==================== xillybus_stream_mux
File: config.mk
export PLATFORM = sky130hd
export DESIGN_NAME = xillybus_stream_mux
export DESIGN_NICKNAME = d
export VERILOG_FILES = /design/src/rtl/xillybus_stream_pkg.sv /design/src/rtl/xillybus_stream_fifo.sv /design/src/rtl/xillybus_stream_mux.sv
export SDC_FILE = /design/constraint.sdc
export NUM_CORES = 1
export LEC_CHECK = 0
export ABC_CLOCK_PERIOD_IN_PS = 3000
export CAP_MARGIN = 5
export CORE_MARGIN = 2
export CORE_UTILIZATION = 51
export DETAILED_ROUTE_END_ITERATION = 7
export PLACE_DENSITY = 0.8
export SLEW_MARGIN = 20
export SYNTH_ARGS = -nofsm -noshare
export SYNTH_HDL_FRONTEND = slang
export SYNTH_SLANG_ARGS = --single-unit
File: constraint.sdc
create_clock -name bus_clk_w -period 3 [get_ports bus_clk_w]
set_input_delay 0.6 -clock bus_clk_w [delete_from_list [all_inputs] [get_ports bus_clk_w]]
set_output_delay 0.6 -clock bus_clk_w [all_outputs]
set_load 0.01 [all_outputs]
File: src/rtl/xillybus_stream_pkg.sv
// Shared types and constants for the xillybus stream multiplexer.
// Header layout constants only matter when XSTREAM_HDR_EN is defined.
package xillybus_stream_pkg;

`ifdef XSTREAM_HDR_EN
    typedef enum logic [1:0] {ST_IDLE, ST_HDR, ST_BURST, ST_TAIL} state_t;
`else
    typedef enum logic [1:0] {ST_IDLE, ST_BURST, ST_TAIL} state_t;
`endif

    localparam logic [7:0] HDR_MAGIC = 8'hA5;
    // Field positions in the header word, counted down from the MSB.
    localparam int HDR_MAGIC_OFS = 0;
    localparam int HDR_SEQ_OFS   = 8;

    function automatic int clog2(input int v);
        int r;
        r = 0;
        while ((1 << r) < v) r++;
        return r;
    endfunction

endpackage

File: src/rtl/xillybus_stream_fifo.sv
// Synchronous standard-read FIFO of tagged words: pop_data is registered and
// valid the cycle after an accepted pop. flush empties it in one cycle.
module xillybus_stream_fifo #(
    parameter int WIDTH = 34,
    parameter int DEPTH = 4,
    localparam int AW = $clog2(DEPTH),
    localparam int CW = $clog2(DEPTH + 1)
) (
    input  logic             clk,
    input  logic             rst,
    input  logic             flush,
    input  logic             push,
    input  logic [WIDTH-1:0] push_data,
    input  logic             pop,
    output logic [WIDTH-1:0] pop_data,
    output logic             empty,
    output logic [CW-1:0]    count
);

    logic [WIDTH-1:0] mem [DEPTH];
    logic [AW-1:0]    wr_ptr;
    logic [AW-1:0]    rd_ptr;
    logic             do_push;
    logic             do_pop;

    assign do_pop  = pop && (count != '0);
    assign do_push = push && ((count != CW'(DEPTH)) || do_pop);
    assign empty   = (count == '0);

    always_ff @(posedge clk) begin
        if (do_push && !flush && !rst) mem[wr_ptr] <= push_data;
    end

    always_ff @(posedge clk) begin
        if (rst) begin
            wr_ptr   <= '0;
            rd_ptr   <= '0;
            count    <= '0;
            pop_data <= '0;
        end else if (flush) begin
            wr_ptr <= '0;
            rd_ptr <= '0;
            count  <= '0;
        end else begin
            if (do_push) wr_ptr <= wr_ptr + 1'b1;
            if (do_pop) begin
                pop_data <= mem[rd_ptr];
                rd_ptr   <= rd_ptr + 1'b1;
            end
            count <= count + CW'(do_push) - CW'(do_pop);
        end
    end

endmodule

File: src/rtl/xillybus_stream_mux.sv
// Round-robin merge of NCH source FIFOs into one tagged read stream with eof
// aggregation. Define XSTREAM_HDR_EN to prefix every burst with a header word.
//
// state  | meaning
// IDLE   | search for next channel after rr_ptr with enable & ~done & ~empty
// HDR    | push header word for granted channel (XSTREAM_HDR_EN only)
// BURST  | read granted channel up to MAX_BURST words, gated by FIFO credit
// TAIL   | let the last in-flight word land before re-arbitrating
module xillybus_stream_mux
    import xillybus_stream_pkg::*;
#(
    parameter int NCH       = 4,
    parameter int DW        = 32,
    parameter int MAX_BURST = 16,
    parameter int DEPTH     = 4,
    localparam int CHW = clog2(NCH),
    localparam int BCW = clog2(MAX_BURST + 1),
    localparam int CW  = clog2(DEPTH + 1)
) (
    input  logic              bus_clk_w,
    input  logic              bus_rst_w,
    input  logic [NCH-1:0]    ch_enable_w,
    input  logic [NCH*DW-1:0] src_data_w,
    input  logic [NCH-1:0]    src_empty_w,
    input  logic [NCH-1:0]    src_eof_w,
    output logic [NCH-1:0]    src_rden_w,
    output logic [NCH-1:0]    src_open_w,
    input  logic              out_open_w,
    input  logic              out_rden_w,
    output logic [DW-1:0]     out_data_w,
    output logic [CHW-1:0]    out_chan_w,
    output logic              out_empty_w,
    output logic              out_eof_w
);

    state_t            state;
    logic [CHW-1:0]    gnt;
    logic [CHW-1:0]    rr_ptr;
    logic [CHW-1:0]    next_ch;
    logic [CHW-1:0]    cidx;
    logic              found;
    logic [BCW-1:0]    burst_cnt;
    logic [NCH-1:0]    done;
    logic              inflight;
    logic [CHW-1:0]    inflight_ch;
    logic [CW-1:0]     fifo_count;
    logic              credit;
    logic              rd_ok;
    logic              fifo_push;
    logic [DW+CHW-1:0] fifo_wdata;
    logic [DW+CHW-1:0] fifo_rdata;
    logic [DW-1:0]     src_word [NCH];

`ifdef XSTREAM_HDR_EN
    logic [7:0]    seq;
    logic [DW-1:0] hdr_word;

    always_comb begin
        hdr_word = '0;
        hdr_word[DW-1-HDR_MAGIC_OFS -: 8] = HDR_MAGIC;
        hdr_word[DW-1-HDR_SEQ_OFS -: 8]   = seq;
        hdr_word[CHW-1:0]                 = gnt;
    end
`endif

    always_comb begin
        for (int i = 0; i < NCH; i++) src_word[i] = src_data_w[i*DW +: DW];
    end

    // Words already requested from a source still need a FIFO slot.
    assign credit = (int'(fifo_count) + int'(inflight)) < DEPTH;

    assign rd_ok = out_open_w && !bus_rst_w && (state == ST_BURST) &&
                   ch_enable_w[gnt] && !src_empty_w[gnt] &&
                   (burst_cnt < BCW'(MAX_BURST)) && credit;

    always_comb begin
        src_rden_w      = '0;
        src_rden_w[gnt] = rd_ok;
    end

    always_comb begin
        found   = 1'b0;
        next_ch = '0;
        cidx    = '0;
        for (int k = 1; k <= NCH; k++) begin
            cidx = CHW'((int'(rr_ptr) + k) % NCH);
            if (!found && ch_enable_w[cidx] && !done[cidx] && !src_empty_w[cidx]) begin
                found   = 1'b1;
                next_ch = cidx;
            end
        end
    end

    always_comb begin
        fifo_push  = 1'b0;
        fifo_wdata = '0;
        if (inflight) begin
            fifo_push  = out_open_w;
            fifo_wdata = {inflight_ch, src_word[inflight_ch]};
        end
`ifdef XSTREAM_HDR_EN
        else if (state == ST_HDR && credit) begin
            fifo_push  = out_open_w;
            fifo_wdata = {gnt, hdr_word};
        end
`endif
    end

    always_ff @(posedge bus_clk_w) begin
        if (bus_rst_w) begin
            state       <= ST_IDLE;
            gnt         <= '0;
            rr_ptr      <= CHW'(NCH - 1);
            burst_cnt   <= '0;
            done        <= '0;
            inflight    <= 1'b0;
            inflight_ch <= '0;
            src_open_w  <= '0;
            out_eof_w   <= 1'b0;
`ifdef XSTREAM_HDR_EN
            seq         <= '0;
`endif
        end else begin
            src_open_w <= {NCH{out_open_w}} & ch_enable_w;
            if (!out_open_w) begin
                state     <= ST_IDLE;
                done      <= '0;
                inflight  <= 1'b0;
                burst_cnt <= '0;
                out_eof_w <= 1'b0;
            end else begin
                inflight    <= rd_ok;
                inflight_ch <= gnt;
                done        <= done | (src_empty_w & src_eof_w);
                out_eof_w   <= (&(done | ~ch_enable_w)) && (fifo_count == '0) && !inflight;
                if (rd_ok) burst_cnt <= burst_cnt + 1'b1;
                case (state)
                    ST_IDLE: begin
                        if (found) begin
                            gnt       <= next_ch;
                            rr_ptr    <= next_ch;
                            burst_cnt <= '0;
`ifdef XSTREAM_HDR_EN
                            state     <= ST_HDR;
`else
                            state     <= ST_BURST;
`endif
                        end
                    end
`ifdef XSTREAM_HDR_EN
                    ST_HDR: begin
                        if (credit) begin
                            seq   <= seq + 1'b1;
                            state <= ST_BURST;
                        end
                    end
`endif
                    ST_BURST: begin
                        // A disabled channel ends its burst exactly like an empty one.
                        if (burst_cnt == BCW'(MAX_BURST) || src_empty_w[gnt] || !ch_enable_w[gnt])
                            state <= ST_TAIL;
                    end
                    ST_TAIL:  state <= ST_IDLE;
                    default:  state <= ST_IDLE;
                endcase
            end
        end
    end

    xillybus_stream_fifo #(
        .WIDTH (DW + CHW),
        .DEPTH (DEPTH)
    ) u_fifo (
        .clk       (bus_clk_w),
        .rst       (bus_rst_w),
        .flush     (!out_open_w),
        .push      (fifo_push),
        .push_data (fifo_wdata),
        .pop       (out_rden_w),
        .pop_data  (fifo_rdata),
        .empty     (out_empty_w),
        .count     (fifo_count)
    );

    assign out_data_w = fifo_rdata[DW-1:0];
    assign out_chan_w = fifo_rdata[DW+CHW-1:DW];

endmodule

==================== piso_frame_tx
`src/rtl/piso_pkg.sv`:
```
// Shared types and constants for the framed parallel-in/serial-out transmitter.
package piso_pkg;

  typedef enum logic [2:0] {
    IDLE   = 3'd0,
    START  = 3'd1,
    DATA   = 3'd2,
    PARITY = 3'd3,
    STOP   = 3'd4
  } state_t;

  localparam logic IDLE_LEVEL = 1'b1;

  // Cycles from start bit through stop bit inclusive.
  function automatic int frame_len(input int data_w, input int parity_en);
    return data_w + 2 + parity_en;
  endfunction

endpackage

```
`src/rtl/piso_shift_reg.sv`:
```
// Shadow word for one frame. Shifting rotates, so the word is intact again
// after DATA_W shifts and parity stays available throughout the frame.
module piso_shift_reg
  import piso_pkg::*;
#(
  parameter int DATA_W = 8
) (
  input  logic              clk,
  input  logic              rst,
  input  logic              i_load,
  input  logic              i_shift,
  input  logic [DATA_W-1:0] i_data,
  output logic              o_lsb,
  output logic              o_par
);

  logic [DATA_W-1:0] r_word;

  always_ff @(posedge clk or negedge rst) begin
    if (!rst) begin
      r_word <= '0;
    end else if (i_load) begin
      r_word <= i_data;
    end else if (i_shift) begin
      r_word <= {r_word[0], r_word[DATA_W-1:1]};
    end
  end

  assign o_lsb = r_word[0];
  assign o_par = ^r_word;

endmodule

```
`src/rtl/piso_frame_tx.sv`:
```
// Framed serial transmitter: start bit, DATA_W bits LSB first, optional even
// parity, stop bit. Accepts a word via valid/ready in IDLE or during STOP.
module piso_frame_tx
  import piso_pkg::*;
#(
  parameter int DATA_W    = 8,
  parameter int PARITY_EN = 0
) (
  input  logic              clk,
  input  logic              rst,
  input  logic [DATA_W-1:0] data_i,
  input  logic              valid_i,
  output logic              ready_o,
  output logic              d_o,
  output logic              busy_o,
  output logic              done_o
);

  localparam int CNT_W = (DATA_W > 1) ? $clog2(DATA_W) : 1;
  localparam logic [CNT_W-1:0] CNT_LAST = CNT_W'(DATA_W - 1);

  state_t           r_state, w_state_nxt;
  logic [CNT_W-1:0] r_cnt, w_cnt_nxt;
  logic             w_accept, w_load, w_shift, w_lsb, w_par, w_d_nxt;
  logic             r_d, r_busy, r_done;

  assign ready_o  = (r_state == IDLE) || (r_state == STOP);
  assign w_accept = valid_i && ready_o;

  piso_shift_reg #(.DATA_W(DATA_W)) u_shreg (
    .clk     (clk),
    .rst     (rst),
    .i_load  (w_load),
    .i_shift (w_shift),
    .i_data  (data_i),
    .o_lsb   (w_lsb),
    .o_par   (w_par)
  );

  always_ff @(posedge clk or negedge rst) begin
    if (!rst) r_state <= IDLE;
    else      r_state <= w_state_nxt;
  end

  always_comb begin
    w_state_nxt = r_state;
    w_cnt_nxt   = r_cnt;
    w_load      = 1'b0;
    w_shift     = 1'b0;
    w_d_nxt     = IDLE_LEVEL;
    case (r_state)
      IDLE, STOP: begin
        if (w_accept) begin
          w_state_nxt = START;
          w_load      = 1'b1;
        end else begin
          w_state_nxt = IDLE;
        end
      end
      START: begin
        w_state_nxt = DATA;
        w_shift     = 1'b1;
        w_cnt_nxt   = '0;
      end
      DATA: begin
        if (r_cnt == CNT_LAST) begin
          w_state_nxt = (PARITY_EN != 0) ? PARITY : STOP;
          w_cnt_nxt   = '0;
        end else begin
          w_shift   = 1'b1;
          w_cnt_nxt = r_cnt + 1'b1;
        end
      end
      PARITY:  w_state_nxt = STOP;
      default: w_state_nxt = IDLE;
    endcase
    // Output bits are registered from the state being entered, so d_o
    // always reflects the current state with no input-to-output path.
    case (w_state_nxt)
      START:   w_d_nxt = 1'b0;
      DATA:    w_d_nxt = w_lsb;
      PARITY:  w_d_nxt = w_par;
      default: w_d_nxt = IDLE_LEVEL;
    endcase
  end

  always_ff @(posedge clk or negedge rst) begin
    if (!rst) begin
      r_cnt  <= '0;
      r_d    <= IDLE_LEVEL;
      r_busy <= 1'b0;
      r_done <= 1'b0;
    end else begin
      r_cnt  <= w_cnt_nxt;
      r_d    <= w_d_nxt;
      r_busy <= (w_state_nxt != IDLE);
      r_done <= (w_state_nxt == STOP);
    end
  end

  assign d_o    = r_d;
  assign busy_o = r_busy;
  assign done_o = r_done;

endmodule
```
`config.mk`:
```
export PLATFORM = sky130hd
export DESIGN_NAME = piso_frame_tx
export DESIGN_NICKNAME = d
export VERILOG_FILES = /design/src/rtl/piso_pkg.sv /design/src/rtl/piso_shift_reg.sv /design/src/rtl/piso_frame_tx.sv
export SDC_FILE = /design/constraint.sdc
export NUM_CORES = 1
export LEC_CHECK = 0
export CAP_MARGIN = 10
export CORE_AREA = 3 3 48 50
export DETAILED_ROUTE_END_ITERATION = 10
export DIE_AREA = 0 0 51 53
export PLACE_DENSITY = 0.62
export SLEW_MARGIN = 20
export SYNTH_ARGS = -nofsm -noshare
export SYNTH_HDL_FRONTEND = slang
export SYNTH_HIERARCHICAL = 1
export SYNTH_SLANG_ARGS = --single-unit
```
`constraint.sdc`:
```
create_clock -name clk -period 4.4 [get_ports clk]
set_input_delay 0.66 -clock clk [delete_from_list [all_inputs] [get_ports clk]]
set_output_delay 0.66 -clock clk [all_outputs]
set_load 0.005 [all_outputs]
```
==================== mem_data_arbiter_flat
--- src/rtl/mem_arb_pkg.sv ---
// Shared widths, response tag type and pointer helper for the memory data arbiter.
package mem_arb_pkg;
  localparam int ADDR_W   = 15;
  localparam int DATA_W   = 16;
  localparam int MAX_NREQ = 4;

  typedef struct packed {
    logic       vld;
    logic [1:0] id;
  } rsp_tag_t;

  // Round-robin successor of requester i among n requesters.
  function automatic logic [1:0] next_idx(logic [1:0] i, int n);
    return (int'(i) + 1 >= n) ? 2'd0 : i + 2'd1;
  endfunction
endpackage

--- src/rtl/mem_data_arbiter_if.sv ---
// Requester and memory-port bundle of the memory data arbiter.
interface mem_data_arbiter_if #(parameter int NREQ = 2) ();
  import mem_arb_pkg::*;

  logic [NREQ-1:0]             req_valid;
  logic [NREQ-1:0]             req_we;
  logic [NREQ-1:0][ADDR_W-1:0] req_addr;
  logic [NREQ-1:0][DATA_W-1:0] req_wdata;
  logic [NREQ-1:0]             req_ready;
  logic [NREQ-1:0]             rsp_valid;
  logic [DATA_W-1:0]           rsp_data;
  logic [ADDR_W-1:0]           mem_raddr;
  logic [DATA_W-1:0]           mem_rdata;
  logic                        mem_wen;
  logic [ADDR_W-1:0]           mem_waddr;
  logic [DATA_W-1:0]           mem_wdata;

  modport slave (
    input  req_valid, req_we, req_addr, req_wdata, mem_rdata,
    output req_ready, rsp_valid, rsp_data, mem_raddr, mem_wen, mem_waddr, mem_wdata
  );
  modport master (
    output req_valid, req_we, req_addr, req_wdata, mem_rdata,
    input  req_ready, rsp_valid, rsp_data, mem_raddr, mem_wen, mem_waddr, mem_wdata
  );
endinterface

--- src/rtl/mem_data_arbiter_rr_picker.sv ---
// Round-robin picker: first set request at or after the pointer, wrapping.
module rr_picker #(parameter int N = 2) (
  input  logic [N-1:0] req_i,
  input  logic [1:0]   ptr_i,
  output logic [N-1:0] gnt_o,
  output logic [1:0]   idx_o,
  output logic         any_o
);
  always_comb begin
    gnt_o = '0;
    idx_o = '0;
    any_o = 1'b0;
    for (int k = 0; k < N; k++) begin
      for (int j = 0; j < N; j++) begin
        if (!any_o && req_i[j] && j == (int'(ptr_i) + k) % N) begin
          any_o    = 1'b1;
          gnt_o[j] = 1'b1;
          idx_o    = 2'(j);
        end
      end
    end
  end
endmodule

--- src/rtl/mem_data_arbiter.sv ---
// Shares the memory data port among NREQ requesters; one access per cycle,
// load data routed back to its issuer RD_LAT cycles after the grant.
module mem_data_arbiter import mem_arb_pkg::*; #(
  parameter int NREQ   = 2,
  parameter int RD_LAT = 2,
  parameter int FIXED0 = 1
) (
  input logic               clk,
  input logic               rst_n,
  mem_data_arbiter_if.slave bus
);
  if (NREQ < 2 || NREQ > MAX_NREQ) begin : g_bad_nreq
    $error("mem_data_arbiter: NREQ must be 2..4");
  end
  if (RD_LAT < 1 || RD_LAT > 4) begin : g_bad_lat
    $error("mem_data_arbiter: RD_LAT must be 1..4");
  end

  logic [1:0]              rr_q, rr_d;
  rsp_tag_t [RD_LAT-1:0]   tag_q;
  rsp_tag_t                tap;
  logic [DATA_W-1:0]       rdata_q, rsp_data_d;
  logic [NREQ-1:0]         live, pick_req, pick_gnt, gnt;
  logic [1:0]              pick_idx, win;
  logic                    pick_any, any, is_st, is_ld;
  logic [ADDR_W-1:0]       sel_addr;
  logic [DATA_W-1:0]       sel_wdata;

  // Grant is suppressed while reset is held so nothing is accepted then.
  assign live = bus.req_valid & {NREQ{rst_n}};

  always_comb begin
    pick_req = live;
    if (FIXED0 != 0) pick_req[0] = 1'b0;
  end

  rr_picker #(.N(NREQ)) u_pick (
    .req_i (pick_req),
    .ptr_i (rr_q),
    .gnt_o (pick_gnt),
    .idx_o (pick_idx),
    .any_o (pick_any)
  );

  always_comb begin
    if (FIXED0 != 0 && live[0]) begin
      gnt = {{(NREQ-1){1'b0}}, 1'b1};
      win = '0;
      any = 1'b1;
    end else begin
      gnt = pick_gnt;
      win = pick_idx;
      any = pick_any;
    end
  end

  always_comb begin
    sel_addr  = '0;
    sel_wdata = '0;
    for (int i = 0; i < NREQ; i++) begin
      if (gnt[i]) begin
        sel_addr  = bus.req_addr[i];
        sel_wdata = bus.req_wdata[i];
      end
    end
  end

  assign is_st = |(gnt & bus.req_we);
  assign is_ld = |(gnt & ~bus.req_we);

  assign bus.req_ready = gnt;
  assign bus.mem_wen   = is_st;
  assign bus.mem_waddr = is_st ? sel_addr  : '0;
  assign bus.mem_wdata = is_st ? sel_wdata : '0;
  assign bus.mem_raddr = is_ld ? sel_addr  : '0;

  always_comb begin
    rr_d = rr_q;
    if (any) rr_d = next_idx(win, NREQ);
  end

  assign tap = tag_q[RD_LAT-1];

  always_comb begin
    bus.rsp_valid = '0;
    for (int i = 0; i < NREQ; i++) begin
      if (tap.vld && tap.id == 2'(i)) bus.rsp_valid[i] = 1'b1;
    end
  end

  // Outside a response slot the last returned word is held.
  assign rsp_data_d   = tap.vld ? bus.mem_rdata : rdata_q;
  assign bus.rsp_data = rsp_data_d;

  always_ff @(posedge clk or negedge rst_n) begin
    if (!rst_n) begin
      rr_q    <= '0;
      tag_q   <= '0;
      rdata_q <= '0;
    end else begin
      rr_q     <= rr_d;
      rdata_q  <= rsp_data_d;
      tag_q[0] <= rsp_tag_t'{vld: is_ld, id: win};
      for (int k = RD_LAT - 1; k > 0; k--) tag_q[k] <= tag_q[k-1];
    end
  end
endmodule
--- src/flat_wrapper.sv ---
// flat-port wrapper written by rule: the top's interface ports become plain ports
module mem_data_arbiter_flat import mem_arb_pkg::*;
#(
  parameter int NREQ   = 2,
  parameter int RD_LAT = 2,
  parameter int FIXED0 = 1
)
  (clk, rst_n, bus_req_valid, bus_req_we, bus_req_addr, bus_req_wdata, bus_mem_rdata, bus_req_ready, bus_rsp_valid, bus_rsp_data, bus_mem_raddr, bus_mem_wen, bus_mem_waddr, bus_mem_wdata);
  mem_data_arbiter_if #(.NREQ(NREQ)) bus_i ();
  input logic clk;
  input logic rst_n;
  input wire logic [$bits(bus_i.req_valid)-1:0] bus_req_valid;
  input wire logic [$bits(bus_i.req_we)-1:0] bus_req_we;
  input wire logic [$bits(bus_i.req_addr)-1:0] bus_req_addr;
  input wire logic [$bits(bus_i.req_wdata)-1:0] bus_req_wdata;
  input wire logic [$bits(bus_i.mem_rdata)-1:0] bus_mem_rdata;
  output wire logic [$bits(bus_i.req_ready)-1:0] bus_req_ready;
  output wire logic [$bits(bus_i.rsp_valid)-1:0] bus_rsp_valid;
  output wire logic [$bits(bus_i.rsp_data)-1:0] bus_rsp_data;
  output wire logic [$bits(bus_i.mem_raddr)-1:0] bus_mem_raddr;
  output wire logic [$bits(bus_i.mem_wen)-1:0] bus_mem_wen;
  output wire logic [$bits(bus_i.mem_waddr)-1:0] bus_mem_waddr;
  output wire logic [$bits(bus_i.mem_wdata)-1:0] bus_mem_wdata;
  assign bus_i.req_valid = bus_req_valid;
  assign bus_i.req_we = bus_req_we;
  assign bus_i.req_addr = bus_req_addr;
  assign bus_i.req_wdata = bus_req_wdata;
  assign bus_i.mem_rdata = bus_mem_rdata;
  assign bus_req_ready = bus_i.req_ready;
  assign bus_rsp_valid = bus_i.rsp_valid;
  assign bus_rsp_data = bus_i.rsp_data;
  assign bus_mem_raddr = bus_i.mem_raddr;
  assign bus_mem_wen = bus_i.mem_wen;
  assign bus_mem_waddr = bus_i.mem_waddr;
  assign bus_mem_wdata = bus_i.mem_wdata;
  mem_data_arbiter #(.NREQ(NREQ), .RD_LAT(RD_LAT), .FIXED0(FIXED0)) u_core (.clk(clk), .rst_n(rst_n), .bus(bus_i));
endmodule
--- config.mk ---
export PLATFORM = sky130hd
export DESIGN_NAME = mem_data_arbiter_flat
export DESIGN_NICKNAME = d
export VERILOG_FILES = /design/src/rtl/mem_arb_pkg.sv /design/src/rtl/mem_data_arbiter_if.sv /design/src/rtl/mem_data_arbiter_rr_picker.sv /design/src/rtl/mem_data_arbiter.sv /design/src/flat_wrapper.sv
export SDC_FILE = /design/constraint.sdc
export NUM_CORES = 1
export LEC_CHECK = 0
export ABC_AREA = 1
export CORE_MARGIN = 8
export CORE_UTILIZATION = 31
export DETAILED_ROUTE_END_ITERATION = 8
export GPL_ROUTABILITY_DRIVEN = 0
export HOLD_SLACK_MARGIN = 0.08
export PLACE_DENSITY = 0.83
export SLEW_MARGIN = 15
export SYNTH_ARGS = -nofsm -noshare
export SYNTH_HDL_FRONTEND = slang
export SYNTH_SLANG_ARGS = --single-unit
--- constraint.sdc ---
create_clock -name clk -period 1.5 [get_ports clk]
set_clock_uncertainty 0.15 [all_clocks]
set_input_delay 0.15 -clock clk [delete_from_list [all_inputs] [get_ports clk]]
set_output_delay 0.15 -clock clk [all_outputs]
set_load 0.05 [all_outputs]
==================== mem_stage
### src/rtl/mem_stage_pkg.sv
// Shared encodings for the memory-access stage: load types, byte-enable
// patterns and the bus FSM states.
package mem_stage_pkg;

  localparam logic [2:0] LOAD_LB  = 3'd0;
  localparam logic [2:0] LOAD_LH  = 3'd1;
  localparam logic [2:0] LOAD_LW  = 3'd2;
  localparam logic [2:0] LOAD_LBU = 3'd4;
  localparam logic [2:0] LOAD_LHU = 3'd5;

  localparam logic [3:0] BE_BYTE = 4'b0001;
  localparam logic [3:0] BE_HALF = 4'b0011;
  localparam logic [3:0] BE_WORD = 4'b1111;

  typedef enum logic {
    MEM_IDLE    = 1'b0,
    MEM_WAIT_RV = 1'b1
  } mem_state_e;

endpackage

### src/rtl/mem_stage_load_align.sv
// Combinational load alignment: picks the addressed byte lane out of the
// read word and sign- or zero-extends it according to the load type.
module mem_stage_load_align
  import mem_stage_pkg::*;
(
  input  logic [31:0] i_rdata,
  input  logic [1:0]  i_off,
  input  logic [2:0]  i_op,
  output logic [31:0] o_data
);

  logic [31:0] w_shifted;

  // Bring the addressed lane down to bit 0 before extending.
  assign w_shifted = i_rdata >> {i_off, 3'b000};

  always_comb begin
    o_data = w_shifted;
    case (i_op)
      LOAD_LB:  o_data = {{24{w_shifted[7]}}, w_shifted[7:0]};
      LOAD_LH:  o_data = {{16{w_shifted[15]}}, w_shifted[15:0]};
      LOAD_LW:  o_data = w_shifted;
      LOAD_LBU: o_data = {24'd0, w_shifted[7:0]};
      LOAD_LHU: o_data = {16'd0, w_shifted[15:0]};
      default:  o_data = w_shifted;
    endcase
  end

endmodule

### src/rtl/mem_stage.sv
// Memory-access pipeline stage: drives the req/gnt/rvalid data bus, aligns
// store and load data, and registers the write-back triple.
module mem_stage
  import mem_stage_pkg::*;
#(
  parameter int DATA_WIDTH = 32,
  parameter int BE_WIDTH   = 4
) (
  input  logic                  clk,
  input  logic                  rst_n,
  input  logic [4:0]            m_regfile_waddr_i,
  input  logic [DATA_WIDTH-1:0] m_regfile_rd_i,
  input  logic                  m_regfile_wr_i,
  input  logic                  m_data_wr_i,
  input  logic                  m_data_rd_i,
  input  logic                  m_is_load_store_i,
  input  logic [DATA_WIDTH-1:0] m_data_addr_i,
  input  logic [BE_WIDTH-1:0]   m_data_be_i,
  input  logic [2:0]            m_LOAD_op_i,
  input  logic                  stall_general_i,
  output logic                  mem_stall_o,
  output logic                  data_req_o,
  input  logic                  data_gnt_i,
  output logic [DATA_WIDTH-1:0] data_addr_o,
  output logic                  data_we_o,
  output logic [BE_WIDTH-1:0]   data_be_o,
  output logic [DATA_WIDTH-1:0] data_wdata_o,
  input  logic                  data_rvalid_i,
  input  logic [DATA_WIDTH-1:0] data_rdata_i,
  output logic [4:0]            w_regfile_waddr_o,
  output logic [DATA_WIDTH-1:0] w_regfile_wdata_o,
  output logic                  w_regfile_wr_o,
  output logic                  misaligned_o
);

  mem_state_e            r_state, w_state_nxt;
  logic                  r_done;
  logic [DATA_WIDTH-1:0] r_load_buf;
  logic                  w_acc, w_mis, w_active, w_complete, w_is_load;
  logic [DATA_WIDTH-1:0] w_load_data, w_wb_data;

  assign w_acc = m_is_load_store_i & (m_data_rd_i | m_data_wr_i);
  assign w_mis = w_acc & (((m_data_be_i == BE_HALF) & m_data_addr_i[0]) |
                          ((m_data_be_i == BE_WORD) & (m_data_addr_i[1:0] != 2'b00)));
  // r_done blocks a re-request once the access finished under an external stall.
  assign w_active  = w_acc & ~w_mis & ~r_done;
  assign w_is_load = w_acc & ~m_data_wr_i & ~w_mis;

  assign data_addr_o  = {m_data_addr_i[DATA_WIDTH-1:2], 2'b00};
  assign data_we_o    = m_data_wr_i;
  assign data_be_o    = m_data_be_i << m_data_addr_i[1:0];
  assign data_wdata_o = m_regfile_rd_i << {m_data_addr_i[1:0], 3'b000};

  mem_stage_load_align u_load_align (
    .i_rdata (data_rdata_i),
    .i_off   (m_data_addr_i[1:0]),
    .i_op    (m_LOAD_op_i),
    .o_data  (w_load_data)
  );

  always_ff @(posedge clk or negedge rst_n) begin
    if (!rst_n) r_state <= MEM_IDLE;
    else        r_state <= w_state_nxt;
  end

  always_comb begin
    w_state_nxt = r_state;
    data_req_o  = 1'b0;
    w_complete  = 1'b0;
    case (r_state)
      MEM_IDLE: begin
        data_req_o = w_active;
        if (w_active && data_gnt_i) begin
          if (m_data_wr_i) w_complete  = 1'b1;
          else             w_state_nxt = MEM_WAIT_RV;
        end
      end
      MEM_WAIT_RV: begin
        if (data_rvalid_i) begin
          w_complete  = 1'b1;
          w_state_nxt = MEM_IDLE;
        end
      end
      default: w_state_nxt = MEM_IDLE;
    endcase
  end

  assign mem_stall_o = w_active & ~w_complete;

  // Completion during someone else's stall is remembered until the pipe moves.
  always_ff @(posedge clk or negedge rst_n) begin
    if (!rst_n) begin
      r_done     <= 1'b0;
      r_load_buf <= '0;
    end else if (stall_general_i) begin
      if (w_complete) r_done <= 1'b1;
      if (w_complete && !m_data_wr_i) r_load_buf <= w_load_data;
    end else begin
      r_done <= 1'b0;
    end
  end

  assign w_wb_data = w_is_load ? (r_done ? r_load_buf : w_load_data) : m_regfile_rd_i;

  always_ff @(posedge clk or negedge rst_n) begin
    if (!rst_n) begin
      w_regfile_waddr_o <= '0;
      w_regfile_wdata_o <= '0;
      w_regfile_wr_o    <= 1'b0;
      misaligned_o      <= 1'b0;
    end else if (!stall_general_i) begin
      w_regfile_waddr_o <= m_regfile_waddr_i;
      w_regfile_wdata_o <= w_wb_data;
      w_regfile_wr_o    <= m_regfile_wr_i & ~w_mis;
      misaligned_o      <= w_mis;
    end else begin
      w_regfile_wr_o <= 1'b0;
      misaligned_o   <= 1'b0;
    end
  end

endmodule

### config.mk
export PLATFORM = sky130hd
export DESIGN_NAME = mem_stage
export DESIGN_NICKNAME = d
export VERILOG_FILES = /design/src/rtl/mem_stage_pkg.sv /design/src/rtl/mem_stage_load_align.sv /design/src/rtl/mem_stage.sv
export SDC_FILE = /design/constraint.sdc
export NUM_CORES = 1
export LEC_CHECK = 0
export ABC_CLOCK_PERIOD_IN_PS = 2500
export CAP_MARGIN = 20
export CORE_MARGIN = 2
export CORE_UTILIZATION = 43
export CTS_CLUSTER_DIAMETER = 50
export DETAILED_ROUTE_END_ITERATION = 7
export GPL_TIMING_DRIVEN = 1
export PLACE_DENSITY = 0.82
export SLEW_MARGIN = 5
export SYNTH_ARGS = -nofsm -noshare
export SYNTH_HDL_FRONTEND = slang
export SYNTH_SLANG_ARGS = --single-unit
### constraint.sdc
create_clock -name clk -period 2.5 [get_ports clk]
set_clock_uncertainty 0.15 [all_clocks]
set_input_delay 0.5 -clock clk [delete_from_list [all_inputs] [get_ports clk]]
set_output_delay 0.5 -clock clk [all_outputs]
set_load 0.05 [all_outputs]
### Selected gate families, piso_frame_tx

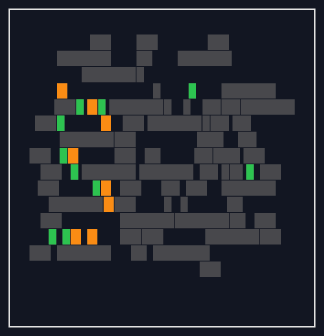
family	color	cells	most used
aoi and oai cells	orange	8	o21ai_0
nand cells	green	10	nand2_1
fraction of standard cell area in multi-input logic: 32.3%
number of standard cells in the layout, taps in and fillers out: 109

==> job_summary.md, piso_frame_tx <==
### Yosys + OpenROAD results

| Metric | Value |
|---|---|
| Required arrival time at the worst endpoint | 4.57 ns |
| WL met1 | 589 um |
| Area of the multi-input gates | 303 um2 |
| Latency at later pin | 0.29 ns |
| Routed WL per cell | 11.7 um |
| Registers with the highest flip-flop counts | u_shreg/r_word x8, r_cnt x3, r_state x3 |
| Met2 wire len | 561 um |
| Number of endpoints failing setup at the final stage | 0 |
| Number of nets in the layout | 96 |
| Maximum root-to-sink buffer count | 2 |
| Status | finished clean |
| Fraction of area in clock buffers and inverters | 2.80% |
| Most frequent cells in the layout | sky130_fd_sc_hd__dfrtp_1 (16), sky130_fd_sc_hd__clkdlybuf4s50_1 (14), sky130_fd_sc_hd__nand2_1 (10) |
| Top Metal Used | met4 |
| Multi-input logic cell count | 45 |
| Final non-clock buffer share | 15.0% |
| OpenROAD warning count | 26 |
| Antenna diode instance count | 0 |
| Height of the die | 53 um |
| Critical path's slowest cell | sky130_fd_sc_hd__nor2_1 |
| Final tally of max-slew violations | 0 |
| Time the final worst path needs with I/O delays and setup | 2.31 ns |
| Post-synthesis to final-layout area growth | 24.2% |
-- piso_frame_tx: power by group --
part           total [W]  internal [W]  switching (W)
registers       0.000280      0.000229      0.0000510
clock network  0.0000840     0.0000353      0.0000488
logic           0.000262      0.000145       0.000117
total           0.000625      0.000409       0.000216
-- piso_frame_tx: through the flow --
step           total power [W]  hold WS, ns
5_1_grt               0.000680        0.579
2_1_floorplan         0.000472        0.364
3_5_place_dp          0.000549        0.538
3_3_place_gp          0.000544        0.534
4_1_cts               0.000637        0.561
6_report              0.000625        0.555
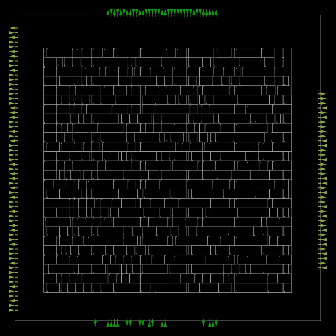
*Cell outlines without signal wires, mem_data_arbiter_flat*
final core area utilization: 92.6%
Flops: 20

==> job_summary.md, mem_data_arbiter_flat <==
### Yosys + OpenROAD results

| Metric | Value |
|---|---|
| Status | complete, but fails checks |
| Failing checks | setup timing |
| Number of endpoints failing setup at the final stage | 16 |
| Number of standard cells in the layout, taps in and fillers out | 527 |
| Cell area after placement | 4090 um2 |
| Bufs and invs on worst path | 3 |
| Cell total after placement | 510 |
| Number of setup buffers added after CTS | 3 |
| Count of non-CTS buffers in the layout | 183 |
| Sum of internal, switching and leakage power | 0.00292 W |
| Antenna diode instance count | 0 |
| Dpl ws | -0.441 ns |
| TritonCTS clock tree | done |
| R2R Path End | u_core.rdata_q[3]$_DFF_PN0_ |
| Mean cell area of the mapped netlist | 5.61 um2 |
| Detailed Routing Iterations Pass 1 | 4 |
| Post-route setup TNS | -0.569 ns |
| Deepest level of the CTS H-tree | 1 |
| Final instance area | 4700 um2 |
| Share of the synthesized area in the top cell type | 37.4% |
| Vias in the first global route | 2917 |
| Number of nets in the layout | 542 |
| Class of the worst hold path | register to register |
| Count of antenna-violating nets left after detailed routing | 0 |
| Vias/cell | 5.04 |
| Synth top cell by count | sky130_fd_sc_hd__nand2_1 |
| Number of well-tap cells placed | 70 |
| PD cells | 622 nW/um2 |
| Die Size | 7820 um2 |
| Actual transition at the worst max-transition pin | 0.252 ns |
| Area reported by Yosys stat | 1630 um2 |
| CLK BUF | 3 |
| Non-CTS inverters | 52 |
| CTS sink cnt | 20 |
| Fraction of layout instances using a drive strength above 1 | 51.0% |
| Sum of overflow across all layers after global routing | 0 |
| FMAX | 634 MHz |
| Fraction of standard cell area in multi-input logic | 24.5% |
| Static Leak | 2.27 nW |
| OpenROAD warning count | 29 |
| End of the critical path | bus_rsp_data[7] |
| Maximum root-to-sink buffer count | 2 |
| Peak supply drop | 0.568 mV |
| Final worst-path setup slack | -0.0769 ns |
| Site Rows | 26 |
| Cell count listed in synth_stat.txt | 290 |
| Final tally of max-slew violations | 0 |
| Unique masters post-synth | 13 |
| # Max-Cap Violations | 0 |
| Width of the die | 88.4 um |
| Total via count after detailed routing | 2657 |
| Count of final hold-check violations | 0 |
## mem_data_arbiter_flat: where the power goes
group / total (W) / internal (W) / switching [W]
clock network: 0.000542 / 0.000357 / 0.000186
logic: 0.00171 / 0.000779 / 0.000934
registers: 0.000669 / 0.000622 / 0.0000464
## mem_data_arbiter_flat: sequential cells by signal, indices dropped and copies added, names as in the netlist
register	cells
u_core.tag_q	4
u_core.rdata_q	16
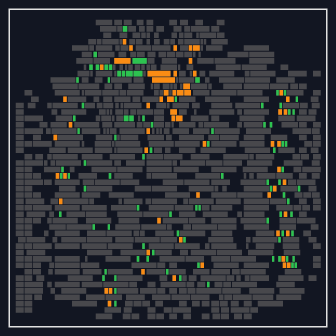
*Selected gate families, xillybus_stream_mux*
family	color	cells	most used	where
nand cells	green	87	nand2_1	spread over the die
aoi and oai cells	orange	58	a21oi_1	spread over the die

==> job_summary.md, xillybus_stream_mux <==
### Yosys + OpenROAD results

| Metric | Value |
|---|---|
| Status | finished clean |
| Post-route clock skew | 0.00804 ns |
| Dominant delay contributor by cell family on the critical path | AND-OR/OR-AND gates |
| Fraction of layout instances using a drive strength above 1 | 17.9% |
| Fill cells | 1058 |
| Static Leak | 3.69 nW |
| Share of the core filled by cells before placement | 52.2% |
| Startpoint of the worst setup timing path | u_fifo.count[1]$_SDFF_PN0_ |
| Hold endpoint | u_fifo.pop_data[31]$_SDFFE_PP0P_ |
| Non-CTS inverters | 16 |
| Dominant synthesized flop cell | sky130_fd_sc_hd__edfxtp_1 |
| Critical path fanouts, max | 7 |
| Die Size | 18100 um2 |
| Flop share of the area | 46.6% |
| NetSw | 0.00108 W |
| Critical path, cell by cell | ha_1 > o211a_1 > o22ai_4 > nand3_4 > nor3_1 > dlygate4sd2_1 |
| Clock slew at the register clock pins of the worst setup and hold paths | 0.06 ns |
| TritonCTS clock tree | done |
| Met3 routed WL | 1.12 mm |
| Fraction of standard cell area in multi-input logic | 27.1% |
| Synthesized Nets | 730 |
| Tcrit/Tclk final | 94.2% |
| Comb power frac | 7.4% |
| Final tally of max-slew violations | 0 |
| Register ranked first by flip-flop count | u_fifo.mem |
| First-iteration detailed-routing DRC count | 459 |
[xillybus_stream_mux: cell usage in the layout (no fill, tap or decap), types with 17 or more instances in the layout]
cell and instances:
sky130_fd_sc_hd__a21oi_1 41, sky130_fd_sc_hd__and2_1 37, sky130_fd_sc_hd__buf_4 17, sky130_fd_sc_hd__clkbuf_16 17
sky130_fd_sc_hd__clkdlybuf4s50_1 182, sky130_fd_sc_hd__dfxtp_1 60, sky130_fd_sc_hd__edfxtp_1 136, sky130_fd_sc_hd__mux4_2 67
sky130_fd_sc_hd__nand2_1 73, sky130_fd_sc_hd__nor2_1 19
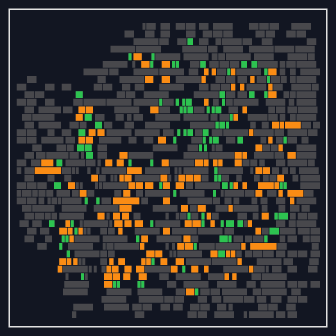
*Selected gate families, mem_stage*
family	color	cells	most used
nand cells	green	96	nand2_1
aoi and oai cells	orange	140	a211oi_1

==> job_summary.md, mem_stage <==
### Yosys + OpenROAD results

| Metric | Value |
|---|---|
| Status | finished clean |
| CTS sink cnt | 73 |
| Number of enable-type register cells in the synthesized netlist | 0 |
| OpenROAD warning count | 27 |
| Critical path's slowest cell | sky130_fd_sc_hd__clkdlybuf4s50_1 |
| Sum of internal, switching and leakage power | 0.00450 W |
| Clock share of power | 25.8% |
| Number of standard cells in the layout, taps in and fillers out | 848 |
| Post-route setup TNS | 0 ns |
| Arrival @ worst endpoint | 1.78 ns |
| Required arrival time at the worst endpoint | 1.85 ns |
| Post-synthesis to final-layout area growth | 47.1% |
| Top Metal Used | met4 |
| Width of the die | 113 um |
| List of most frequent post-synthesis cells | sky130_fd_sc_hd__dfrtp_1 (73), sky130_fd_sc_hd__nand2_1 (65), sky130_fd_sc_hd__nor2_1 (48), sky130_fd_sc_hd__mux2i_1 (44), sky130_fd_sc_hd__buf_4 (40) |
| Most frequent cells in the layout | sky130_fd_sc_hd__clkdlybuf4s50_1 (119), sky130_fd_sc_hd__dfrtp_1 (73), sky130_fd_sc_hd__nand2_1 (65) |
| Time the final worst path needs with I/O delays and setup | 2.43 ns |
| Fa+ha+maj area frac | 0% |
| Most frequent standard cell in the layout excluding fill and tap cells | sky130_fd_sc_hd__clkdlybuf4s50_1 |
| Bufs and invs on worst path | 2 |
| Number of setup buffers added after CTS | 1 |
| Basic-gate share of the synthesized area counting and, or, nand and nor cells | 16.4% |
| Number of buffers inserted by hold repair at cts | 0 |
| Net switching share of the total power | 37.1% |
| Routed WL per cell | 21.5 um |
| Core Box Area | 11600 um2 |
| Comb power frac | 39.2% |
| Met3 routed WL | 1.64 mm |
| Final worst-path setup slack | 0.0689 ns |
| PD cells | 596 nW/um2 |
## mem_stage: metal layers
metal / track usage, % / up-vias
li1: - / 2322
met1: 38.4 / 2515
met2: 44.5 / 328
met3: 4.87 / 45
met4: 11.9 / 0
met5: 0 / -
## mem_stage: layout make-up
class | instances | share of cell area (%)
well taps | 143 | 2.37
multi-input cells | 407 | 39.1
clock buffers | 11 | 3.08
inverters | 1 | 0.0497
repair buffers | 208 | 30.8
flip-flops and latches | 73 | 24.2
clock inverters | 5 | 0.430

==================== muldiv_unit
### Cell outlines without signal wires, muldiv_unit

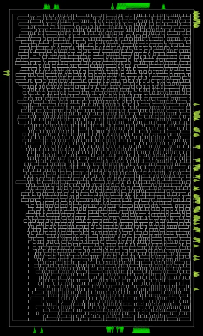

===== src/rtl/muldiv_unit.sv =====
// muldiv_unit: iterative unsigned MUL (shift-add) and DIV (restoring).
// Define MULDIV_EARLY_DZ_EN to finish DIV-by-zero without iterating.
module muldiv_unit #(
    parameter int WIDTH = 32
) (
    input  logic             clk,
    input  logic             reset,
    input  logic             start,
    input  logic             op_div,
    input  logic [WIDTH-1:0] data_a,
    input  logic [WIDTH-1:0] data_b,
    output logic             busy,
    output logic             done,
    output logic [WIDTH-1:0] result_hi,
    output logic [WIDTH-1:0] result_lo,
    output logic             div_zero
);

    localparam int CW = $clog2(WIDTH + 1);

    typedef enum logic [1:0] {
        IDLE,
        RUN,
        DONE
    } state_t;

    state_t             state_q, state_d;
    logic [CW-1:0]      cnt_q, cnt_d;
    logic [2*WIDTH-1:0] acc_q, acc_d;
    logic [WIDTH-1:0]   opb_q, opb_d;
    logic               op_div_q, op_div_d;
    logic [WIDTH-1:0]   hi_q, hi_d;
    logic [WIDTH-1:0]   lo_q, lo_d;
    logic               div_zero_q, div_zero_d;
`ifdef MULDIV_EARLY_DZ_EN
    logic               pend_q, pend_d;
`endif

    logic [WIDTH:0]     mul_sum;
    logic [2*WIDTH-1:0] acc_mul;
    logic [WIDTH:0]     part;
    logic               ge;
    logic [WIDTH-1:0]   rem_new;
    logic [2*WIDTH-1:0] acc_div;

    // opb_q holds the multiplicand (MUL) or divisor (DIV)
    always_comb begin
        mul_sum = {1'b0, acc_q[2*WIDTH-1:WIDTH]}
                + (acc_q[0] ? {1'b0, opb_q} : '0);
        acc_mul = {mul_sum, acc_q[WIDTH-1:1]};
        // shifted remainder needs one extra bit before the trial subtract
        part    = acc_q[2*WIDTH-1:WIDTH-1];
        ge      = part >= {1'b0, opb_q};
        rem_new = part[WIDTH-1:0] - opb_q;
        acc_div = ge ? {rem_new, acc_q[WIDTH-2:0], 1'b1}
                     : {acc_q[2*WIDTH-2:0], 1'b0};
    end

    always_comb begin
        state_d    = state_q;
        cnt_d      = cnt_q;
        acc_d      = acc_q;
        opb_d      = opb_q;
        op_div_d   = op_div_q;
        hi_d       = hi_q;
        lo_d       = lo_q;
        div_zero_d = div_zero_q;
`ifdef MULDIV_EARLY_DZ_EN
        pend_d     = 1'b0;
`endif
        unique case (state_q)
            IDLE, DONE: begin
                state_d = IDLE;
`ifdef MULDIV_EARLY_DZ_EN
                if (pend_q) begin
                    state_d    = DONE;
                    hi_d       = acc_q[WIDTH-1:0];
                    lo_d       = '1;
                    div_zero_d = 1'b1;
                end else
`endif
                if (start) begin
                    state_d  = RUN;
                    cnt_d    = '0;
                    op_div_d = op_div;
                    opb_d    = op_div ? data_b : data_a;
                    acc_d    = {{WIDTH{1'b0}},
                                op_div ? data_a : data_b};
`ifdef MULDIV_EARLY_DZ_EN
                    if (op_div && data_b == '0) begin
                        state_d = IDLE;
                        pend_d  = 1'b1;
                    end
`endif
                end
            end
            RUN: begin
                if (cnt_q == CW'(WIDTH)) begin
                    state_d    = DONE;
                    hi_d       = acc_q[2*WIDTH-1:WIDTH];
                    lo_d       = acc_q[WIDTH-1:0];
                    div_zero_d = op_div_q && (opb_q == '0);
                end else begin
                    acc_d = op_div_q ? acc_div : acc_mul;
                    cnt_d = cnt_q + 1'b1;
                end
            end
            default: state_d = IDLE;
        endcase
    end

    always_ff @(posedge clk or negedge reset) begin
        if (!reset) begin
            state_q    <= IDLE;
            cnt_q      <= '0;
            acc_q      <= '0;
            opb_q      <= '0;
            op_div_q   <= 1'b0;
            hi_q       <= '0;
            lo_q       <= '0;
            div_zero_q <= 1'b0;
`ifdef MULDIV_EARLY_DZ_EN
            pend_q     <= 1'b0;
`endif
        end else begin
            state_q    <= state_d;
            cnt_q      <= cnt_d;
            acc_q      <= acc_d;
            opb_q      <= opb_d;
            op_div_q   <= op_div_d;
            hi_q       <= hi_d;
            lo_q       <= lo_d;
            div_zero_q <= div_zero_d;
`ifdef MULDIV_EARLY_DZ_EN
            pend_q     <= pend_d;
`endif
        end
    end

    assign busy      = (state_q == RUN);
    assign done      = (state_q == DONE);
    assign result_hi = hi_q;
    assign result_lo = lo_q;
    assign div_zero  = div_zero_q;

endmodule


===== config.mk =====
export PLATFORM = sky130hd
export DESIGN_NAME = muldiv_unit
export DESIGN_NICKNAME = d
export VERILOG_FILES = /design/src/rtl/muldiv_unit.sv
export SDC_FILE = /design/constraint.sdc
export NUM_CORES = 1
export LEC_CHECK = 0
export ABC_AREA = 1
export CELL_PAD_IN_SITES_DETAIL_PLACEMENT = 2
export CELL_PAD_IN_SITES_GLOBAL_PLACEMENT = 2
export CORE_ASPECT_RATIO = 1.75
export CORE_MARGIN = 3
export CORE_UTILIZATION = 29
export DETAILED_ROUTE_END_ITERATION = 8
export PLACE_DENSITY = 0.84
export RECOVER_POWER = 100
export SLEW_MARGIN = 15
export SYNTH_ARGS = -nofsm -noshare
export SYNTH_HDL_FRONTEND = slang
export SYNTH_SLANG_ARGS = --single-unit

===== constraint.sdc =====
create_clock -name clk -period 2.3 [get_ports clk]
set_input_delay 0.23 -clock clk [delete_from_list [all_inputs] [get_ports clk]]
set_output_delay 0.23 -clock clk [all_outputs]
set_load 0.01 [all_outputs]

==================== rr_mux2_arbiter
File: src/rtl/rr_mux2_arbiter.sv
// rr_mux2_arbiter: round-robin 2:1 valid/ready arbiter with registered output stage and saturating grant counters
module rr_mux2_arbiter #(
  parameter int DATA_W = 8,
  parameter int CNT_W  = 8
) (
  input  logic              clk,
  input  logic              rst,
  input  logic              a_valid,
  input  logic [DATA_W-1:0] a_data,
  output logic              a_ready,
  input  logic              b_valid,
  input  logic [DATA_W-1:0] b_data,
  output logic              b_ready,
  output logic              out_valid,
  output logic [DATA_W-1:0] out_data,
  output logic              out_sel,
  input  logic              out_ready,
  output logic [CNT_W-1:0]  cnt_a,
  output logic [CNT_W-1:0]  cnt_b
);
  typedef enum logic {EMPTY, FULL} state_t;
  state_t state;
  logic   rr_ptr;
  logic   can_load;
  logic   gnt_a;
  logic   gnt_b;
  always_comb begin
    can_load = (state == EMPTY) || out_ready;
    gnt_a    = !rst && can_load && a_valid && (!b_valid || !rr_ptr);
    gnt_b    = !rst && can_load && b_valid && (!a_valid || rr_ptr);
  end
  assign a_ready   = gnt_a;
  assign b_ready   = gnt_b;
  assign out_valid = (state == FULL);
  always_ff @(posedge clk) begin
    if (rst) begin
      state    <= EMPTY;
      out_data <= '0;
      out_sel  <= 1'b0;
      rr_ptr   <= 1'b0;
      cnt_a    <= '0;
      cnt_b    <= '0;
    end else if (gnt_a || gnt_b) begin
      state    <= FULL;
      out_data <= gnt_b ? b_data : a_data;
      out_sel  <= gnt_b;
      rr_ptr   <= gnt_a;
      cnt_a    <= cnt_a + CNT_W'(gnt_a && !(&cnt_a));
      cnt_b    <= cnt_b + CNT_W'(gnt_b && !(&cnt_b));
    end else if (out_ready) begin
      state <= EMPTY;
    end
  end
endmodule

File: config.mk
export PLATFORM = sky130hd
export DESIGN_NAME = rr_mux2_arbiter
export DESIGN_NICKNAME = d
export VERILOG_FILES = /design/src/rtl/rr_mux2_arbiter.sv
export SDC_FILE = /design/constraint.sdc
export NUM_CORES = 1
export LEC_CHECK = 0
export CAP_MARGIN = 10
export CORE_MARGIN = 2
export CORE_UTILIZATION = 30
export DETAILED_ROUTE_END_ITERATION = 10
export SLEW_MARGIN = 0
export SYNTH_ARGS = -nofsm -noshare
export SYNTH_HDL_FRONTEND = slang
export SYNTH_SLANG_ARGS = --single-unit
File: constraint.sdc
create_clock -name clk -period 2.5 [get_ports clk]
set_input_delay 0.25 -clock clk [delete_from_list [all_inputs] [get_ports clk]]
set_output_delay 0.25 -clock clk [all_outputs]
set_load 0.03 [all_outputs]
==================== div_arbiter
**config.mk**
```make
export PLATFORM = sky130hd
export DESIGN_NAME = div_arbiter
export DESIGN_NICKNAME = d
export VERILOG_FILES = /design/src/rtl/div_arbiter.sv
export SDC_FILE = /design/constraint.sdc
export NUM_CORES = 1
export LEC_CHECK = 0
export ABC_CLOCK_PERIOD_IN_PS = 4630
export CAP_MARGIN = 15
export CORE_UTILIZATION = 42
export CTS_CLUSTER_DIAMETER = 40
export DETAILED_ROUTE_END_ITERATION = 6
export HOLD_SLACK_MARGIN = 0.05
export MAX_ROUTING_LAYER = met4
export PLACE_DENSITY = 0.85
export SLEW_MARGIN = 40
export SYNTH_ARGS = -nofsm -noshare
export SYNTH_HDL_FRONTEND = slang
export SYNTH_SLANG_ARGS = --single-unit
```
**constraint.sdc**
```tcl
create_clock -name clk -period 4.63 [get_ports clk]
set_input_delay 0.6945 -clock clk [delete_from_list [all_inputs] [get_ports clk]]
set_output_delay 0.6945 -clock clk [all_outputs]
set_load 0.005 [all_outputs]
```
**src/rtl/div_arbiter.sv**
```systemverilog
// rtl/div_arbiter.sv - two-requester round-robin front end for a shared divider
//
// Purpose: arbitrates two requesters onto one divider. Serves one division
// at a time and returns the result on a shared response bus.
// Optional feature: define DIV_ARB_TIMEOUT_EN to add a WAIT timeout counter
// and the ABORT state.
//
// Ports:
//   clk, sclr             clock, asynchronous active-high reset
//   req0/1, a0/b0, a1/b1  requests and operands (held until ackN)
//   ack0/1                one-cycle pulse, operands of requester N captured
//   rvalid0/1             one-cycle pulse, shared result valid for requester N
//   q_out, dvz_out,
//   ovf_out, err_out      shared result bus, qualified by rvalidN
//   busy                  high whenever the FSM is not IDLE
//   div_a, div_b,
//   div_start, div_sclr   divider operands, start pulse and synchronous clear
//   div_q, div_dvz,
//   div_ovf, div_busy,
//   div_valid             divider results
module div_arbiter #(
   parameter int WIDTH   = 10,
   parameter int TIMEOUT = 32
) (
   input  logic             clk,
   input  logic             sclr,
   input  logic             req0,
   input  logic             req1,
   input  logic [WIDTH-1:0] a0,
   input  logic [WIDTH-1:0] b0,
   input  logic [WIDTH-1:0] a1,
   input  logic [WIDTH-1:0] b1,
   output logic             ack0,
   output logic             ack1,
   output logic             rvalid0,
   output logic             rvalid1,
   output logic [WIDTH-1:0] q_out,
   output logic             dvz_out,
   output logic             ovf_out,
   output logic             err_out,
   output logic             busy,
   output logic [WIDTH-1:0] div_a,
   output logic [WIDTH-1:0] div_b,
   output logic             div_start,
   output logic             div_sclr,
   input  logic [WIDTH-1:0] div_q,
   input  logic             div_dvz,
   input  logic             div_ovf,
   input  logic             div_busy,
   input  logic             div_valid
);

`ifdef DIV_ARB_TIMEOUT_EN
   typedef enum logic [2:0] {IDLE, START, WAIT, RESP, ABORT} state_t;
   localparam int CNT_W = (TIMEOUT > 1) ? $clog2(TIMEOUT) : 1;
   logic [CNT_W-1:0] wait_cnt_q;
   logic             err_q;
`else
   typedef enum logic [1:0] {IDLE, START, WAIT, RESP} state_t;
   localparam int unused_timeout = TIMEOUT;
`endif

   state_t           state_q;
   logic             sel_q;        // requester being served
   logic             prio_q;       // requester that wins a tie next
   logic             ack0_q, ack1_q, rvalid0_q, rvalid1_q;
   logic             div_start_q, div_sclr_q;
   logic [WIDTH-1:0] div_a_q, div_b_q, q_q;
   logic             dvz_q, ovf_q;
   logic             grant_d;

   // The divider's own busy flag adds nothing: the FSM already tracks it.
   logic unused_div_busy;
   assign unused_div_busy = div_busy;

   // Round-robin: a tie goes to the priority pointer, otherwise the sole requester.
   assign grant_d = (req0 && req1) ? prio_q : req1;

   always_ff @(posedge clk or posedge sclr) begin
      if (sclr) begin
         state_q     <= IDLE;
         sel_q       <= 1'b0;
         prio_q      <= 1'b0;
         ack0_q      <= 1'b0;
         ack1_q      <= 1'b0;
         rvalid0_q   <= 1'b0;
         rvalid1_q   <= 1'b0;
         div_start_q <= 1'b0;
         // Stays set through the first edge after release so the divider clears.
         div_sclr_q  <= 1'b1;
         div_a_q     <= '0;
         div_b_q     <= '0;
         q_q         <= '0;
         dvz_q       <= 1'b0;
         ovf_q       <= 1'b0;
`ifdef DIV_ARB_TIMEOUT_EN
         wait_cnt_q  <= '0;
         err_q       <= 1'b0;
`endif
      end else begin
         ack0_q      <= 1'b0;
         ack1_q      <= 1'b0;
         rvalid0_q   <= 1'b0;
         rvalid1_q   <= 1'b0;
         div_start_q <= 1'b0;
         div_sclr_q  <= 1'b0;
`ifdef DIV_ARB_TIMEOUT_EN
         err_q       <= 1'b0;
`endif
         case (state_q)
            IDLE: begin
               if (req0 || req1) begin
                  sel_q       <= grant_d;
                  div_a_q     <= grant_d ? a1 : a0;
                  div_b_q     <= grant_d ? b1 : b0;
                  ack0_q      <= ~grant_d;
                  ack1_q      <= grant_d;
                  div_start_q <= 1'b1;
                  state_q     <= START;
               end
            end
            START: begin
`ifdef DIV_ARB_TIMEOUT_EN
               wait_cnt_q <= '0;
`endif
               state_q <= WAIT;
            end
            WAIT: begin
               if (div_valid) begin
                  q_q       <= div_q;
                  dvz_q     <= div_dvz;
                  ovf_q     <= div_ovf;
                  rvalid0_q <= ~sel_q;
                  rvalid1_q <= sel_q;
                  state_q   <= RESP;
               end
`ifdef DIV_ARB_TIMEOUT_EN
               else if (wait_cnt_q == CNT_W'(TIMEOUT - 1)) begin
                  // Divider is hung: clear it and report an error response.
                  q_q        <= '0;
                  dvz_q      <= 1'b0;
                  ovf_q      <= 1'b0;
                  err_q      <= 1'b1;
                  div_sclr_q <= 1'b1;
                  rvalid0_q  <= ~sel_q;
                  rvalid1_q  <= sel_q;
                  state_q    <= ABORT;
               end else begin
                  wait_cnt_q <= wait_cnt_q + 1'b1;
               end
`endif
            end
            RESP: begin
               prio_q  <= ~sel_q;
               state_q <= IDLE;
            end
`ifdef DIV_ARB_TIMEOUT_EN
            ABORT: begin
               prio_q  <= ~sel_q;
               state_q <= IDLE;
            end
`endif
            default: state_q <= IDLE;
         endcase
      end
   end

   assign ack0      = ack0_q;
   assign ack1      = ack1_q;
   assign rvalid0   = rvalid0_q;
   assign rvalid1   = rvalid1_q;
   assign q_out     = q_q;
   assign dvz_out   = dvz_q;
   assign ovf_out   = ovf_q;
   assign busy      = (state_q != IDLE);
   assign div_a     = div_a_q;
   assign div_b     = div_b_q;
   assign div_start = div_start_q;
   assign div_sclr  = div_sclr_q;
`ifdef DIV_ARB_TIMEOUT_EN
   assign err_out   = err_q;
`else
   assign err_out   = 1'b0;
`endif

endmodule
```
==================== mem_copy_engine
`config.mk`:
```
export PLATFORM = sky130hd
export DESIGN_NAME = mem_copy_engine
export DESIGN_NICKNAME = d
export VERILOG_FILES = /design/src/rtl/mem_copy_engine.sv
export SDC_FILE = /design/constraint.sdc
export NUM_CORES = 1
export LEC_CHECK = 0
export ABC_AREA = 1
export CORE_UTILIZATION = 50
export CTS_BUF_LIST = sky130_fd_sc_hd__clkbuf_4 sky130_fd_sc_hd__clkbuf_8
export DETAILED_ROUTE_END_ITERATION = 12
export GPL_ROUTABILITY_DRIVEN = 0
export PLACE_DENSITY = 0.76
export SLEW_MARGIN = 20
export SYNTH_ARGS = -nofsm -noshare
export SYNTH_HDL_FRONTEND = slang
export SYNTH_SLANG_ARGS = --single-unit
export TNS_END_PERCENT = 1
```
`constraint.sdc`:
```
create_clock -name clk -period 3.56 [get_ports clk]
set_clock_uncertainty 0.2 [all_clocks]
set_input_delay 0.89 -clock clk [delete_from_list [all_inputs] [get_ports clk]]
set_output_delay 0.89 -clock clk [all_outputs]
set_load 0.005 [all_outputs]
```
`src/rtl/mem_copy_engine.sv`:
```
// mem_copy_engine
// Copies `length` consecutive words from src_addr to dst_addr in a single-port
// data memory. Words are copied one at a time in ascending order: one read
// cycle, then one write cycle. For overlapping regions the result is therefore
// exactly that of a forward word-by-word copy.
//
// Ports
//   clk            : clock; all state changes on the rising edge
//   rst_n          : asynchronous active-low reset
//   start          : begin a copy; only looked at while idle
//   src_addr       : first source word address (captured on accepted start)
//   dst_addr       : first destination word address (captured on accepted start)
//   length         : number of words to copy (0 completes without memory access)
//   busy           : high from the accepted start until the done pulse ends
//   done           : one-cycle completion pulse
//   mem_address    : word address to the data memory
//   mem_write_data : write data to the data memory
//   mem_read       : read enable to the data memory
//   mem_write      : write enable; the memory commits on the rising edge
//   mem_read_data  : combinational read data for the current mem_address
module mem_copy_engine #(
    parameter int ADDR_W = 16,
    parameter int DATA_W = 16,
    parameter int LEN_W  = 8
) (
    input  logic              clk,
    input  logic              rst_n,
    input  logic              start,
    input  logic [ADDR_W-1:0] src_addr,
    input  logic [ADDR_W-1:0] dst_addr,
    input  logic [LEN_W-1:0]  length,
    output logic              busy,
    output logic              done,
    output logic [ADDR_W-1:0] mem_address,
    output logic [DATA_W-1:0] mem_write_data,
    output logic              mem_read,
    output logic              mem_write,
    input  logic [DATA_W-1:0] mem_read_data
);

    typedef enum logic [1:0] {
        IDLE = 2'd0,
        RD   = 2'd1,
        WR   = 2'd2,
        DONE = 2'd3
    } state_t;

    state_t            state;
    logic [ADDR_W-1:0] src_reg;
    logic [ADDR_W-1:0] dst_reg;
    logic [LEN_W-1:0]  len_reg;
    logic [LEN_W-1:0]  index;
    logic [LEN_W-1:0]  index_inc;
    logic [DATA_W-1:0] buffer;

    // index never exceeds len_reg-1, so index+1 cannot overflow LEN_W bits.
    assign index_inc = index + LEN_W'(1);

    // The buffer register feeds the write port directly; the write enable
    // qualifies it, so its value outside WR is irrelevant.
    assign mem_write_data = buffer;

    // All memory-side outputs are registered: each is loaded with the value
    // it must show in the next state, so nothing from start or the address
    // inputs reaches an output combinationally. Address sums wrap modulo
    // 2^ADDR_W by virtue of the register width.
    always_ff @(posedge clk or negedge rst_n) begin
        if (!rst_n) begin
            state       <= IDLE;
            src_reg     <= '0;
            dst_reg     <= '0;
            len_reg     <= '0;
            index       <= '0;
            buffer      <= '0;
            busy        <= 1'b0;
            done        <= 1'b0;
            mem_read    <= 1'b0;
            mem_write   <= 1'b0;
            mem_address <= '0;
        end else begin
            unique case (state)
                IDLE: begin
                    done <= 1'b0;
                    if (start) begin
                        busy <= 1'b1;
                        if (length != '0) begin
                            src_reg     <= src_addr;
                            dst_reg     <= dst_addr;
                            len_reg     <= length;
                            index       <= '0;
                            mem_read    <= 1'b1;
                            mem_address <= src_addr;
                            state       <= RD;
                        end else begin
                            // Empty copy: straight to completion, no access.
                            done  <= 1'b1;
                            state <= DONE;
                        end
                    end
                end

                RD: begin
                    buffer      <= mem_read_data;
                    mem_read    <= 1'b0;
                    mem_write   <= 1'b1;
                    mem_address <= dst_reg + ADDR_W'(index);
                    state       <= WR;
                end

                WR: begin
                    mem_write <= 1'b0;
                    index     <= index_inc;
                    if (index == len_reg - LEN_W'(1)) begin
                        done        <= 1'b1;
                        mem_address <= '0;
                        state       <= DONE;
                    end else begin
                        mem_read    <= 1'b1;
                        mem_address <= src_reg + ADDR_W'(index_inc);
                        state       <= RD;
                    end
                end

                DONE: begin
                    done        <= 1'b0;
                    busy        <= 1'b0;
                    mem_address <= '0;
                    state       <= IDLE;
                end

                default: begin
                    state <= IDLE;
                end
            endcase
        end
    end

endmodule

```
### Placement by cell class, muldiv_unit

The bar under the picture is 50 um long.
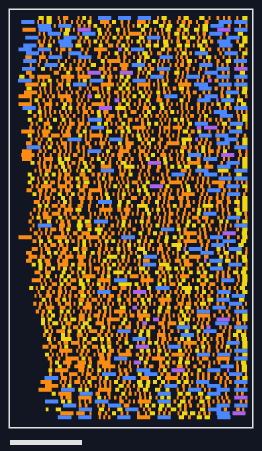
class	color	cells
remaining buffers and delay cells	yellow	540
registers	blue	170
remaining logic cells	orange	1867
clock drivers and dummy loads	purple	32
Core Box Area: 45400 um2
final instance area: 21600 um2
Site Rows: 103

About 'Cell outlines without signal wires' of muldiv_unit:
Fill cells: 5064
final core area utilization: 47.6%
Flops: 170
number of standard cells in the layout, taps in and fillers out: 3193
flop share of the area: 19.8%

==> job_summary.md, muldiv_unit <==
### Yosys + OpenROAD results

| Metric | Value |
|---|---|
| CTS sink cnt | 170 |
| Non-CTS inverters | 373 |
| Class of the worst hold path | input port to register |
| Failing checks | capacitance limit, slew limit, setup timing |
| Area reported by Yosys stat | 13300 um2 |
| WL met1 | 38.4 mm |
| Cell type with the largest total area after synthesis | sky130_fd_sc_hd__dfrtp_1 |
| Worst slew margin relative to its limit | -25.2% |
| Number of cells on the worst hold path | 3 |
| RSZ-0062 raised after global routing | yes |
| Mux share | 0% |
| Final worst-path setup slack | -0.699 ns |
| Met1 Resource Use GR | 37.9% |
| Status | complete, but fails checks |
| Final tally of max-slew violations | 53 |
| Vias/cell | 6.33 |
| OpenROAD warning count | 29 |
| Required arrival time at the worst endpoint | 2.75 ns |
| Number of enable-type register cells in the synthesized netlist | 0 |
| CTS resizes | 291 |
| Share of the core filled by cells before placement | 29.4% |
| Logic depth of the worst register-to-register path | 13 |
| Met2 wire len | 55.9 mm |
| Final non-clock buffer share | 21.6% |
| Dominant synthesized flop cell | sky130_fd_sc_hd__dfrtp_1 |
| Die Size | 48700 um2 |
| Pin count of the biggest net entering global routing | 64 |
| Number of endpoints failing setup at the final stage | 40 |
| Synthesized Nets | 2249 |
| Most congested layer reported by global routing | met2 |
| Fraction of layout instances using a drive strength above 1 | 38.0% |
| FMAX | 333 MHz |
| Post-synthesis to final-layout area growth | 61.7% |
| R2r setup slk | -0.70 ns |
| Most frequent cells in the layout | sky130_fd_sc_hd__nand2_1 (453), sky130_fd_sc_hd__buf_4 (358), sky130_fd_sc_hd__inv_1 (283) |
| Critical path fanouts, max | 3 |
| RePlAce Congestion | 0.956 |
| Area of the mapped netlist | 13300 um2 |
| Critical path, cell by cell | inv_1 > ha_1 > nand2_1 > nor2_2 > buf_4 > nand2_1 > nor2_1 > nor2_2 > nand3_1 > nand3_2 > nand2_1 > nand3_1 > nand2_2 |
| Cell count listed in synth_stat.txt | 2113 |
| Post-Syn Instances | 2113 |
| # Max-Cap Violations | 1 |
| Critical path type | register to register |
| Maximum root-to-sink buffer count | 2 |
muldiv_unit: flip-flops by register name, indices dropped and copies added, names as in the netlist:
register	cells
acc_q	64
cnt_q	6
div_zero	1
op_div_q	1
opb_q	32
result_hi	32
result_lo	32
state_q	2
muldiv_unit: through the flow:
step | util, % | setup WS, ns | TNS, ns
floorplan | - | 0.0119 | 0
global placement | 38.7 | -0.311 | -5.37
detailed placement | 38.7 | -0.517 | -11.15
CTS | 43.3 | -0.236 | -6.15
global route | 47.6 | -0.636 | -16.45
finish | 47.6 | -0.699 | -14.96
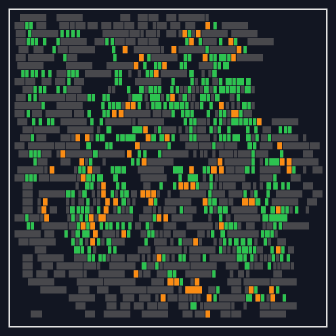
*Selected gate families, mem_copy_engine*
family	color	cells	most used
nand cells	green	357	nand2_1
aoi and oai cells	orange	87	o21ai_0
number of standard cells in the layout, taps in and fillers out: 1017
fraction of standard cell area in multi-input logic: 42.0%
most frequent standard cell in the layout excluding fill and tap cells: sky130_fd_sc_hd__nand2_1

==> job_summary.md, mem_copy_engine <==
### Yosys + OpenROAD results

| Metric | Value |
|---|---|
| Status | finished clean |
| #FFs+latches synth | 86 |
| Multi-input logic cell count | 563 |
| Area of the mapped netlist | 5540 um2 |
| Arrival @ worst endpoint | 3.17 ns |
| Required arrival time at the worst endpoint | 3.69 ns |
| Number of endpoints failing setup at the final stage | 0 |
| CTS resizes | 0 |
| Critical path type | register to register |
| Dominant delay contributor by cell family on the critical path | simple AND/OR/NAND/NOR gates |
| Critical path, cell by cell | inv_1 > nor3_1 > nand3_1 > nor2_1 > nand2_1 > xor2_1 > inv_1 > ha_1 > nand2_1 > inv_1 > nand2_1 > nand2_1 > inv_1 > nand2_1 > nand2_1 > xor2_1 > o21ai_0 > nand2_1 > nand2_1 |
| Buffer cell driving the clock tree root | sky130_fd_sc_hd__clkbuf_8 |
| R2R Path End | mem_address[10]$_DFFE_PN0P_ |
| CTS sink cnt | 86 |
| Number of nets in the layout | 957 |
| Antenna diode instance count | 0 |
| Share of the synthesized area in the top cell type | 38.8% |
| Number of well-tap cells placed | 140 |
| Synth top cell by count | sky130_fd_sc_hd__nand2_1 |
| Dominant synthesized flop cell | sky130_fd_sc_hd__dfrtp_1 |
| TritonCTS clock tree | done |
| FF+latch area | 2150 um2 |
| Post-route setup TNS | 0 ns |
| Share of the core filled by cells before placement | 51.1% |
| Latency at later pin | 0.38 ns |
| Number of setup buffers added after CTS | 0 |
| Unique masters post-synth | 34 |
| Routed WL per cell | 14.4 um |
| Final non-clock buffer share | 14.6% |
| OpenROAD warning count | 31 |
==> mem_copy_engine: cell families (layout without fill, tap and decap cells) <==
| group | Yosys count | after routing | synth area share [%] |
|---|---|---|---|
| compound gates | 88 | 88 | 8.17 |
| xor+xnor | 19 | 19 | 3.00 |
| fa+ha+maj | 26 | 26 | 6.14 |
| buf+inv | 135 | 228 | 9.57 |
| flops | 86 | 86 | 38.8 |
| mux | 10 | 10 | 2.03 |
| simple gates | 420 | 420 | 32.3 |
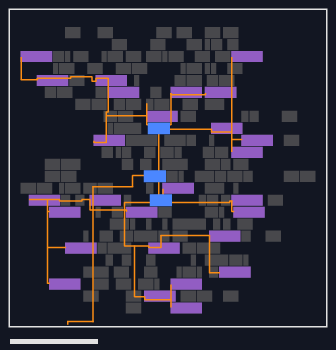
*Clock distribution, rr_mux2_arbiter*
The bar under the picture is 20 um long.
[flip-flops] purple | count: 27
[clock-net drivers] blue | count: 3
[clock wires] orange | length: 342 um
routed clock nets	4
Latency at later pin: 0.27 ns

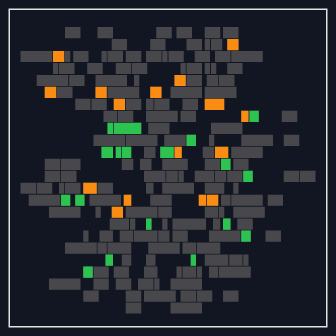
*Selected gate families, rr_mux2_arbiter*
family	color	cells	most used
nand cells	green	18	nand2b_1
aoi and oai cells	orange	16	a211oi_1

==> job_summary.md, rr_mux2_arbiter <==
### Yosys + OpenROAD results

| Metric | Value |
|---|---|
| CLK BUF | 3 |
| Mean cell area of the mapped netlist | 10.3 um2 |
| Part of the Yosys area used for sequential elements | 39.2% |
| Site Rows | 24 |
| Share of the core filled by cells before placement | 31.4% |
| Maximum root-to-sink buffer count | 2 |
| Arrival @ worst endpoint | 2.39 ns |
| Number of standard cells in the layout, taps in and fillers out | 238 |
| Bufs and invs on worst path | 2 |
| Multi-input logic cell count | 98 |
| TritonCTS Buffers | 3 |
| TritonCTS clock tree | done |
| Sum of overflow across all layers after global routing | 0 |
| CTS sink cnt | 27 |
| Number of cells on the critical path | 11 |
| Total via count after detailed routing | 1163 |
| Number of ports placed on the die boundary | 49 |
| CTS resizes | 0 |
| Dominant delay contributor by cell family on the critical path | simple AND/OR/NAND/NOR gates |
| Pin count of the biggest net entering global routing | 22 |
| Time the final worst path needs with I/O delays and setup | 2.22 ns |
| Post-Syn Instances | 134 |
| Count of warnings emitted by yosys | 0 |
| Area of the mapped netlist | 1380 um2 |
| Gr usage total | 12.5% |
| Status | finished clean |
| Unique masters post-synth | 33 |
[rr_mux2_arbiter: cells by family after synthesis]
logic type                 after synthesis  synth area share [%]
muxes                                   16                  11.6
xor gates and xnor gates                 8                  5.09
AOI/OAI and AO/OA                       16                  8.54
buffers and inverters                    9                  5.27
DFF                                     27                  39.2
adders and majority gates                4                  3.63
and+or+nand+nor                         54                  26.6
[rr_mux2_arbiter: metal layers]
| layer | global-route usage (%) | share of wire, % |
|---|---|---|
| met5 | 0 | 0 |
| met4 | 4.82 | 1.7 |
| met3 | 1.83 | 2.0 |
| met1 | 16.2 | 45 |
| met2 | 20.9 | 52 |
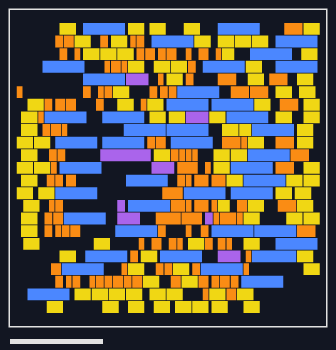
*Placement by cell class, div_arbiter*
The bar under the picture is 20 um long.
class	color	cells
remaining buffers and delay cells	yellow	98
clock drivers and dummy loads	purple	8
registers	blue	42
remaining logic cells	orange	120

==> job_summary.md, div_arbiter <==
### Yosys + OpenROAD results

| Metric | Value |
|---|---|
| Status | finished clean |
| Area reported by Yosys stat | 1830 um2 |
| Startpoint of the most critical hold path | sel_q$_DFFE_PP0P_ |
| Number of port buffers | 95 |
| Area of the multi-input gates | 684 um2 |
| Critical path fanouts, max | 3 |
| Class of the worst hold path | register to register |
| Mean cell area of the mapped netlist | 10.4 um2 |
| Deepest level of the CTS H-tree | 2 |
| Final core area utilization | 71.2% |
| Bufs and invs on worst path | 3 |
| Met1 Resource Use GR | 27.3% |
| Fraction of layout instances using a drive strength above 1 | 10.8% |
| Largest stage delay, worst path | 0.51 ns |
| Fraction of standard cell area in multi-input logic | 23.5% |
| # Max-Cap Violations | 0 |
| OpenROAD warning count | 29 |
| GRT met2 Usage | 35.2% |
| Multi-input logic cell count | 113 |
| Met3 track demand over resource | 6.00% |
| Startpoint of the worst-slack reg-to-reg timing path | state_q[0]$_DFFE_PP0P_ |
| Gr usage total | 22.4% |
| RePlAce Congestion | 0.748 |
| Final non-clock buffer share | 33.5% |
| HPWL reported at the end of detailed placement | 3.43 mm |
| FF+latch area | 1050 um2 |
| Actual transition at the worst max-transition pin | 0.739 ns |
| Met3 routed WL | 368 um |
| Latency at later pin | 0.29 ns |
| Flop share of the area | 36.2% |
| Arrival @ worst endpoint | 1.56 ns |
| Maximum root-to-sink buffer count | 2 |
| Total via count after detailed routing | 1692 |
| TritonCTS clock tree | done |
| Fill cells | 300 |
| Buffer cell driving the clock tree root | sky130_fd_sc_hd__clkbuf_8 |
| Vias in the first global route | 1615 |
| Startpoint Class | register |
| Startpoint of the worst setup timing path | state_q[0]$_DFFE_PP0P_ |
| CTS sink cnt | 42 |
| Detailed Routing Iterations Pass 1 | 4 |
| #FFs+latches synth | 42 |
div_arbiter: kinds of logic after synthesis:
group | synth area share (%)
fa+ha+maj | 2.05
other cells | 0.205
flops | 57.6
mux | 8.21
buf+inv | 5.48
simple gates | 6.37
compound gates | 20.1
div_arbiter: registers in the layout, indices dropped and copies added, names as in the netlist:
signal	flops
ack0	1
ack1	1
div_a	10
div_b	10
div_sclr	1
div_start	1
dvz_out	1
ovf_out	1
prio_q	1
q_out	10
rvalid0	1
rvalid1	1
sel_q	1
state_q	2

## Gallery

Cell outlines without signal wires.
panel A
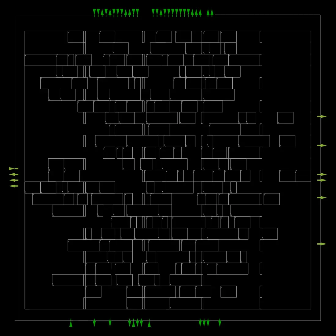
panel B
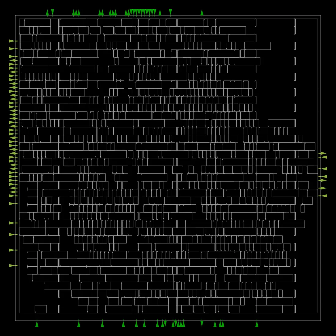
panel C
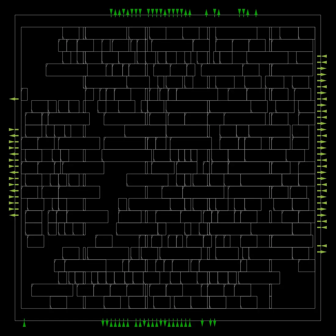
For div_arbiter, see panel C.
For rr_mux2_arbiter, see panel A.
For mem_copy_engine, see panel B.


==================== if_fetch_unit
### Cell outlines without signal wires, if_fetch_unit

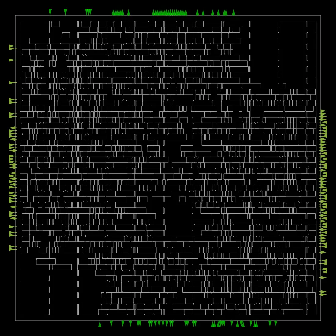

[src/rtl/if_pkg.sv]
// Shared types and constants for the instruction-fetch stage.
package if_pkg;

  localparam int XLEN = 32;

  localparam logic [XLEN-1:0] NOP_INSTR = 32'h0000_0013;
  localparam logic [XLEN-1:0] PC_STEP   = 32'd4;

  typedef enum logic [1:0] {
    ST_IDLE  = 2'd0,
    ST_FETCH = 2'd1,
    ST_HOLD  = 2'd2,
    ST_KILL  = 2'd3
  } fetch_state_e;

  // An all-zero word is never a legal instruction; it is treated as a bubble.
  function automatic logic [XLEN-1:0] canon_instr(input logic [XLEN-1:0] word,
                                                 input logic [XLEN-1:0] nop);
    return (word == '0) ? nop : word;
  endfunction

endpackage

[src/rtl/if_fetch_unit_pc_gen.sv]
// Program counter: reset value, sequential +4 advance and redirect load.
// With FETCH_MISALIGN_CHECK_EN defined, redirect targets are forced word-aligned.
module pc_gen
  import if_pkg::*;
#(
  parameter logic [XLEN-1:0] RESET_PC = '0
) (
  input  logic            clk,
  input  logic            reset,
  input  logic            load_redirect,
  input  logic [XLEN-1:0] redirect_pc,
  input  logic            advance,
  output logic [XLEN-1:0] pc
);

  logic [XLEN-1:0] pc_q;
  logic [XLEN-1:0] pc_d;
  logic [XLEN-1:0] target;

  always_comb begin
`ifdef FETCH_MISALIGN_CHECK_EN
    target = redirect_pc & ~32'h0000_0003;
`else
    target = redirect_pc;
`endif
    pc_d = pc_q;
    if (load_redirect) begin
      pc_d = target;
    end else if (advance) begin
      pc_d = pc_q + PC_STEP;
    end
  end

  always_ff @(posedge clk or posedge reset) begin
    if (reset) begin
      pc_q <= RESET_PC;
    end else begin
      pc_q <= pc_d;
    end
  end

  assign pc = pc_q;

endmodule

[src/rtl/if_fetch_unit.sv]
// Instruction-fetch stage: issues word fetches, feeds IF/ID, handles stall and redirect.
// Optional FETCH_MISALIGN_CHECK_EN adds the fetch_misaligned flag and aligned redirects.
module if_fetch_unit #(
  parameter logic [31:0] RESET_PC  = 32'h0000_0000,
  parameter logic [31:0] NOP_INSTR = if_pkg::NOP_INSTR
) (
  input  logic                      clk,
  input  logic                      reset,
  input  logic                      stall,
  input  logic                      redirect,
  input  logic [if_pkg::XLEN-1:0]   redirect_pc,
  output logic                      imem_req,
  output logic [if_pkg::XLEN-1:0]   imem_addr,
  input  logic                      imem_ready,
  input  logic [if_pkg::XLEN-1:0]   imem_rdata,
  output logic [if_pkg::XLEN-1:0]   instr_out,
  output logic [if_pkg::XLEN-1:0]   pc_out,
`ifdef FETCH_MISALIGN_CHECK_EN
  output logic                      fetch_misaligned,
`endif
  output logic                      valid_out
);
  import if_pkg::*;

  fetch_state_e    state_q, state_d;
  logic [XLEN-1:0] instr_q, instr_d;
  logic [XLEN-1:0] pc_out_q, pc_out_d;
  logic            valid_q, valid_d;
  logic [XLEN-1:0] hold_instr_q, hold_instr_d;
  logic [XLEN-1:0] hold_pc_q, hold_pc_d;
  logic [XLEN-1:0] kill_addr_q, kill_addr_d;
  logic            launched_q, launched_d;
  logic [XLEN-1:0] pc;
  logic            req;
  logic            rsp;
  logic            pc_advance;
  logic [XLEN-1:0] fetched_instr;

  pc_gen #(
    .RESET_PC (RESET_PC)
  ) u_pc_gen (
    .clk           (clk),
    .reset         (reset),
    .load_redirect (redirect),
    .redirect_pc   (redirect_pc),
    .advance       (pc_advance),
    .pc            (pc)
  );

  // A request only starts while IF/ID is accepting, but once seen by memory it must stay up.
  always_comb begin
    req = 1'b0;
    case (state_q)
      ST_FETCH: req = launched_q || !stall;
      ST_KILL:  req = 1'b1;
      default:  req = 1'b0;
    endcase
  end

  assign rsp           = req && imem_ready;
  assign fetched_instr = canon_instr(imem_rdata, NOP_INSTR);

  always_comb begin
    state_d      = state_q;
    instr_d      = instr_q;
    pc_out_d     = pc_out_q;
    valid_d      = valid_q;
    hold_instr_d = hold_instr_q;
    hold_pc_d    = hold_pc_q;
    kill_addr_d  = kill_addr_q;
    launched_d   = launched_q;
    pc_advance   = 1'b0;

    if (redirect) begin
      instr_d    = NOP_INSTR;
      valid_d    = 1'b0;
      launched_d = 1'b0;
      if (state_q == ST_KILL) begin
        state_d = imem_ready ? ST_FETCH : ST_KILL;
      end else if (req && !imem_ready) begin
        // Memory already saw this address; keep it stable until the stale word returns.
        state_d     = ST_KILL;
        kill_addr_d = pc;
      end else begin
        state_d = ST_FETCH;
      end
    end else begin
      case (state_q)
        ST_IDLE: begin
          state_d = ST_FETCH;
        end
        ST_FETCH: begin
          if (rsp) begin
            pc_advance = 1'b1;
            launched_d = 1'b0;
            if (stall) begin
              hold_instr_d = fetched_instr;
              hold_pc_d    = pc;
              state_d      = ST_HOLD;
            end else begin
              instr_d  = fetched_instr;
              pc_out_d = pc;
              valid_d  = 1'b1;
            end
          end else begin
            launched_d = req;
            if (!stall) begin
              instr_d = NOP_INSTR;
              valid_d = 1'b0;
            end
          end
        end
        ST_HOLD: begin
          if (!stall) begin
            instr_d  = hold_instr_q;
            pc_out_d = hold_pc_q;
            valid_d  = 1'b1;
            state_d  = ST_FETCH;
          end
        end
        ST_KILL: begin
          if (imem_ready) begin
            state_d = ST_FETCH;
          end
        end
        default: begin
          state_d = ST_IDLE;
        end
      endcase
    end
  end

`ifdef FETCH_MISALIGN_CHECK_EN
  logic misaligned_q, misaligned_d;
  assign misaligned_d     = redirect && (redirect_pc[1:0] != 2'b00);
  assign fetch_misaligned = misaligned_q;
`endif

  always_ff @(posedge clk or posedge reset) begin
    if (reset) begin
      state_q      <= ST_IDLE;
      instr_q      <= NOP_INSTR;
      pc_out_q     <= '0;
      valid_q      <= 1'b0;
      hold_instr_q <= NOP_INSTR;
      hold_pc_q    <= '0;
      kill_addr_q  <= RESET_PC;
      launched_q   <= 1'b0;
`ifdef FETCH_MISALIGN_CHECK_EN
      misaligned_q <= 1'b0;
`endif
    end else begin
      state_q      <= state_d;
      instr_q      <= instr_d;
      pc_out_q     <= pc_out_d;
      valid_q      <= valid_d;
      hold_instr_q <= hold_instr_d;
      hold_pc_q    <= hold_pc_d;
      kill_addr_q  <= kill_addr_d;
      launched_q   <= launched_d;
`ifdef FETCH_MISALIGN_CHECK_EN
      misaligned_q <= misaligned_d;
`endif
    end
  end

  assign imem_req  = req;
  assign imem_addr = (state_q == ST_KILL) ? kill_addr_q : pc;
  assign instr_out = instr_q;
  assign pc_out    = pc_out_q;
  assign valid_out = valid_q;

endmodule

[config.mk]
export PLATFORM = sky130hd
export DESIGN_NAME = if_fetch_unit
export DESIGN_NICKNAME = d
export VERILOG_FILES = /design/src/rtl/if_pkg.sv /design/src/rtl/if_fetch_unit_pc_gen.sv /design/src/rtl/if_fetch_unit.sv
export SDC_FILE = /design/constraint.sdc
export NUM_CORES = 1
export LEC_CHECK = 0
export ABC_AREA = 1
export CAP_MARGIN = 5
export CORE_MARGIN = 2
export CORE_UTILIZATION = 48
export DETAILED_ROUTE_END_ITERATION = 16
export MAX_ROUTING_LAYER = met4
export PLACE_DENSITY = 0.76
export SETUP_SLACK_MARGIN = 0.2
export SYNTH_ARGS = -nofsm -noshare
export SYNTH_HDL_FRONTEND = slang
export SYNTH_HIERARCHICAL = 1
export SYNTH_SLANG_ARGS = --single-unit
[constraint.sdc]
create_clock -name clk -period 5.9 [get_ports clk]
set_clock_uncertainty 0.15 [all_clocks]
set_input_delay 1.18 -clock clk [delete_from_list [all_inputs] [get_ports clk]]
set_output_delay 1.18 -clock clk [all_outputs]
set_load 0.05 [all_outputs]
==================== rk_xfer_seq
[src/rtl/rk_xfer_seq.sv]
// rk_xfer_seq: RKV11 sector transfer sequencer.
// Walks word count / bus address / disk address for one RK transfer and moves
// words between the uC-owned 256-word sector buffer and QBUS memory through
// the DMA master. Reports live counters and sticky error flags.
module rk_xfer_seq #(
   parameter int SECTORS   = 12,
   parameter int CYLINDERS = 203,
   parameter int WPS       = 256
) (
   input  logic        qclk,
   input  logic        init_L,
   input  logic        start,
   input  logic [1:0]  func,
   input  logic [15:0] wc_in,
   input  logic [21:0] ba_in,
   input  logic        inh_ba,
   input  logic [12:0] da_in,
   output logic        sect_req,
   output logic        sect_wr,
   output logic [12:0] sect_lba,
   input  logic        sect_ack,
   output logic [7:0]  buf_addr,
   output logic        buf_we,
   output logic [15:0] buf_wdata,
   input  logic [15:0] buf_rdata,
   output logic        dma_req,
   output logic        dma_wr,
   output logic [21:0] dma_addr,
   output logic [15:0] dma_wdata,
   input  logic [15:0] dma_rdata,
   input  logic        dma_done,
   input  logic        dma_nxm,
   output logic        busy,
   output logic        done,
   output logic [15:0] wc_out,
   output logic [21:0] ba_out,
   output logic [12:0] da_out,
   output logic        err_ovr,
   output logic        err_nxs,
   output logic        err_nxc,
   output logic        err_nxm,
   output logic        err_wce
);

   localparam logic [3:0] S_IDLE  = 4'd0;
   localparam logic [3:0] S_CHECK = 4'd1;
   localparam logic [3:0] S_FILL  = 4'd2;
   localparam logic [3:0] S_RDBUF = 4'd3;
   localparam logic [3:0] S_DMA   = 4'd4;
   localparam logic [3:0] S_STORE = 4'd5;
   localparam logic [3:0] S_PAD   = 4'd6;
   localparam logic [3:0] S_FLUSH = 4'd7;
   localparam logic [3:0] S_ADV   = 4'd8;
   localparam logic [3:0] S_FIN   = 4'd9;

   localparam logic [1:0] F_WR = 2'b01;
   localparam logic [1:0] F_RD = 2'b10;
   localparam logic [1:0] F_WC = 2'b11;

   logic [3:0]  state_q, state_d;
   logic [1:0]  func_q, func_d;
   logic [15:0] wc_q, wc_d;
   logic [21:0] ba_q, ba_d;
   logic [12:0] da_q, da_d;
   logic        inh_q, inh_d;
   logic [8:0]  w_q, w_d;        // word index within the sector buffer, 0..WPS
   logic [15:0] data_q, data_d;  // word in flight (DMA read result or buffer word)
   logic        rdp_q, rdp_d;    // first DMA cycle of a read: buffer data arrives now
   logic        ovr_q, ovr_d;
   logic        nxs_q, nxs_d;
   logic        nxc_q, nxc_d;
   logic        nxm_q, nxm_d;
   logic        wce_q, wce_d;

   logic [7:0]  cyl;
   logic        sur;
   logic [3:0]  sec;
   logic [8:0]  cyl_inc;
   logic [15:0] wc_inc;
   logic [8:0]  w_inc;
   logic [12:0] lba;
   logic        is_wr, is_rd, is_wc;

   assign cyl     = da_q[12:5];
   assign sur     = da_q[4];
   assign sec     = da_q[3:0];
   assign cyl_inc = {1'b0, cyl} + 9'd1;
   assign wc_inc  = wc_q + 16'd1;
   assign w_inc   = w_q + 9'd1;
   assign is_wr   = (func_q == F_WR);
   assign is_rd   = (func_q == F_RD);
   assign is_wc   = (func_q == F_WC);

   // Linear sector number: two surfaces of SECTORS each per cylinder.
   assign lba = 13'(cyl) * 13'(2 * SECTORS) + (sur ? 13'(SECTORS) : 13'd0) + 13'(sec);

   // Next-state and datapath updates for the transfer sequencer.
   always_comb begin
      state_d = state_q;
      func_d  = func_q;
      wc_d    = wc_q;
      ba_d    = ba_q;
      da_d    = da_q;
      inh_d   = inh_q;
      w_d     = w_q;
      data_d  = data_q;
      rdp_d   = 1'b0;
      ovr_d   = ovr_q;
      nxs_d   = nxs_q;
      nxc_d   = nxc_q;
      nxm_d   = nxm_q;
      wce_d   = wce_q;
      case (state_q)
         S_IDLE: begin
            if (start && (func != 2'b00)) begin
               func_d  = func;
               wc_d    = wc_in;
               ba_d    = ba_in & ~22'd1;
               da_d    = da_in;
               inh_d   = inh_ba;
               w_d     = 9'd0;
               ovr_d   = 1'b0;
               nxs_d   = 1'b0;
               nxc_d   = 1'b0;
               nxm_d   = 1'b0;
               wce_d   = 1'b0;
               state_d = S_CHECK;
            end
         end
         S_CHECK: begin
            if (sec >= 4'(SECTORS)) begin
               nxs_d   = 1'b1;
               state_d = S_FIN;
            end else if ({1'b0, cyl} >= 9'(CYLINDERS)) begin
               nxc_d   = 1'b1;
               state_d = S_FIN;
            end else if (is_wr) begin
               w_d     = 9'd0;
               state_d = S_DMA;
            end else begin
               state_d = S_FILL;
            end
         end
         S_FILL: begin
            if (sect_ack) begin
               w_d     = 9'd0;
               state_d = is_rd ? S_RDBUF : S_DMA;
            end
         end
         S_RDBUF: begin
            rdp_d   = 1'b1;
            state_d = S_DMA;
         end
         S_DMA: begin
            // Capture the buffer word so dma_wdata stays stable for the whole request.
            if (rdp_q) data_d = buf_rdata;
            if (dma_nxm) begin
               nxm_d   = 1'b1;
               state_d = S_FIN;
            end else if (dma_done) begin
               wc_d = wc_inc;
               if (!inh_q) ba_d = ba_q + 22'd2;
               if (is_rd) begin
                  w_d = w_inc;
                  if (wc_inc == 16'd0)         state_d = S_FIN;
                  else if (w_inc == 9'(WPS))   state_d = S_ADV;
                  else                         state_d = S_RDBUF;
               end else begin
                  data_d  = dma_rdata;
                  state_d = S_STORE;
               end
            end
         end
         S_STORE: begin
            w_d = w_inc;
            if (is_wc) begin
               // buf_addr has sat on w since the DMA cycle, so buf_rdata is buf[w].
               if (buf_rdata != data_q) begin
                  wce_d   = 1'b1;
                  state_d = S_FIN;
               end else if (wc_q == 16'd0)   state_d = S_FIN;
               else if (w_inc == 9'(WPS))    state_d = S_ADV;
               else                          state_d = S_DMA;
            end else begin
               if (wc_q == 16'd0)            state_d = (w_inc < 9'(WPS)) ? S_PAD : S_FLUSH;
               else if (w_inc == 9'(WPS))    state_d = S_FLUSH;
               else                          state_d = S_DMA;
            end
         end
         S_PAD: begin
            w_d = w_inc;
            if (w_q == 9'(WPS - 1)) state_d = S_FLUSH;
         end
         S_FLUSH: begin
            if (sect_ack) state_d = (wc_q == 16'd0) ? S_FIN : S_ADV;
         end
         S_ADV: begin
            w_d     = 9'd0;
            state_d = is_wr ? S_DMA : S_FILL;
            if (sec == 4'(SECTORS - 1)) begin
               if (sur) begin
                  // Running off the last cylinder leaves da at the last valid sector.
                  if (cyl_inc == 9'(CYLINDERS)) begin
                     ovr_d   = 1'b1;
                     state_d = S_FIN;
                  end else begin
                     da_d = {cyl_inc[7:0], 1'b0, 4'd0};
                  end
               end else begin
                  da_d = {cyl, 1'b1, 4'd0};
               end
            end else begin
               da_d = {cyl, sur, sec + 4'd1};
            end
         end
         S_FIN: begin
            state_d = S_IDLE;
         end
         default: begin
            state_d = S_IDLE;
         end
      endcase
   end

   // State and counter registers; init_L clears everything immediately.
   always_ff @(posedge qclk or negedge init_L) begin
      if (!init_L) begin
         state_q <= S_IDLE;
         func_q  <= 2'b00;
         wc_q    <= 16'd0;
         ba_q    <= 22'd0;
         da_q    <= 13'd0;
         inh_q   <= 1'b0;
         w_q     <= 9'd0;
         data_q  <= 16'd0;
         rdp_q   <= 1'b0;
         ovr_q   <= 1'b0;
         nxs_q   <= 1'b0;
         nxc_q   <= 1'b0;
         nxm_q   <= 1'b0;
         wce_q   <= 1'b0;
      end else begin
         state_q <= state_d;
         func_q  <= func_d;
         wc_q    <= wc_d;
         ba_q    <= ba_d;
         da_q    <= da_d;
         inh_q   <= inh_d;
         w_q     <= w_d;
         data_q  <= data_d;
         rdp_q   <= rdp_d;
         ovr_q   <= ovr_d;
         nxs_q   <= nxs_d;
         nxc_q   <= nxc_d;
         nxm_q   <= nxm_d;
         wce_q   <= wce_d;
      end
   end

   // Handshake, buffer and status outputs decoded from registered state.
   always_comb begin
      sect_req  = (state_q == S_FILL) || (state_q == S_FLUSH);
      sect_wr   = (state_q == S_FLUSH);
      sect_lba  = sect_req ? lba : 13'd0;
      dma_req   = (state_q == S_DMA);
      dma_wr    = dma_req && is_rd;
      dma_addr  = ba_q;
      dma_wdata = dma_wr ? (rdp_q ? buf_rdata : data_q) : 16'd0;
      buf_addr  = w_q[7:0];
      buf_we    = ((state_q == S_STORE) && is_wr) || (state_q == S_PAD);
      buf_wdata = ((state_q == S_STORE) && is_wr) ? data_q : 16'd0;
      busy      = (state_q != S_IDLE) && (state_q != S_FIN);
      done      = (state_q == S_FIN);
      wc_out    = wc_q;
      ba_out    = ba_q;
      da_out    = da_q;
      err_ovr   = ovr_q;
      err_nxs   = nxs_q;
      err_nxc   = nxc_q;
      err_nxm   = nxm_q;
      err_wce   = wce_q;
   end

endmodule

[config.mk]
export PLATFORM = sky130hd
export DESIGN_NAME = rk_xfer_seq
export DESIGN_NICKNAME = d
export VERILOG_FILES = /design/src/rtl/rk_xfer_seq.sv
export SDC_FILE = /design/constraint.sdc
export NUM_CORES = 1
export LEC_CHECK = 0
export CAP_MARGIN = 20
export CORE_MARGIN = 2
export CORE_UTILIZATION = 48
export DETAILED_ROUTE_END_ITERATION = 10
export PLACE_DENSITY = 0.92
export SLEW_MARGIN = 15
export SYNTH_ARGS = -nofsm -noshare
export SYNTH_HDL_FRONTEND = slang
export SYNTH_SLANG_ARGS = --single-unit
[constraint.sdc]
create_clock -name qclk -period 4.6 [get_ports qclk]
set_input_delay 0.92 -clock qclk [delete_from_list [all_inputs] [get_ports qclk]]
set_output_delay 0.92 -clock qclk [all_outputs]
set_load 0.02 [all_outputs]
### Selected gate families, rk_xfer_seq

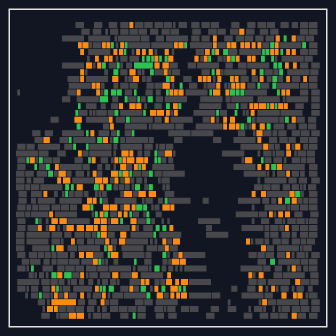
family	color	cells	most used	where
nand cells	green	138	nand2_1	spread over the die
aoi and oai cells	orange	254	a21oi_1	spread over the die
fraction of standard cell area in multi-input logic: 46.3%
most frequent standard cell in the layout excluding fill and tap cells: sky130_fd_sc_hd__clkdlybuf4s50_1

==> job_summary.md, rk_xfer_seq <==
### Yosys + OpenROAD results

| Metric | Value |
|---|---|
| Status | finished clean |
| Met3 routed WL | 2.15 mm |
| TritonCTS clock tree | done |
| Dpl ws | 0.174 ns |
| Peak supply drop | 0.630 mV |
| Synth Area in XOR/XNOR | 3.98% |
| Biggest area cells | sky130_fd_sc_hd__dfrtp_1 (30%), sky130_fd_sc_hd__a21oi_1 (6.1%), sky130_fd_sc_hd__nor2_1 (5.0%) |
| Max-area cell class | logic gates |
| Unique masters post-synth | 82 |
| Largest power group | combinational cells |
| Dominant delay contributor by cell family on the critical path | AND-OR/OR-AND gates |
| R2r setup slk | 1.31 ns |
| Count of antenna-violating nets left after detailed routing | 0 |
| Actual transition at the worst max-transition pin | 1.02 ns |
| Antenna violations before repair | 0 |
| Mux share | 3.25% |
| HPWL reported at the end of detailed placement | 17.1 mm |
| #FFs+latches synth | 88 |
| RSZ-0062 raised after global routing | no |
| Post-Syn Instances | 927 |
| Share of the synthesized area in the top cell type | 30.3% |
| Vias/cell | 6.26 |
| Fraction of layout instances using a drive strength above 1 | 5.38% |
| FMAX | 225 MHz |
| Critical path, cell by cell | ha_1 > fa_1 > nor2b_1 > o31a_1 > a2111oi_4 > nand4b_1 > buf_4 > nor4_4 > mux2_2 > dlygate4sd2_1 |
| # Max-Cap Violations | 0 |
| Power dissipated in sequential cells | 0.00169 W |
| Clock slew at the register clock pins of the worst setup and hold paths | 0.07 ns |
| Fill cells | 1180 |
| Area reported by Yosys stat | 7270 um2 |
| Basic-gate share of the synthesized area counting and, or, nand and nor cells | 23.9% |
| Total via count after detailed routing | 8013 |
| End of the critical path | sect_lba[12] |
| Sequential cell fraction of total power | 26.3% |
| RePlAce Congestion | 0.916 |
## rk_xfer_seq: state kept, by name (all words and copies together), names as in the netlist, 2 cells and up
name,count
ba_out,21
data_q,16
wc_out,16
da_out,13
w_q,9
state_q,4
func_q,2
## rk_xfer_seq: layer usage
metal | vias up | GRT usage (%)
met4 | 0 | 8.66
met1 | 3803 | 34.2
met2 | 462 | 48.4
li1 | 3699 | -
met5 | - | 0
met3 | 49 | 7.08
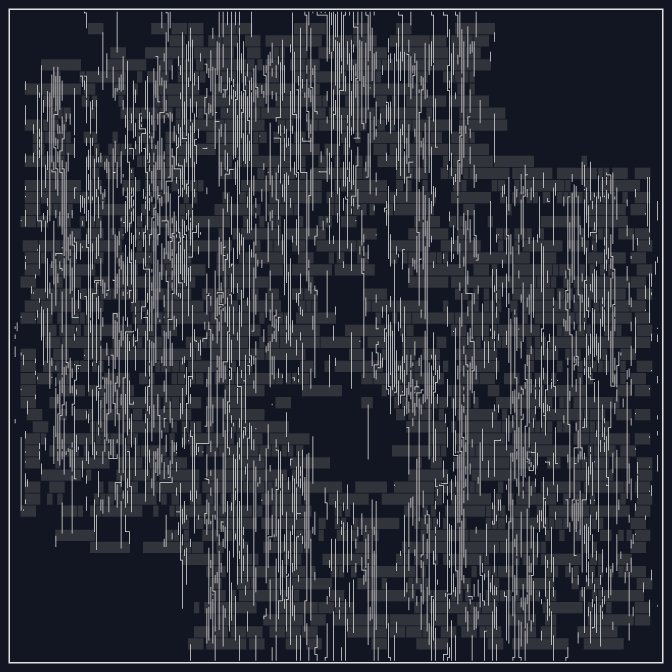
*M2 wires, if_fetch_unit*
Cells faint in the background.
wire length on this layer	11200 um
share of all routed wire	46%
longest straight run	45.2 um
total via count after detailed routing: 8440
GRT met2 Usage: 35.8%
Total Routed Length: 24.2 mm

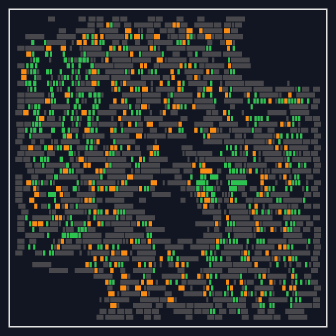
*Selected gate families, if_fetch_unit*
family	color	cells	most used	where
nand cells	green	456	nand2_1	spread over the die
aoi and oai cells	orange	234	o21ai_0	spread over the die
fraction of standard cell area in multi-input logic: 34.4%
most frequent standard cell in the layout excluding fill and tap cells: sky130_fd_sc_hd__nand2_1

Notes on 'Cell outlines without signal wires' of if_fetch_unit above:
Core Box Area: 20200 um2
Site Rows: 52
Fill cells: 1769
final core area utilization: 60.5%
number of standard cells in the layout, taps in and fillers out: 1655

==> job_summary.md, if_fetch_unit <==
### Yosys + OpenROAD results

| Metric | Value |
|---|---|
| Status | finished clean |
| Critical path, cell by cell | ha_2 > inv_1 > nand2_4 > clkdlybuf4s50_1 |
| Logic depth of the worst register-to-register path | 10 |
| Sum of overflow across all layers after global routing | 0 |
| Post-synthesis to final-layout area growth | 24.3% |
| Largest power group | combinational cells |
| Met2 wire len | 11.2 mm |
| Mean cell area of the mapped netlist | 7.94 um2 |
| Actual transition at the worst max-transition pin | 1.07 ns |
| Count of non-CTS buffers in the layout | 178 |
| Most frequent cells in the layout | sky130_fd_sc_hd__nand2_1 (399), sky130_fd_sc_hd__dfrtp_1 (190), sky130_fd_sc_hd__clkdlybuf4s50_1 (166) |
| Basic-gate share of the synthesized area counting and, or, nand and nor cells | 25.2% |
| Total clock network power | 0.00112 W |
| Async set-or-reset flop fraction in the synthesized netlist | 100% |
| Logic power comb | 0.00313 W |
| Number of well-tap cells placed | 270 |
| Startpoint of the worst-slack reg-to-reg timing path | state_q[0]$_DFFE_PP0P_ |
| Non-CTS inverters | 105 |
| CLK BUF | 19 |
| Number of endpoints failing setup at the final stage | 0 |
| Number of enable-type register cells in the synthesized netlist | 0 |
| WL met1 | 11.3 mm |
| Antenna diode instance count | 1 |
| Cell area after placement | 11600 um2 |
==> if_fetch_unit: how the worst max path moves through the flow <==
stage,slack (ns),cells after the start,end,from
floorplan,2.47,4,imem_addr[23],state_q[0]$_DFFE_PP0P_
global placement,1.57,5,imem_req,stall
detailed placement,1.56,5,imem_req,stall
CTS,1.44,4,imem_req,state_q[0]$_DFFE_PP0P_
global route,1.27,4,imem_req,state_q[0]$_DFFE_PP0P_
finish,1.47,4,imem_req,state_q[0]$_DFFE_PP0P_

==> layout pictures side by side <==
Clock distribution.
The bar under the picture is 50 um long.
Plate I
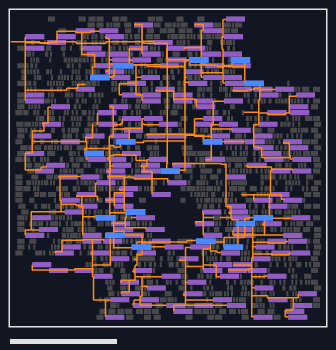
Plate II
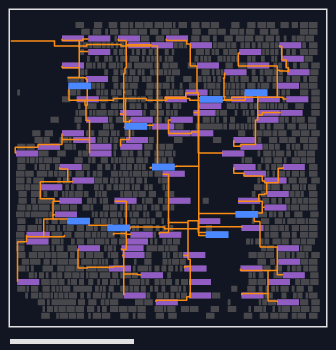
Of these, largest die: Plate I
Of these, most sequential cells: Plate I
Plate II comes from rk_xfer_seq.
Plate I comes from if_fetch_unit.

Key to Plate II:
[clock-net drivers] blue | count: 9
[clock wires] orange | length: 1270 um
[flip-flops] purple | count: 88
flops lie	spread over the die


==================== uart_rx_ctrl
### Placement by cell class, uart_rx_ctrl

The bar under the picture is 20 um long.
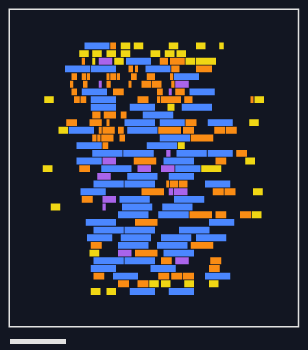

`src/rtl/uart_rx_ctrl.sv`:
```
// Receive-side UART controller: sequences the deserialiser, checks each frame, buffers bytes in a FWFT FIFO.
// Optional macro UART_RX_PARITY_CHECK_EN enables the parity check; when undefined, parity is ignored.
module uart_rx_ctrl #(
    parameter int FIFO_DEPTH = 4,
    parameter bit PARITY_ODD = 1'b0
) (
    input  logic                          baud_clk_rx,
    input  logic                          rst,
    input  logic [10:0]                   parallel_data_rx,
    input  logic                          active_flag_rx,
    input  logic                          received_flag,
    input  logic                          rx_enable,
    output logic [7:0]                    rx_data,
    output logic                          rx_valid,
    input  logic                          rx_ready,
    input  logic                          err_clear,
    output logic                          frame_err,
    output logic                          parity_err,
    output logic                          overrun_err,
    output logic [$clog2(FIFO_DEPTH):0]   fifo_count,
    output logic                          busy
);

    localparam int AW = $clog2(FIFO_DEPTH);
    localparam int CW = AW + 1;

    typedef enum logic [1:0] {IDLE, ARMED, RECV, CHECK} state_t;

    state_t         state_q, state_d;
    logic [10:0]    frame_q;
    logic           capture_en;
    logic           in_check;
    logic [7:0]     push_data;
    logic           stop_bad;
    logic           par_bad;
    logic           fifo_full;
    logic           pop;
    logic           push;
    logic           frame_set;
    logic           parity_set;
    logic           overrun_set;

    logic [7:0]     mem [FIFO_DEPTH];
    logic [AW-1:0]  wr_ptr;
    logic [AW-1:0]  rd_ptr;
    logic [CW-1:0]  count_q;
    logic [7:0]     last_q;

    always_ff @(posedge baud_clk_rx or negedge rst) begin
        if (!rst) begin
            state_q <= IDLE;
        end else begin
            state_q <= state_d;
        end
    end

    always_comb begin
        state_d    = state_q;
        capture_en = 1'b0;
        in_check   = 1'b0;
        case (state_q)
            IDLE: begin
                if (rx_enable) state_d = ARMED;
            end
            ARMED: begin
                if (!rx_enable)          state_d = IDLE;
                else if (active_flag_rx) state_d = RECV;
            end
            RECV: begin
                // rx_enable is deliberately ignored here so a started frame always completes
                if (!active_flag_rx) begin
                    capture_en = 1'b1;
                    state_d    = CHECK;
                end
            end
            CHECK: begin
                in_check = 1'b1;
                state_d  = rx_enable ? ARMED : IDLE;
            end
            default: state_d = IDLE;
        endcase
    end

    always_ff @(posedge baud_clk_rx or negedge rst) begin
        if (!rst) begin
            frame_q <= '0;
        end else if (capture_en) begin
            frame_q <= parallel_data_rx;
        end
    end

    always_comb begin
        for (int i = 0; i < 8; i++) begin
            push_data[i] = frame_q[9-i];
        end
    end

    assign stop_bad = ~frame_q[0];
`ifdef UART_RX_PARITY_CHECK_EN
    assign par_bad = ((^frame_q[9:1]) != PARITY_ODD);
    logic unused_bits;
    assign unused_bits = received_flag ^ frame_q[10];
`else
    assign par_bad = 1'b0;
    logic unused_bits;
    assign unused_bits = received_flag ^ frame_q[10] ^ frame_q[1] ^ PARITY_ODD;
`endif

    assign rx_valid    = (count_q != '0);
    assign fifo_full   = (count_q == CW'(FIFO_DEPTH));
    assign pop         = rx_valid & rx_ready;
    assign frame_set   = in_check & stop_bad;
    assign parity_set  = in_check & ~stop_bad & par_bad;
    // A full FIFO still accepts the push when the head leaves in the same cycle
    assign push        = in_check & ~stop_bad & ~par_bad & (~fifo_full | pop);
    assign overrun_set = in_check & ~stop_bad & ~par_bad & fifo_full & ~pop;

    always_ff @(posedge baud_clk_rx) begin
        if (push) begin
            mem[wr_ptr] <= push_data;
        end
    end

    always_ff @(posedge baud_clk_rx or negedge rst) begin
        if (!rst) begin
            wr_ptr  <= '0;
            rd_ptr  <= '0;
            count_q <= '0;
            last_q  <= '0;
        end else begin
            if (push) wr_ptr <= wr_ptr + 1'b1;
            if (pop) begin
                rd_ptr <= rd_ptr + 1'b1;
                last_q <= mem[rd_ptr];
            end
            case ({push, pop})
                2'b10:   count_q <= count_q + 1'b1;
                2'b01:   count_q <= count_q - 1'b1;
                default: count_q <= count_q;
            endcase
        end
    end

    assign rx_data    = rx_valid ? mem[rd_ptr] : last_q;
    assign fifo_count = count_q;
    assign busy       = (state_q == RECV) || (state_q == CHECK);

    // Setting takes precedence over a simultaneous clear
    always_ff @(posedge baud_clk_rx or negedge rst) begin
        if (!rst) begin
            frame_err   <= 1'b0;
            parity_err  <= 1'b0;
            overrun_err <= 1'b0;
        end else begin
            frame_err   <= frame_set   | (frame_err   & ~err_clear);
            parity_err  <= parity_set  | (parity_err  & ~err_clear);
            overrun_err <= overrun_set | (overrun_err & ~err_clear);
        end
    end

endmodule

```
`config.mk`:
```
export PLATFORM = sky130hd
export DESIGN_NAME = uart_rx_ctrl
export DESIGN_NICKNAME = d
export VERILOG_FILES = /design/src/rtl/uart_rx_ctrl.sv
export SDC_FILE = /design/constraint.sdc
export NUM_CORES = 1
export LEC_CHECK = 0
export CAP_MARGIN = 20
export CORE_AREA = 10 10 92 102
export DETAILED_ROUTE_END_ITERATION = 7
export DIE_AREA = 0 0 102 112
export GPL_TIMING_DRIVEN = 0
export PLACE_DENSITY = 0.65
export SLEW_MARGIN = 20
export SYNTH_ARGS = -nofsm -noshare
export SYNTH_HDL_FRONTEND = slang
export SYNTH_SLANG_ARGS = --single-unit
```
`constraint.sdc`:
```
create_clock -name baud_clk_rx -period 3 [get_ports baud_clk_rx]
set_clock_uncertainty 0.05 [all_clocks]
set_input_delay 0.75 -clock baud_clk_rx [delete_from_list [all_inputs] [get_ports baud_clk_rx]]
set_output_delay 0.75 -clock baud_clk_rx [all_outputs]
set_load 0.005 [all_outputs]
```
==================== stopwatch_counter
**src/rtl/stopwatch_counter.sv**
```systemverilog
// stopwatch_counter
// Timebase and M:SS.t digit counter for the stopwatch datapath.
// A prescaler divides clk down to a tenth-second tick. On each tick a chain
// of four BCD incrementers advances the time. A small run/stop/clear state
// machine gates the counting, and a lap register set can freeze the display.
//
// Ports
//   clk         system clock, all state on rising edge
//   rst_n       asynchronous active-low reset
//   start_stop  single-cycle pulse, toggles run/stop
//   clear       single-cycle pulse, zeroes time when not running
//   lap         single-cycle pulse, toggles display freeze
//   disp_t      displayed tenths digit (BCD 0-9)
//   disp_su     displayed seconds-units digit (BCD 0-9)
//   disp_st     displayed seconds-tens digit (BCD 0-5)
//   disp_m      displayed minutes digit (BCD 0-9)
//   running     high while counting
//   lap_hold    high while the display is frozen on the lap registers
//   wrap        one-cycle pulse after 9:59.9 rolls over to 0:00.0
module stopwatch_counter #(
    parameter int CLK_DIV = 5_000_000
) (
    input  logic       clk,
    input  logic       rst_n,
    input  logic       start_stop,
    input  logic       clear,
    input  logic       lap,
    output logic [3:0] disp_t,
    output logic [3:0] disp_su,
    output logic [3:0] disp_st,
    output logic [3:0] disp_m,
    output logic       running,
    output logic       lap_hold,
    output logic       wrap
);

    localparam int            PW        = $clog2(CLK_DIV);
    localparam logic [PW-1:0] PRESC_MAX = PW'(CLK_DIV - 1);

    localparam logic [1:0] ST_IDLE = 2'd0;
    localparam logic [1:0] ST_RUN  = 2'd1;
    localparam logic [1:0] ST_STOP = 2'd2;

    localparam logic [3:0] LIM_T  = 4'd9;
    localparam logic [3:0] LIM_SU = 4'd9;
    localparam logic [3:0] LIM_ST = 4'd5;
    localparam logic [3:0] LIM_M  = 4'd9;

    logic [1:0]    state_q,   state_d;
    logic [PW-1:0] presc_q,   presc_d;
    logic [3:0]    tenths_q,  tenths_d;
    logic [3:0]    secUnit_q, secUnit_d;
    logic [3:0]    secTen_q,  secTen_d;
    logic [3:0]    minute_q,  minute_d;
    logic [3:0]    lapT_q,    lapT_d;
    logic [3:0]    lapSu_q,   lapSu_d;
    logic [3:0]    lapSt_q,   lapSt_d;
    logic [3:0]    lapM_q,    lapM_d;
    logic          lapHold_q, lapHold_d;
    logic          wrap_q,    wrap_d;

    logic          tick;
    logic          cinSu, cinSt, cinM, rollover;
    logic [3:0]    incT, incSu, incSt, incM;

    // One BCD incrementer stage: a digit sitting at its limit goes to 0
    // instead of taking the binary sum.
    function automatic logic [3:0] incDigit(input logic [3:0] d,
                                            input logic       cin,
                                            input logic [3:0] lim);
        if (!cin)
            return d;
        else if (d == lim)
            return 4'd0;
        else
            return d + 4'd1;
    endfunction

    assign tick = (state_q == ST_RUN) && (presc_q == PRESC_MAX);

    // Ripple carry: a digit advances only when every lower digit is at its limit.
    assign cinSu    = tick  && (tenths_q  == LIM_T);
    assign cinSt    = cinSu && (secUnit_q == LIM_SU);
    assign cinM     = cinSt && (secTen_q  == LIM_ST);
    assign rollover = cinM  && (minute_q  == LIM_M);

    assign incT  = incDigit(tenths_q,  tick,  LIM_T);
    assign incSu = incDigit(secUnit_q, cinSu, LIM_SU);
    assign incSt = incDigit(secTen_q,  cinSt, LIM_ST);
    assign incM  = incDigit(minute_q,  cinM,  LIM_M);

    always_comb begin
        state_d   = state_q;
        presc_d   = presc_q;
        tenths_d  = tenths_q;
        secUnit_d = secUnit_q;
        secTen_d  = secTen_q;
        minute_d  = minute_q;
        lapT_d    = lapT_q;
        lapSu_d   = lapSu_q;
        lapSt_d   = lapSt_q;
        lapM_d    = lapM_q;
        lapHold_d = lapHold_q;
        wrap_d    = 1'b0;

        case (state_q)
            ST_IDLE: begin
                presc_d = '0;
                if (!clear && start_stop)
                    state_d = ST_RUN;
            end

            ST_RUN: begin
                presc_d   = tick ? '0 : presc_q + 1'b1;
                tenths_d  = incT;
                secUnit_d = incSu;
                secTen_d  = incSt;
                minute_d  = incM;
                wrap_d    = rollover;
                if (start_stop)
                    state_d = ST_STOP;
                // Capturing the incremented values keeps the frozen time
                // consistent with what the live display would show this cycle.
                if (lap) begin
                    lapHold_d = !lapHold_q;
                    if (!lapHold_q) begin
                        lapT_d  = incT;
                        lapSu_d = incSu;
                        lapSt_d = incSt;
                        lapM_d  = incM;
                    end
                end
            end

            ST_STOP: begin
                // clear has priority over start_stop and lap here.
                if (clear) begin
                    state_d   = ST_IDLE;
                    presc_d   = '0;
                    tenths_d  = 4'd0;
                    secUnit_d = 4'd0;
                    secTen_d  = 4'd0;
                    minute_d  = 4'd0;
                    lapT_d    = 4'd0;
                    lapSu_d   = 4'd0;
                    lapSt_d   = 4'd0;
                    lapM_d    = 4'd0;
                    lapHold_d = 1'b0;
                end else begin
                    if (start_stop)
                        state_d = ST_RUN;
                    if (lap)
                        lapHold_d = 1'b0;
                end
            end

            default: state_d = ST_IDLE;
        endcase
    end

    always_ff @(posedge clk or negedge rst_n) begin
        if (!rst_n) begin
            state_q   <= ST_IDLE;
            presc_q   <= '0;
            tenths_q  <= 4'd0;
            secUnit_q <= 4'd0;
            secTen_q  <= 4'd0;
            minute_q  <= 4'd0;
            lapT_q    <= 4'd0;
            lapSu_q   <= 4'd0;
            lapSt_q   <= 4'd0;
            lapM_q    <= 4'd0;
            lapHold_q <= 1'b0;
            wrap_q    <= 1'b0;
        end else begin
            state_q   <= state_d;
            presc_q   <= presc_d;
            tenths_q  <= tenths_d;
            secUnit_q <= secUnit_d;
            secTen_q  <= secTen_d;
            minute_q  <= minute_d;
            lapT_q    <= lapT_d;
            lapSu_q   <= lapSu_d;
            lapSt_q   <= lapSt_d;
            lapM_q    <= lapM_d;
            lapHold_q <= lapHold_d;
            wrap_q    <= wrap_d;
        end
    end

    assign disp_t   = lapHold_q ? lapT_q  : tenths_q;
    assign disp_su  = lapHold_q ? lapSu_q : secUnit_q;
    assign disp_st  = lapHold_q ? lapSt_q : secTen_q;
    assign disp_m   = lapHold_q ? lapM_q  : minute_q;
    assign running  = (state_q == ST_RUN);
    assign lap_hold = lapHold_q;
    assign wrap     = wrap_q;

endmodule

```
**config.mk**
```make
export PLATFORM = sky130hd
export DESIGN_NAME = stopwatch_counter
export DESIGN_NICKNAME = d
export VERILOG_FILES = /design/src/rtl/stopwatch_counter.sv
export SDC_FILE = /design/constraint.sdc
export NUM_CORES = 1
export LEC_CHECK = 0
export CAP_MARGIN = 30
export CORE_ASPECT_RATIO = 1.1
export CORE_UTILIZATION = 23
export DETAILED_ROUTE_END_ITERATION = 10
export HOLD_SLACK_MARGIN = 0.05
export PLACE_DENSITY = 0.44
export SETUP_SLACK_MARGIN = 0.2
export SYNTH_ARGS = -nofsm -noshare
export SYNTH_HDL_FRONTEND = slang
export SYNTH_SLANG_ARGS = --single-unit
```
**constraint.sdc**
```tcl
create_clock -name clk -period 3.4 [get_ports clk]
set_input_delay 0.68 -clock clk [delete_from_list [all_inputs] [get_ports clk]]
set_output_delay 0.68 -clock clk [all_outputs]
set_load 0.1 [all_outputs]
```
### M2 wires, uart_rx_ctrl

Cells faint in the background.
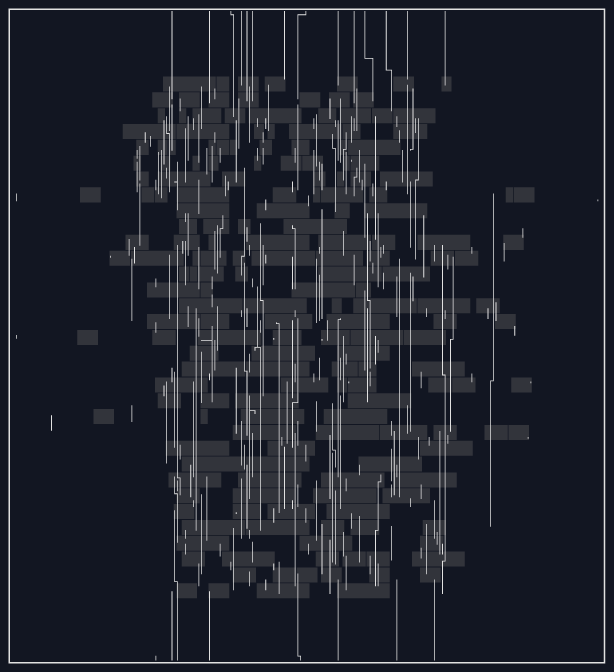
main direction	vertical
wire length on this layer	2160 um
nets with wire on the layer	179
share of all routed wire	52%

About 'Placement by cell class' of uart_rx_ctrl:
class	color	cells
registers	blue	61
remaining logic cells	orange	82
clock drivers and dummy loads	purple	15
remaining buffers and delay cells	yellow	35
Site Rows: 33
final instance area: 3120 um2
final core area utilization: 42.4%

==> job_summary.md, uart_rx_ctrl <==
### Yosys + OpenROAD results

| Metric | Value |
|---|---|
| Status | finished clean |
| Flops | 61 |
| Sum of overflow across all layers after global routing | 0 |
| Sum of internal, switching and leakage power | 0.00295 W |
| Unique masters post-synth | 28 |
| Cell count listed in synth_stat.txt | 147 |
| Area of the multi-input gates | 777 um2 |
| Vias in the first global route | 1394 |
| Top Metal Used | met4 |
| Routed WL per cell | 14.9 um |
| Maximum root-to-sink buffer count | 2 |
| Die Size | 11400 um2 |
| Cell area after placement | 2920 um2 |
| Time the final worst path needs with I/O delays and setup | 2.88 ns |
| Total Routed Length | 4.17 mm |
| Final tally of max-slew violations | 0 |
| Largest stage delay, worst path | 0.52 ns |
| Cell type with the largest total area after synthesis | sky130_fd_sc_hd__edfxtp_1 |
| Area of the mapped netlist | 2520 um2 |
| Mux share | 19.1% |
| Post-synthesis share of cell area spent on and-or and or-and gates | 1.64% |
| Dominant synthesized flop cell | sky130_fd_sc_hd__edfxtp_1 |
| Number of well-tap cells placed | 87 |
| Number of enable-type register cells in the synthesized netlist | 32 |
| Detailed Routing Iterations Pass 1 | 3 |
| RePlAce Congestion | 0.700 |
| Peak supply drop | 0.309 mV |
| Number of port buffers | 30 |
| Flip-flop count of the largest register, all copies and words added | 32 |
| Arrival @ worst endpoint | 2.08 ns |
| CLK BUF | 13 |
| First-iteration detailed-routing DRC count | 52 |
| Fraction of layout instances using a drive strength above 1 | 29.0% |
| Number of buffers inserted by hold repair at cts | 0 |
| Latency at later pin | 0.33 ns |
| Startpoint Class | register |
| HPWL reported at the end of detailed placement | 2.92 mm |
| Non-CTS inverters | 9 |
| Critical path fanouts, max | 9 |
| Met2 wire len | 2.16 mm |
| Worst slew margin relative to its limit | 55.0% |
| Synth top cell by count | sky130_fd_sc_hd__edfxtp_1 |
| Fa+ha+maj area frac | 2.78% |
| Clock slew at the register clock pins of the worst setup and hold paths | 0.06 ns |
| Comb power frac | 33.6% |
| R2r setup slk | 1.14 ns |
| Buffer cell driving the clock tree root | sky130_fd_sc_hd__clkbuf_8 |
| Startpoint of the worst setup timing path | rd_ptr[0]$_DFFE_PN0P_ |
uart_rx_ctrl: through the flow:
stage	util, %	hold slack (ns)	std cells	setup slack [ns]
floorplan	-	0.391	147	0.912
global placement	39.8	0.421	264	0.186
detailed placement	39.8	0.422	264	0.143
CTS	42.2	0.426	279	0.0582
global route	42.4	0.470	280	0.00476
finish	42.4	0.406	280	0.119
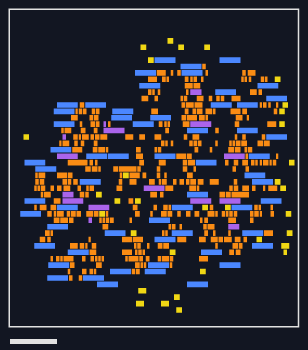
*Placement by cell class, stopwatch_counter*
The bar under the picture is 20 um long.
class	color	cells
remaining buffers and delay cells	yellow	33
clock drivers and dummy loads	purple	15
remaining logic cells	orange	342
registers	blue	59

==> job_summary.md, stopwatch_counter <==
### Yosys + OpenROAD results

| Metric | Value |
|---|---|
| First-iteration detailed-routing DRC count | 191 |
| Number of standard cells in the layout, taps in and fillers out | 645 |
| Post-Syn Instances | 419 |
| Vias/cell | 4.97 |
| Dominant synthesized flop cell | sky130_fd_sc_hd__dfrtp_1 |
| Startpoint Class | register |
| R2R Path End | lapSu_q[1]$_DFFE_PN0P_ |
| Die Size | 16400 um2 |
| Cell area after placement | 4080 um2 |
| Largest power group | combinational cells |
| Most congested layer reported by global routing | met2 |
| Most frequent standard cell in the layout excluding fill and tap cells | sky130_fd_sc_hd__dfrtp_1 |
| Status | finished clean |
| Critical path type | register to register |
| Vias in the first global route | 3148 |
| Number of setup buffers added after CTS | 0 |
| Maximum root-to-sink buffer count | 2 |
| List of most frequent post-synthesis cells | sky130_fd_sc_hd__dfrtp_1 (59), sky130_fd_sc_hd__nand2_1 (57), sky130_fd_sc_hd__o21ai_0 (41), sky130_fd_sc_hd__a21oi_1 (23), sky130_fd_sc_hd__nor2_1 (23) |
| Largest stage delay, worst path | 0.48 ns |
| Clock share of power | 22.5% |
| Met1 Resource Use GR | 17.1% |
| Width of the die | 122 um |
| Count of warnings emitted by yosys | 0 |
| Latency at later pin | 0.33 ns |
| Mux share | 4.69% |
| CTS sink cnt | 59 |
| Unique masters post-synth | 53 |
| Synth top cell by count | sky130_fd_sc_hd__dfrtp_1 |
| TritonCTS clock tree | done |
| Post-route clock skew | 0.00999 ns |
| Routed WL per cell | 16.3 um |
stopwatch_counter: cell type report:
| type | instances | area (um2) |
|---|---|---|
| Sequential cell | 59 | 1480 |
| Inverter | 14 | 52.6 |
| Clock buffer | 13 | 270 |
| Clock inverter | 2 | 10.0 |
| Tap cell | 196 | 245 |
| Fill cell | 1645 | 10900 |
| Timing Repair Buffer | 33 | 255 |
| Multi-Input combinational cell | 328 | 2050 |
stopwatch_counter: critical path: cells and delay by family (launching register included):
family	cells	cell delay [ns]
simple gates	3	1.19
mux	1	0.41
flops	1	0.37
fa+ha+maj	1	0.25
compound gates	1	0.14

==> gallery <==
Clock distribution.
The bar under the picture is 20 um long.
image #1
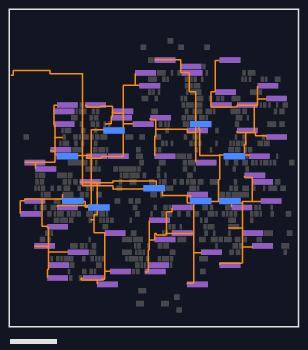
image #2
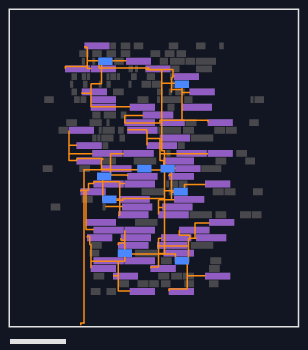
- largest die: image #1
- image #2 = uart_rx_ctrl
- image #1 = stopwatch_counter



==> layout pictures side by side <==
M2 wires.
Cells faint in the background.
picture 1
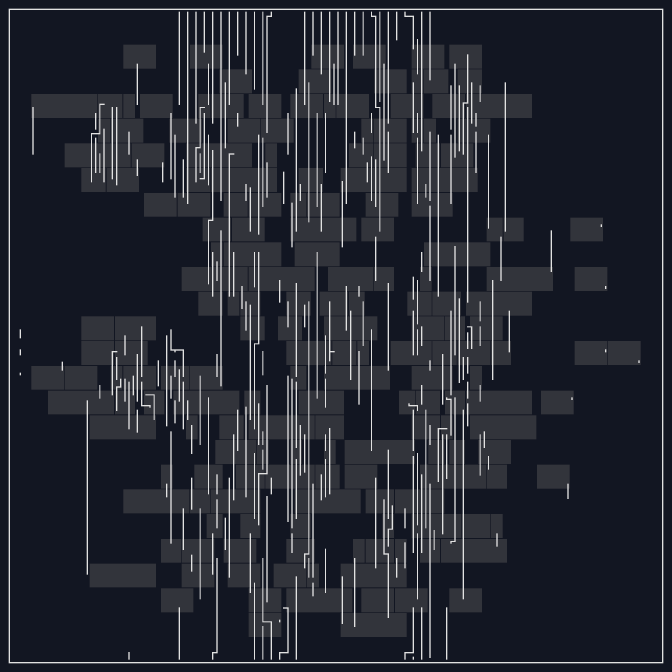
picture 2
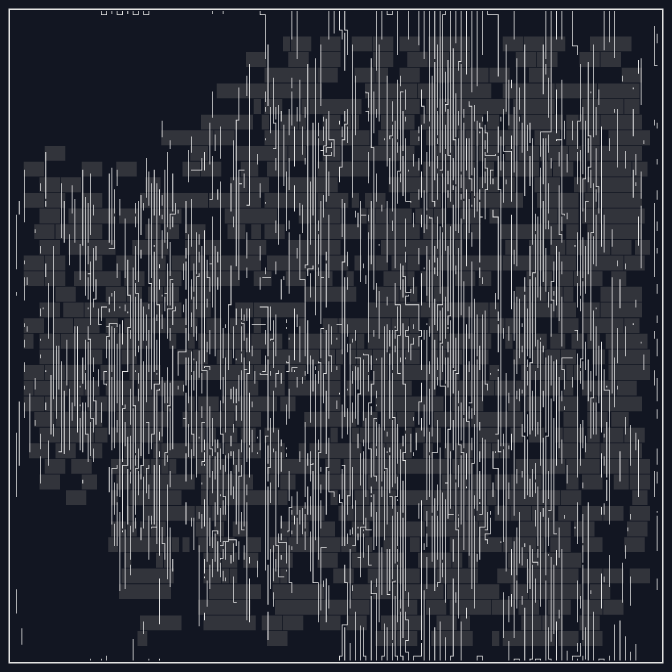
picture 3
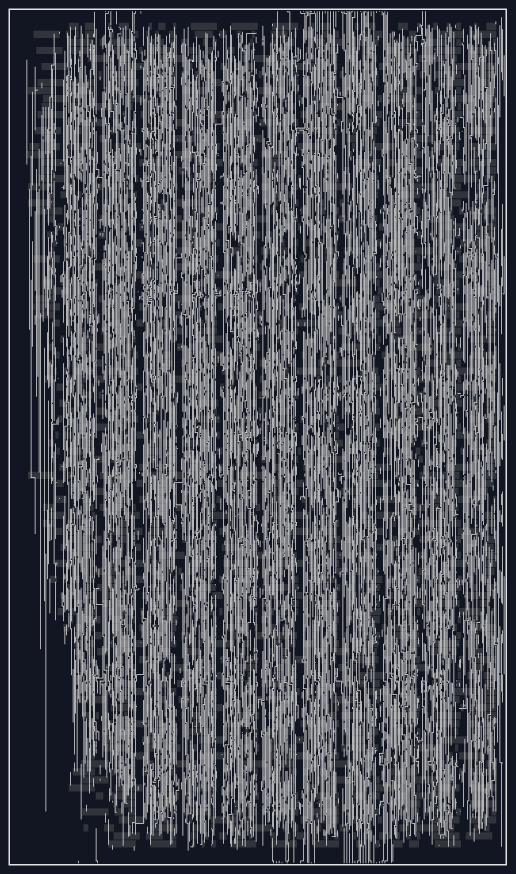
picture 4
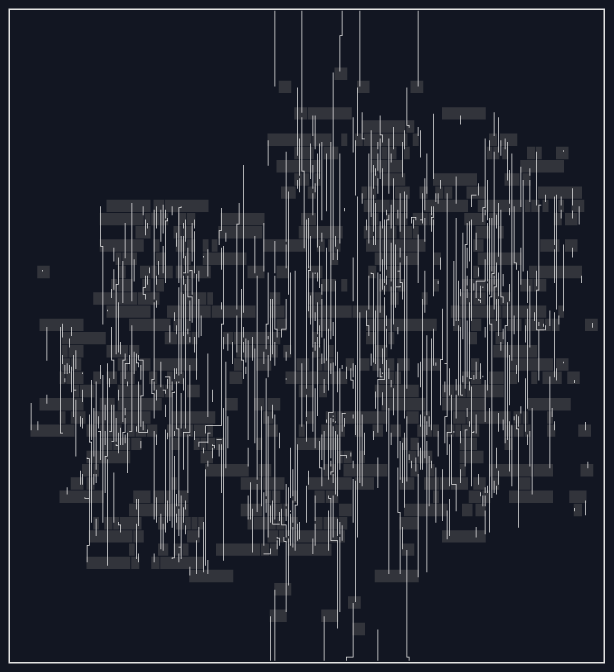
picture 5
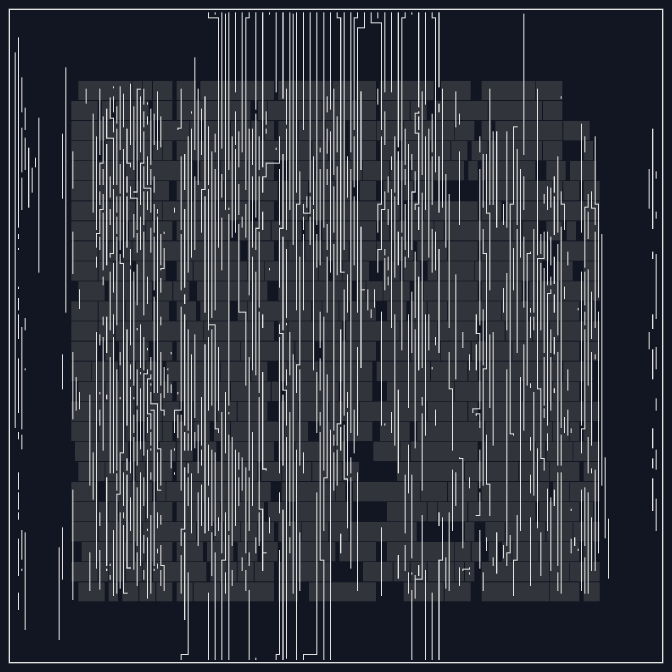
picture 6
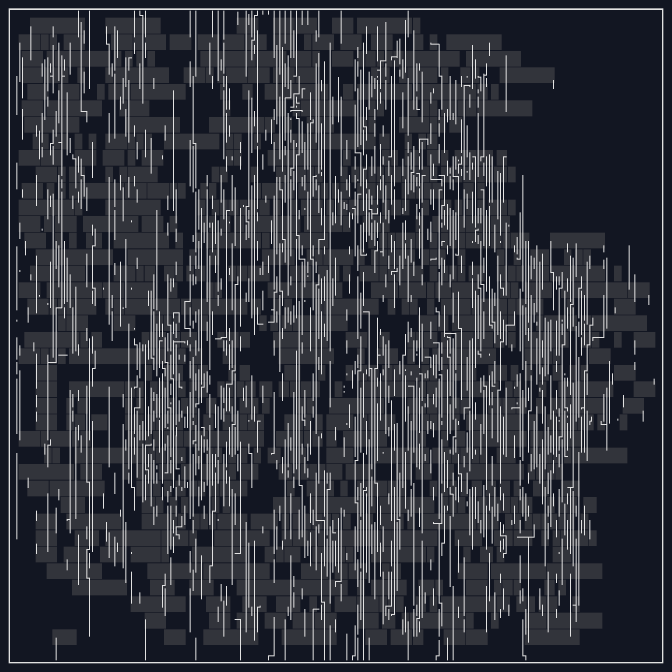
picture 4 -> stopwatch_counter
picture 2 -> mem_stage
picture 6 -> mem_copy_engine
picture 5 -> mem_data_arbiter_flat
picture 1 -> rr_mux2_arbiter
picture 3 -> muldiv_unit


==> layout pictures side by side <==
Placement by cell class.
(a)
The bar under the picture is 50 um long.
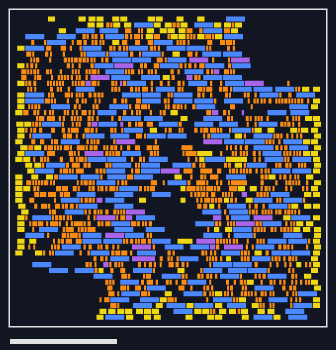
(b)
The bar under the picture is 20 um long.
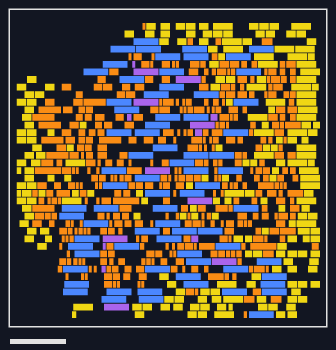
(c)
The bar under the picture is 20 um long.
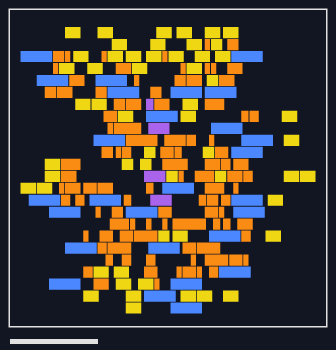
(d)
The bar under the picture is 20 um long.
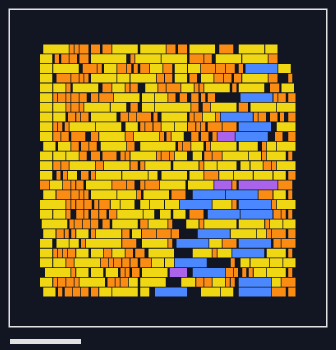
(e)
The bar under the picture is 50 um long.
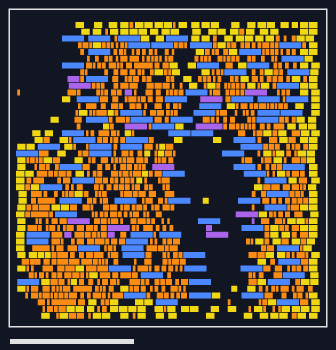
(f)
The bar under the picture is 50 um long.
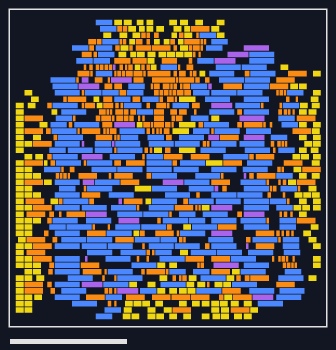
(a): if_fetch_unit
(e): rk_xfer_seq
(f): xillybus_stream_mux
(b): mem_stage
(c): rr_mux2_arbiter
(d): mem_data_arbiter_flat
Of these, largest die: (a)

Power is estimated from default activity; no workload was simulated.
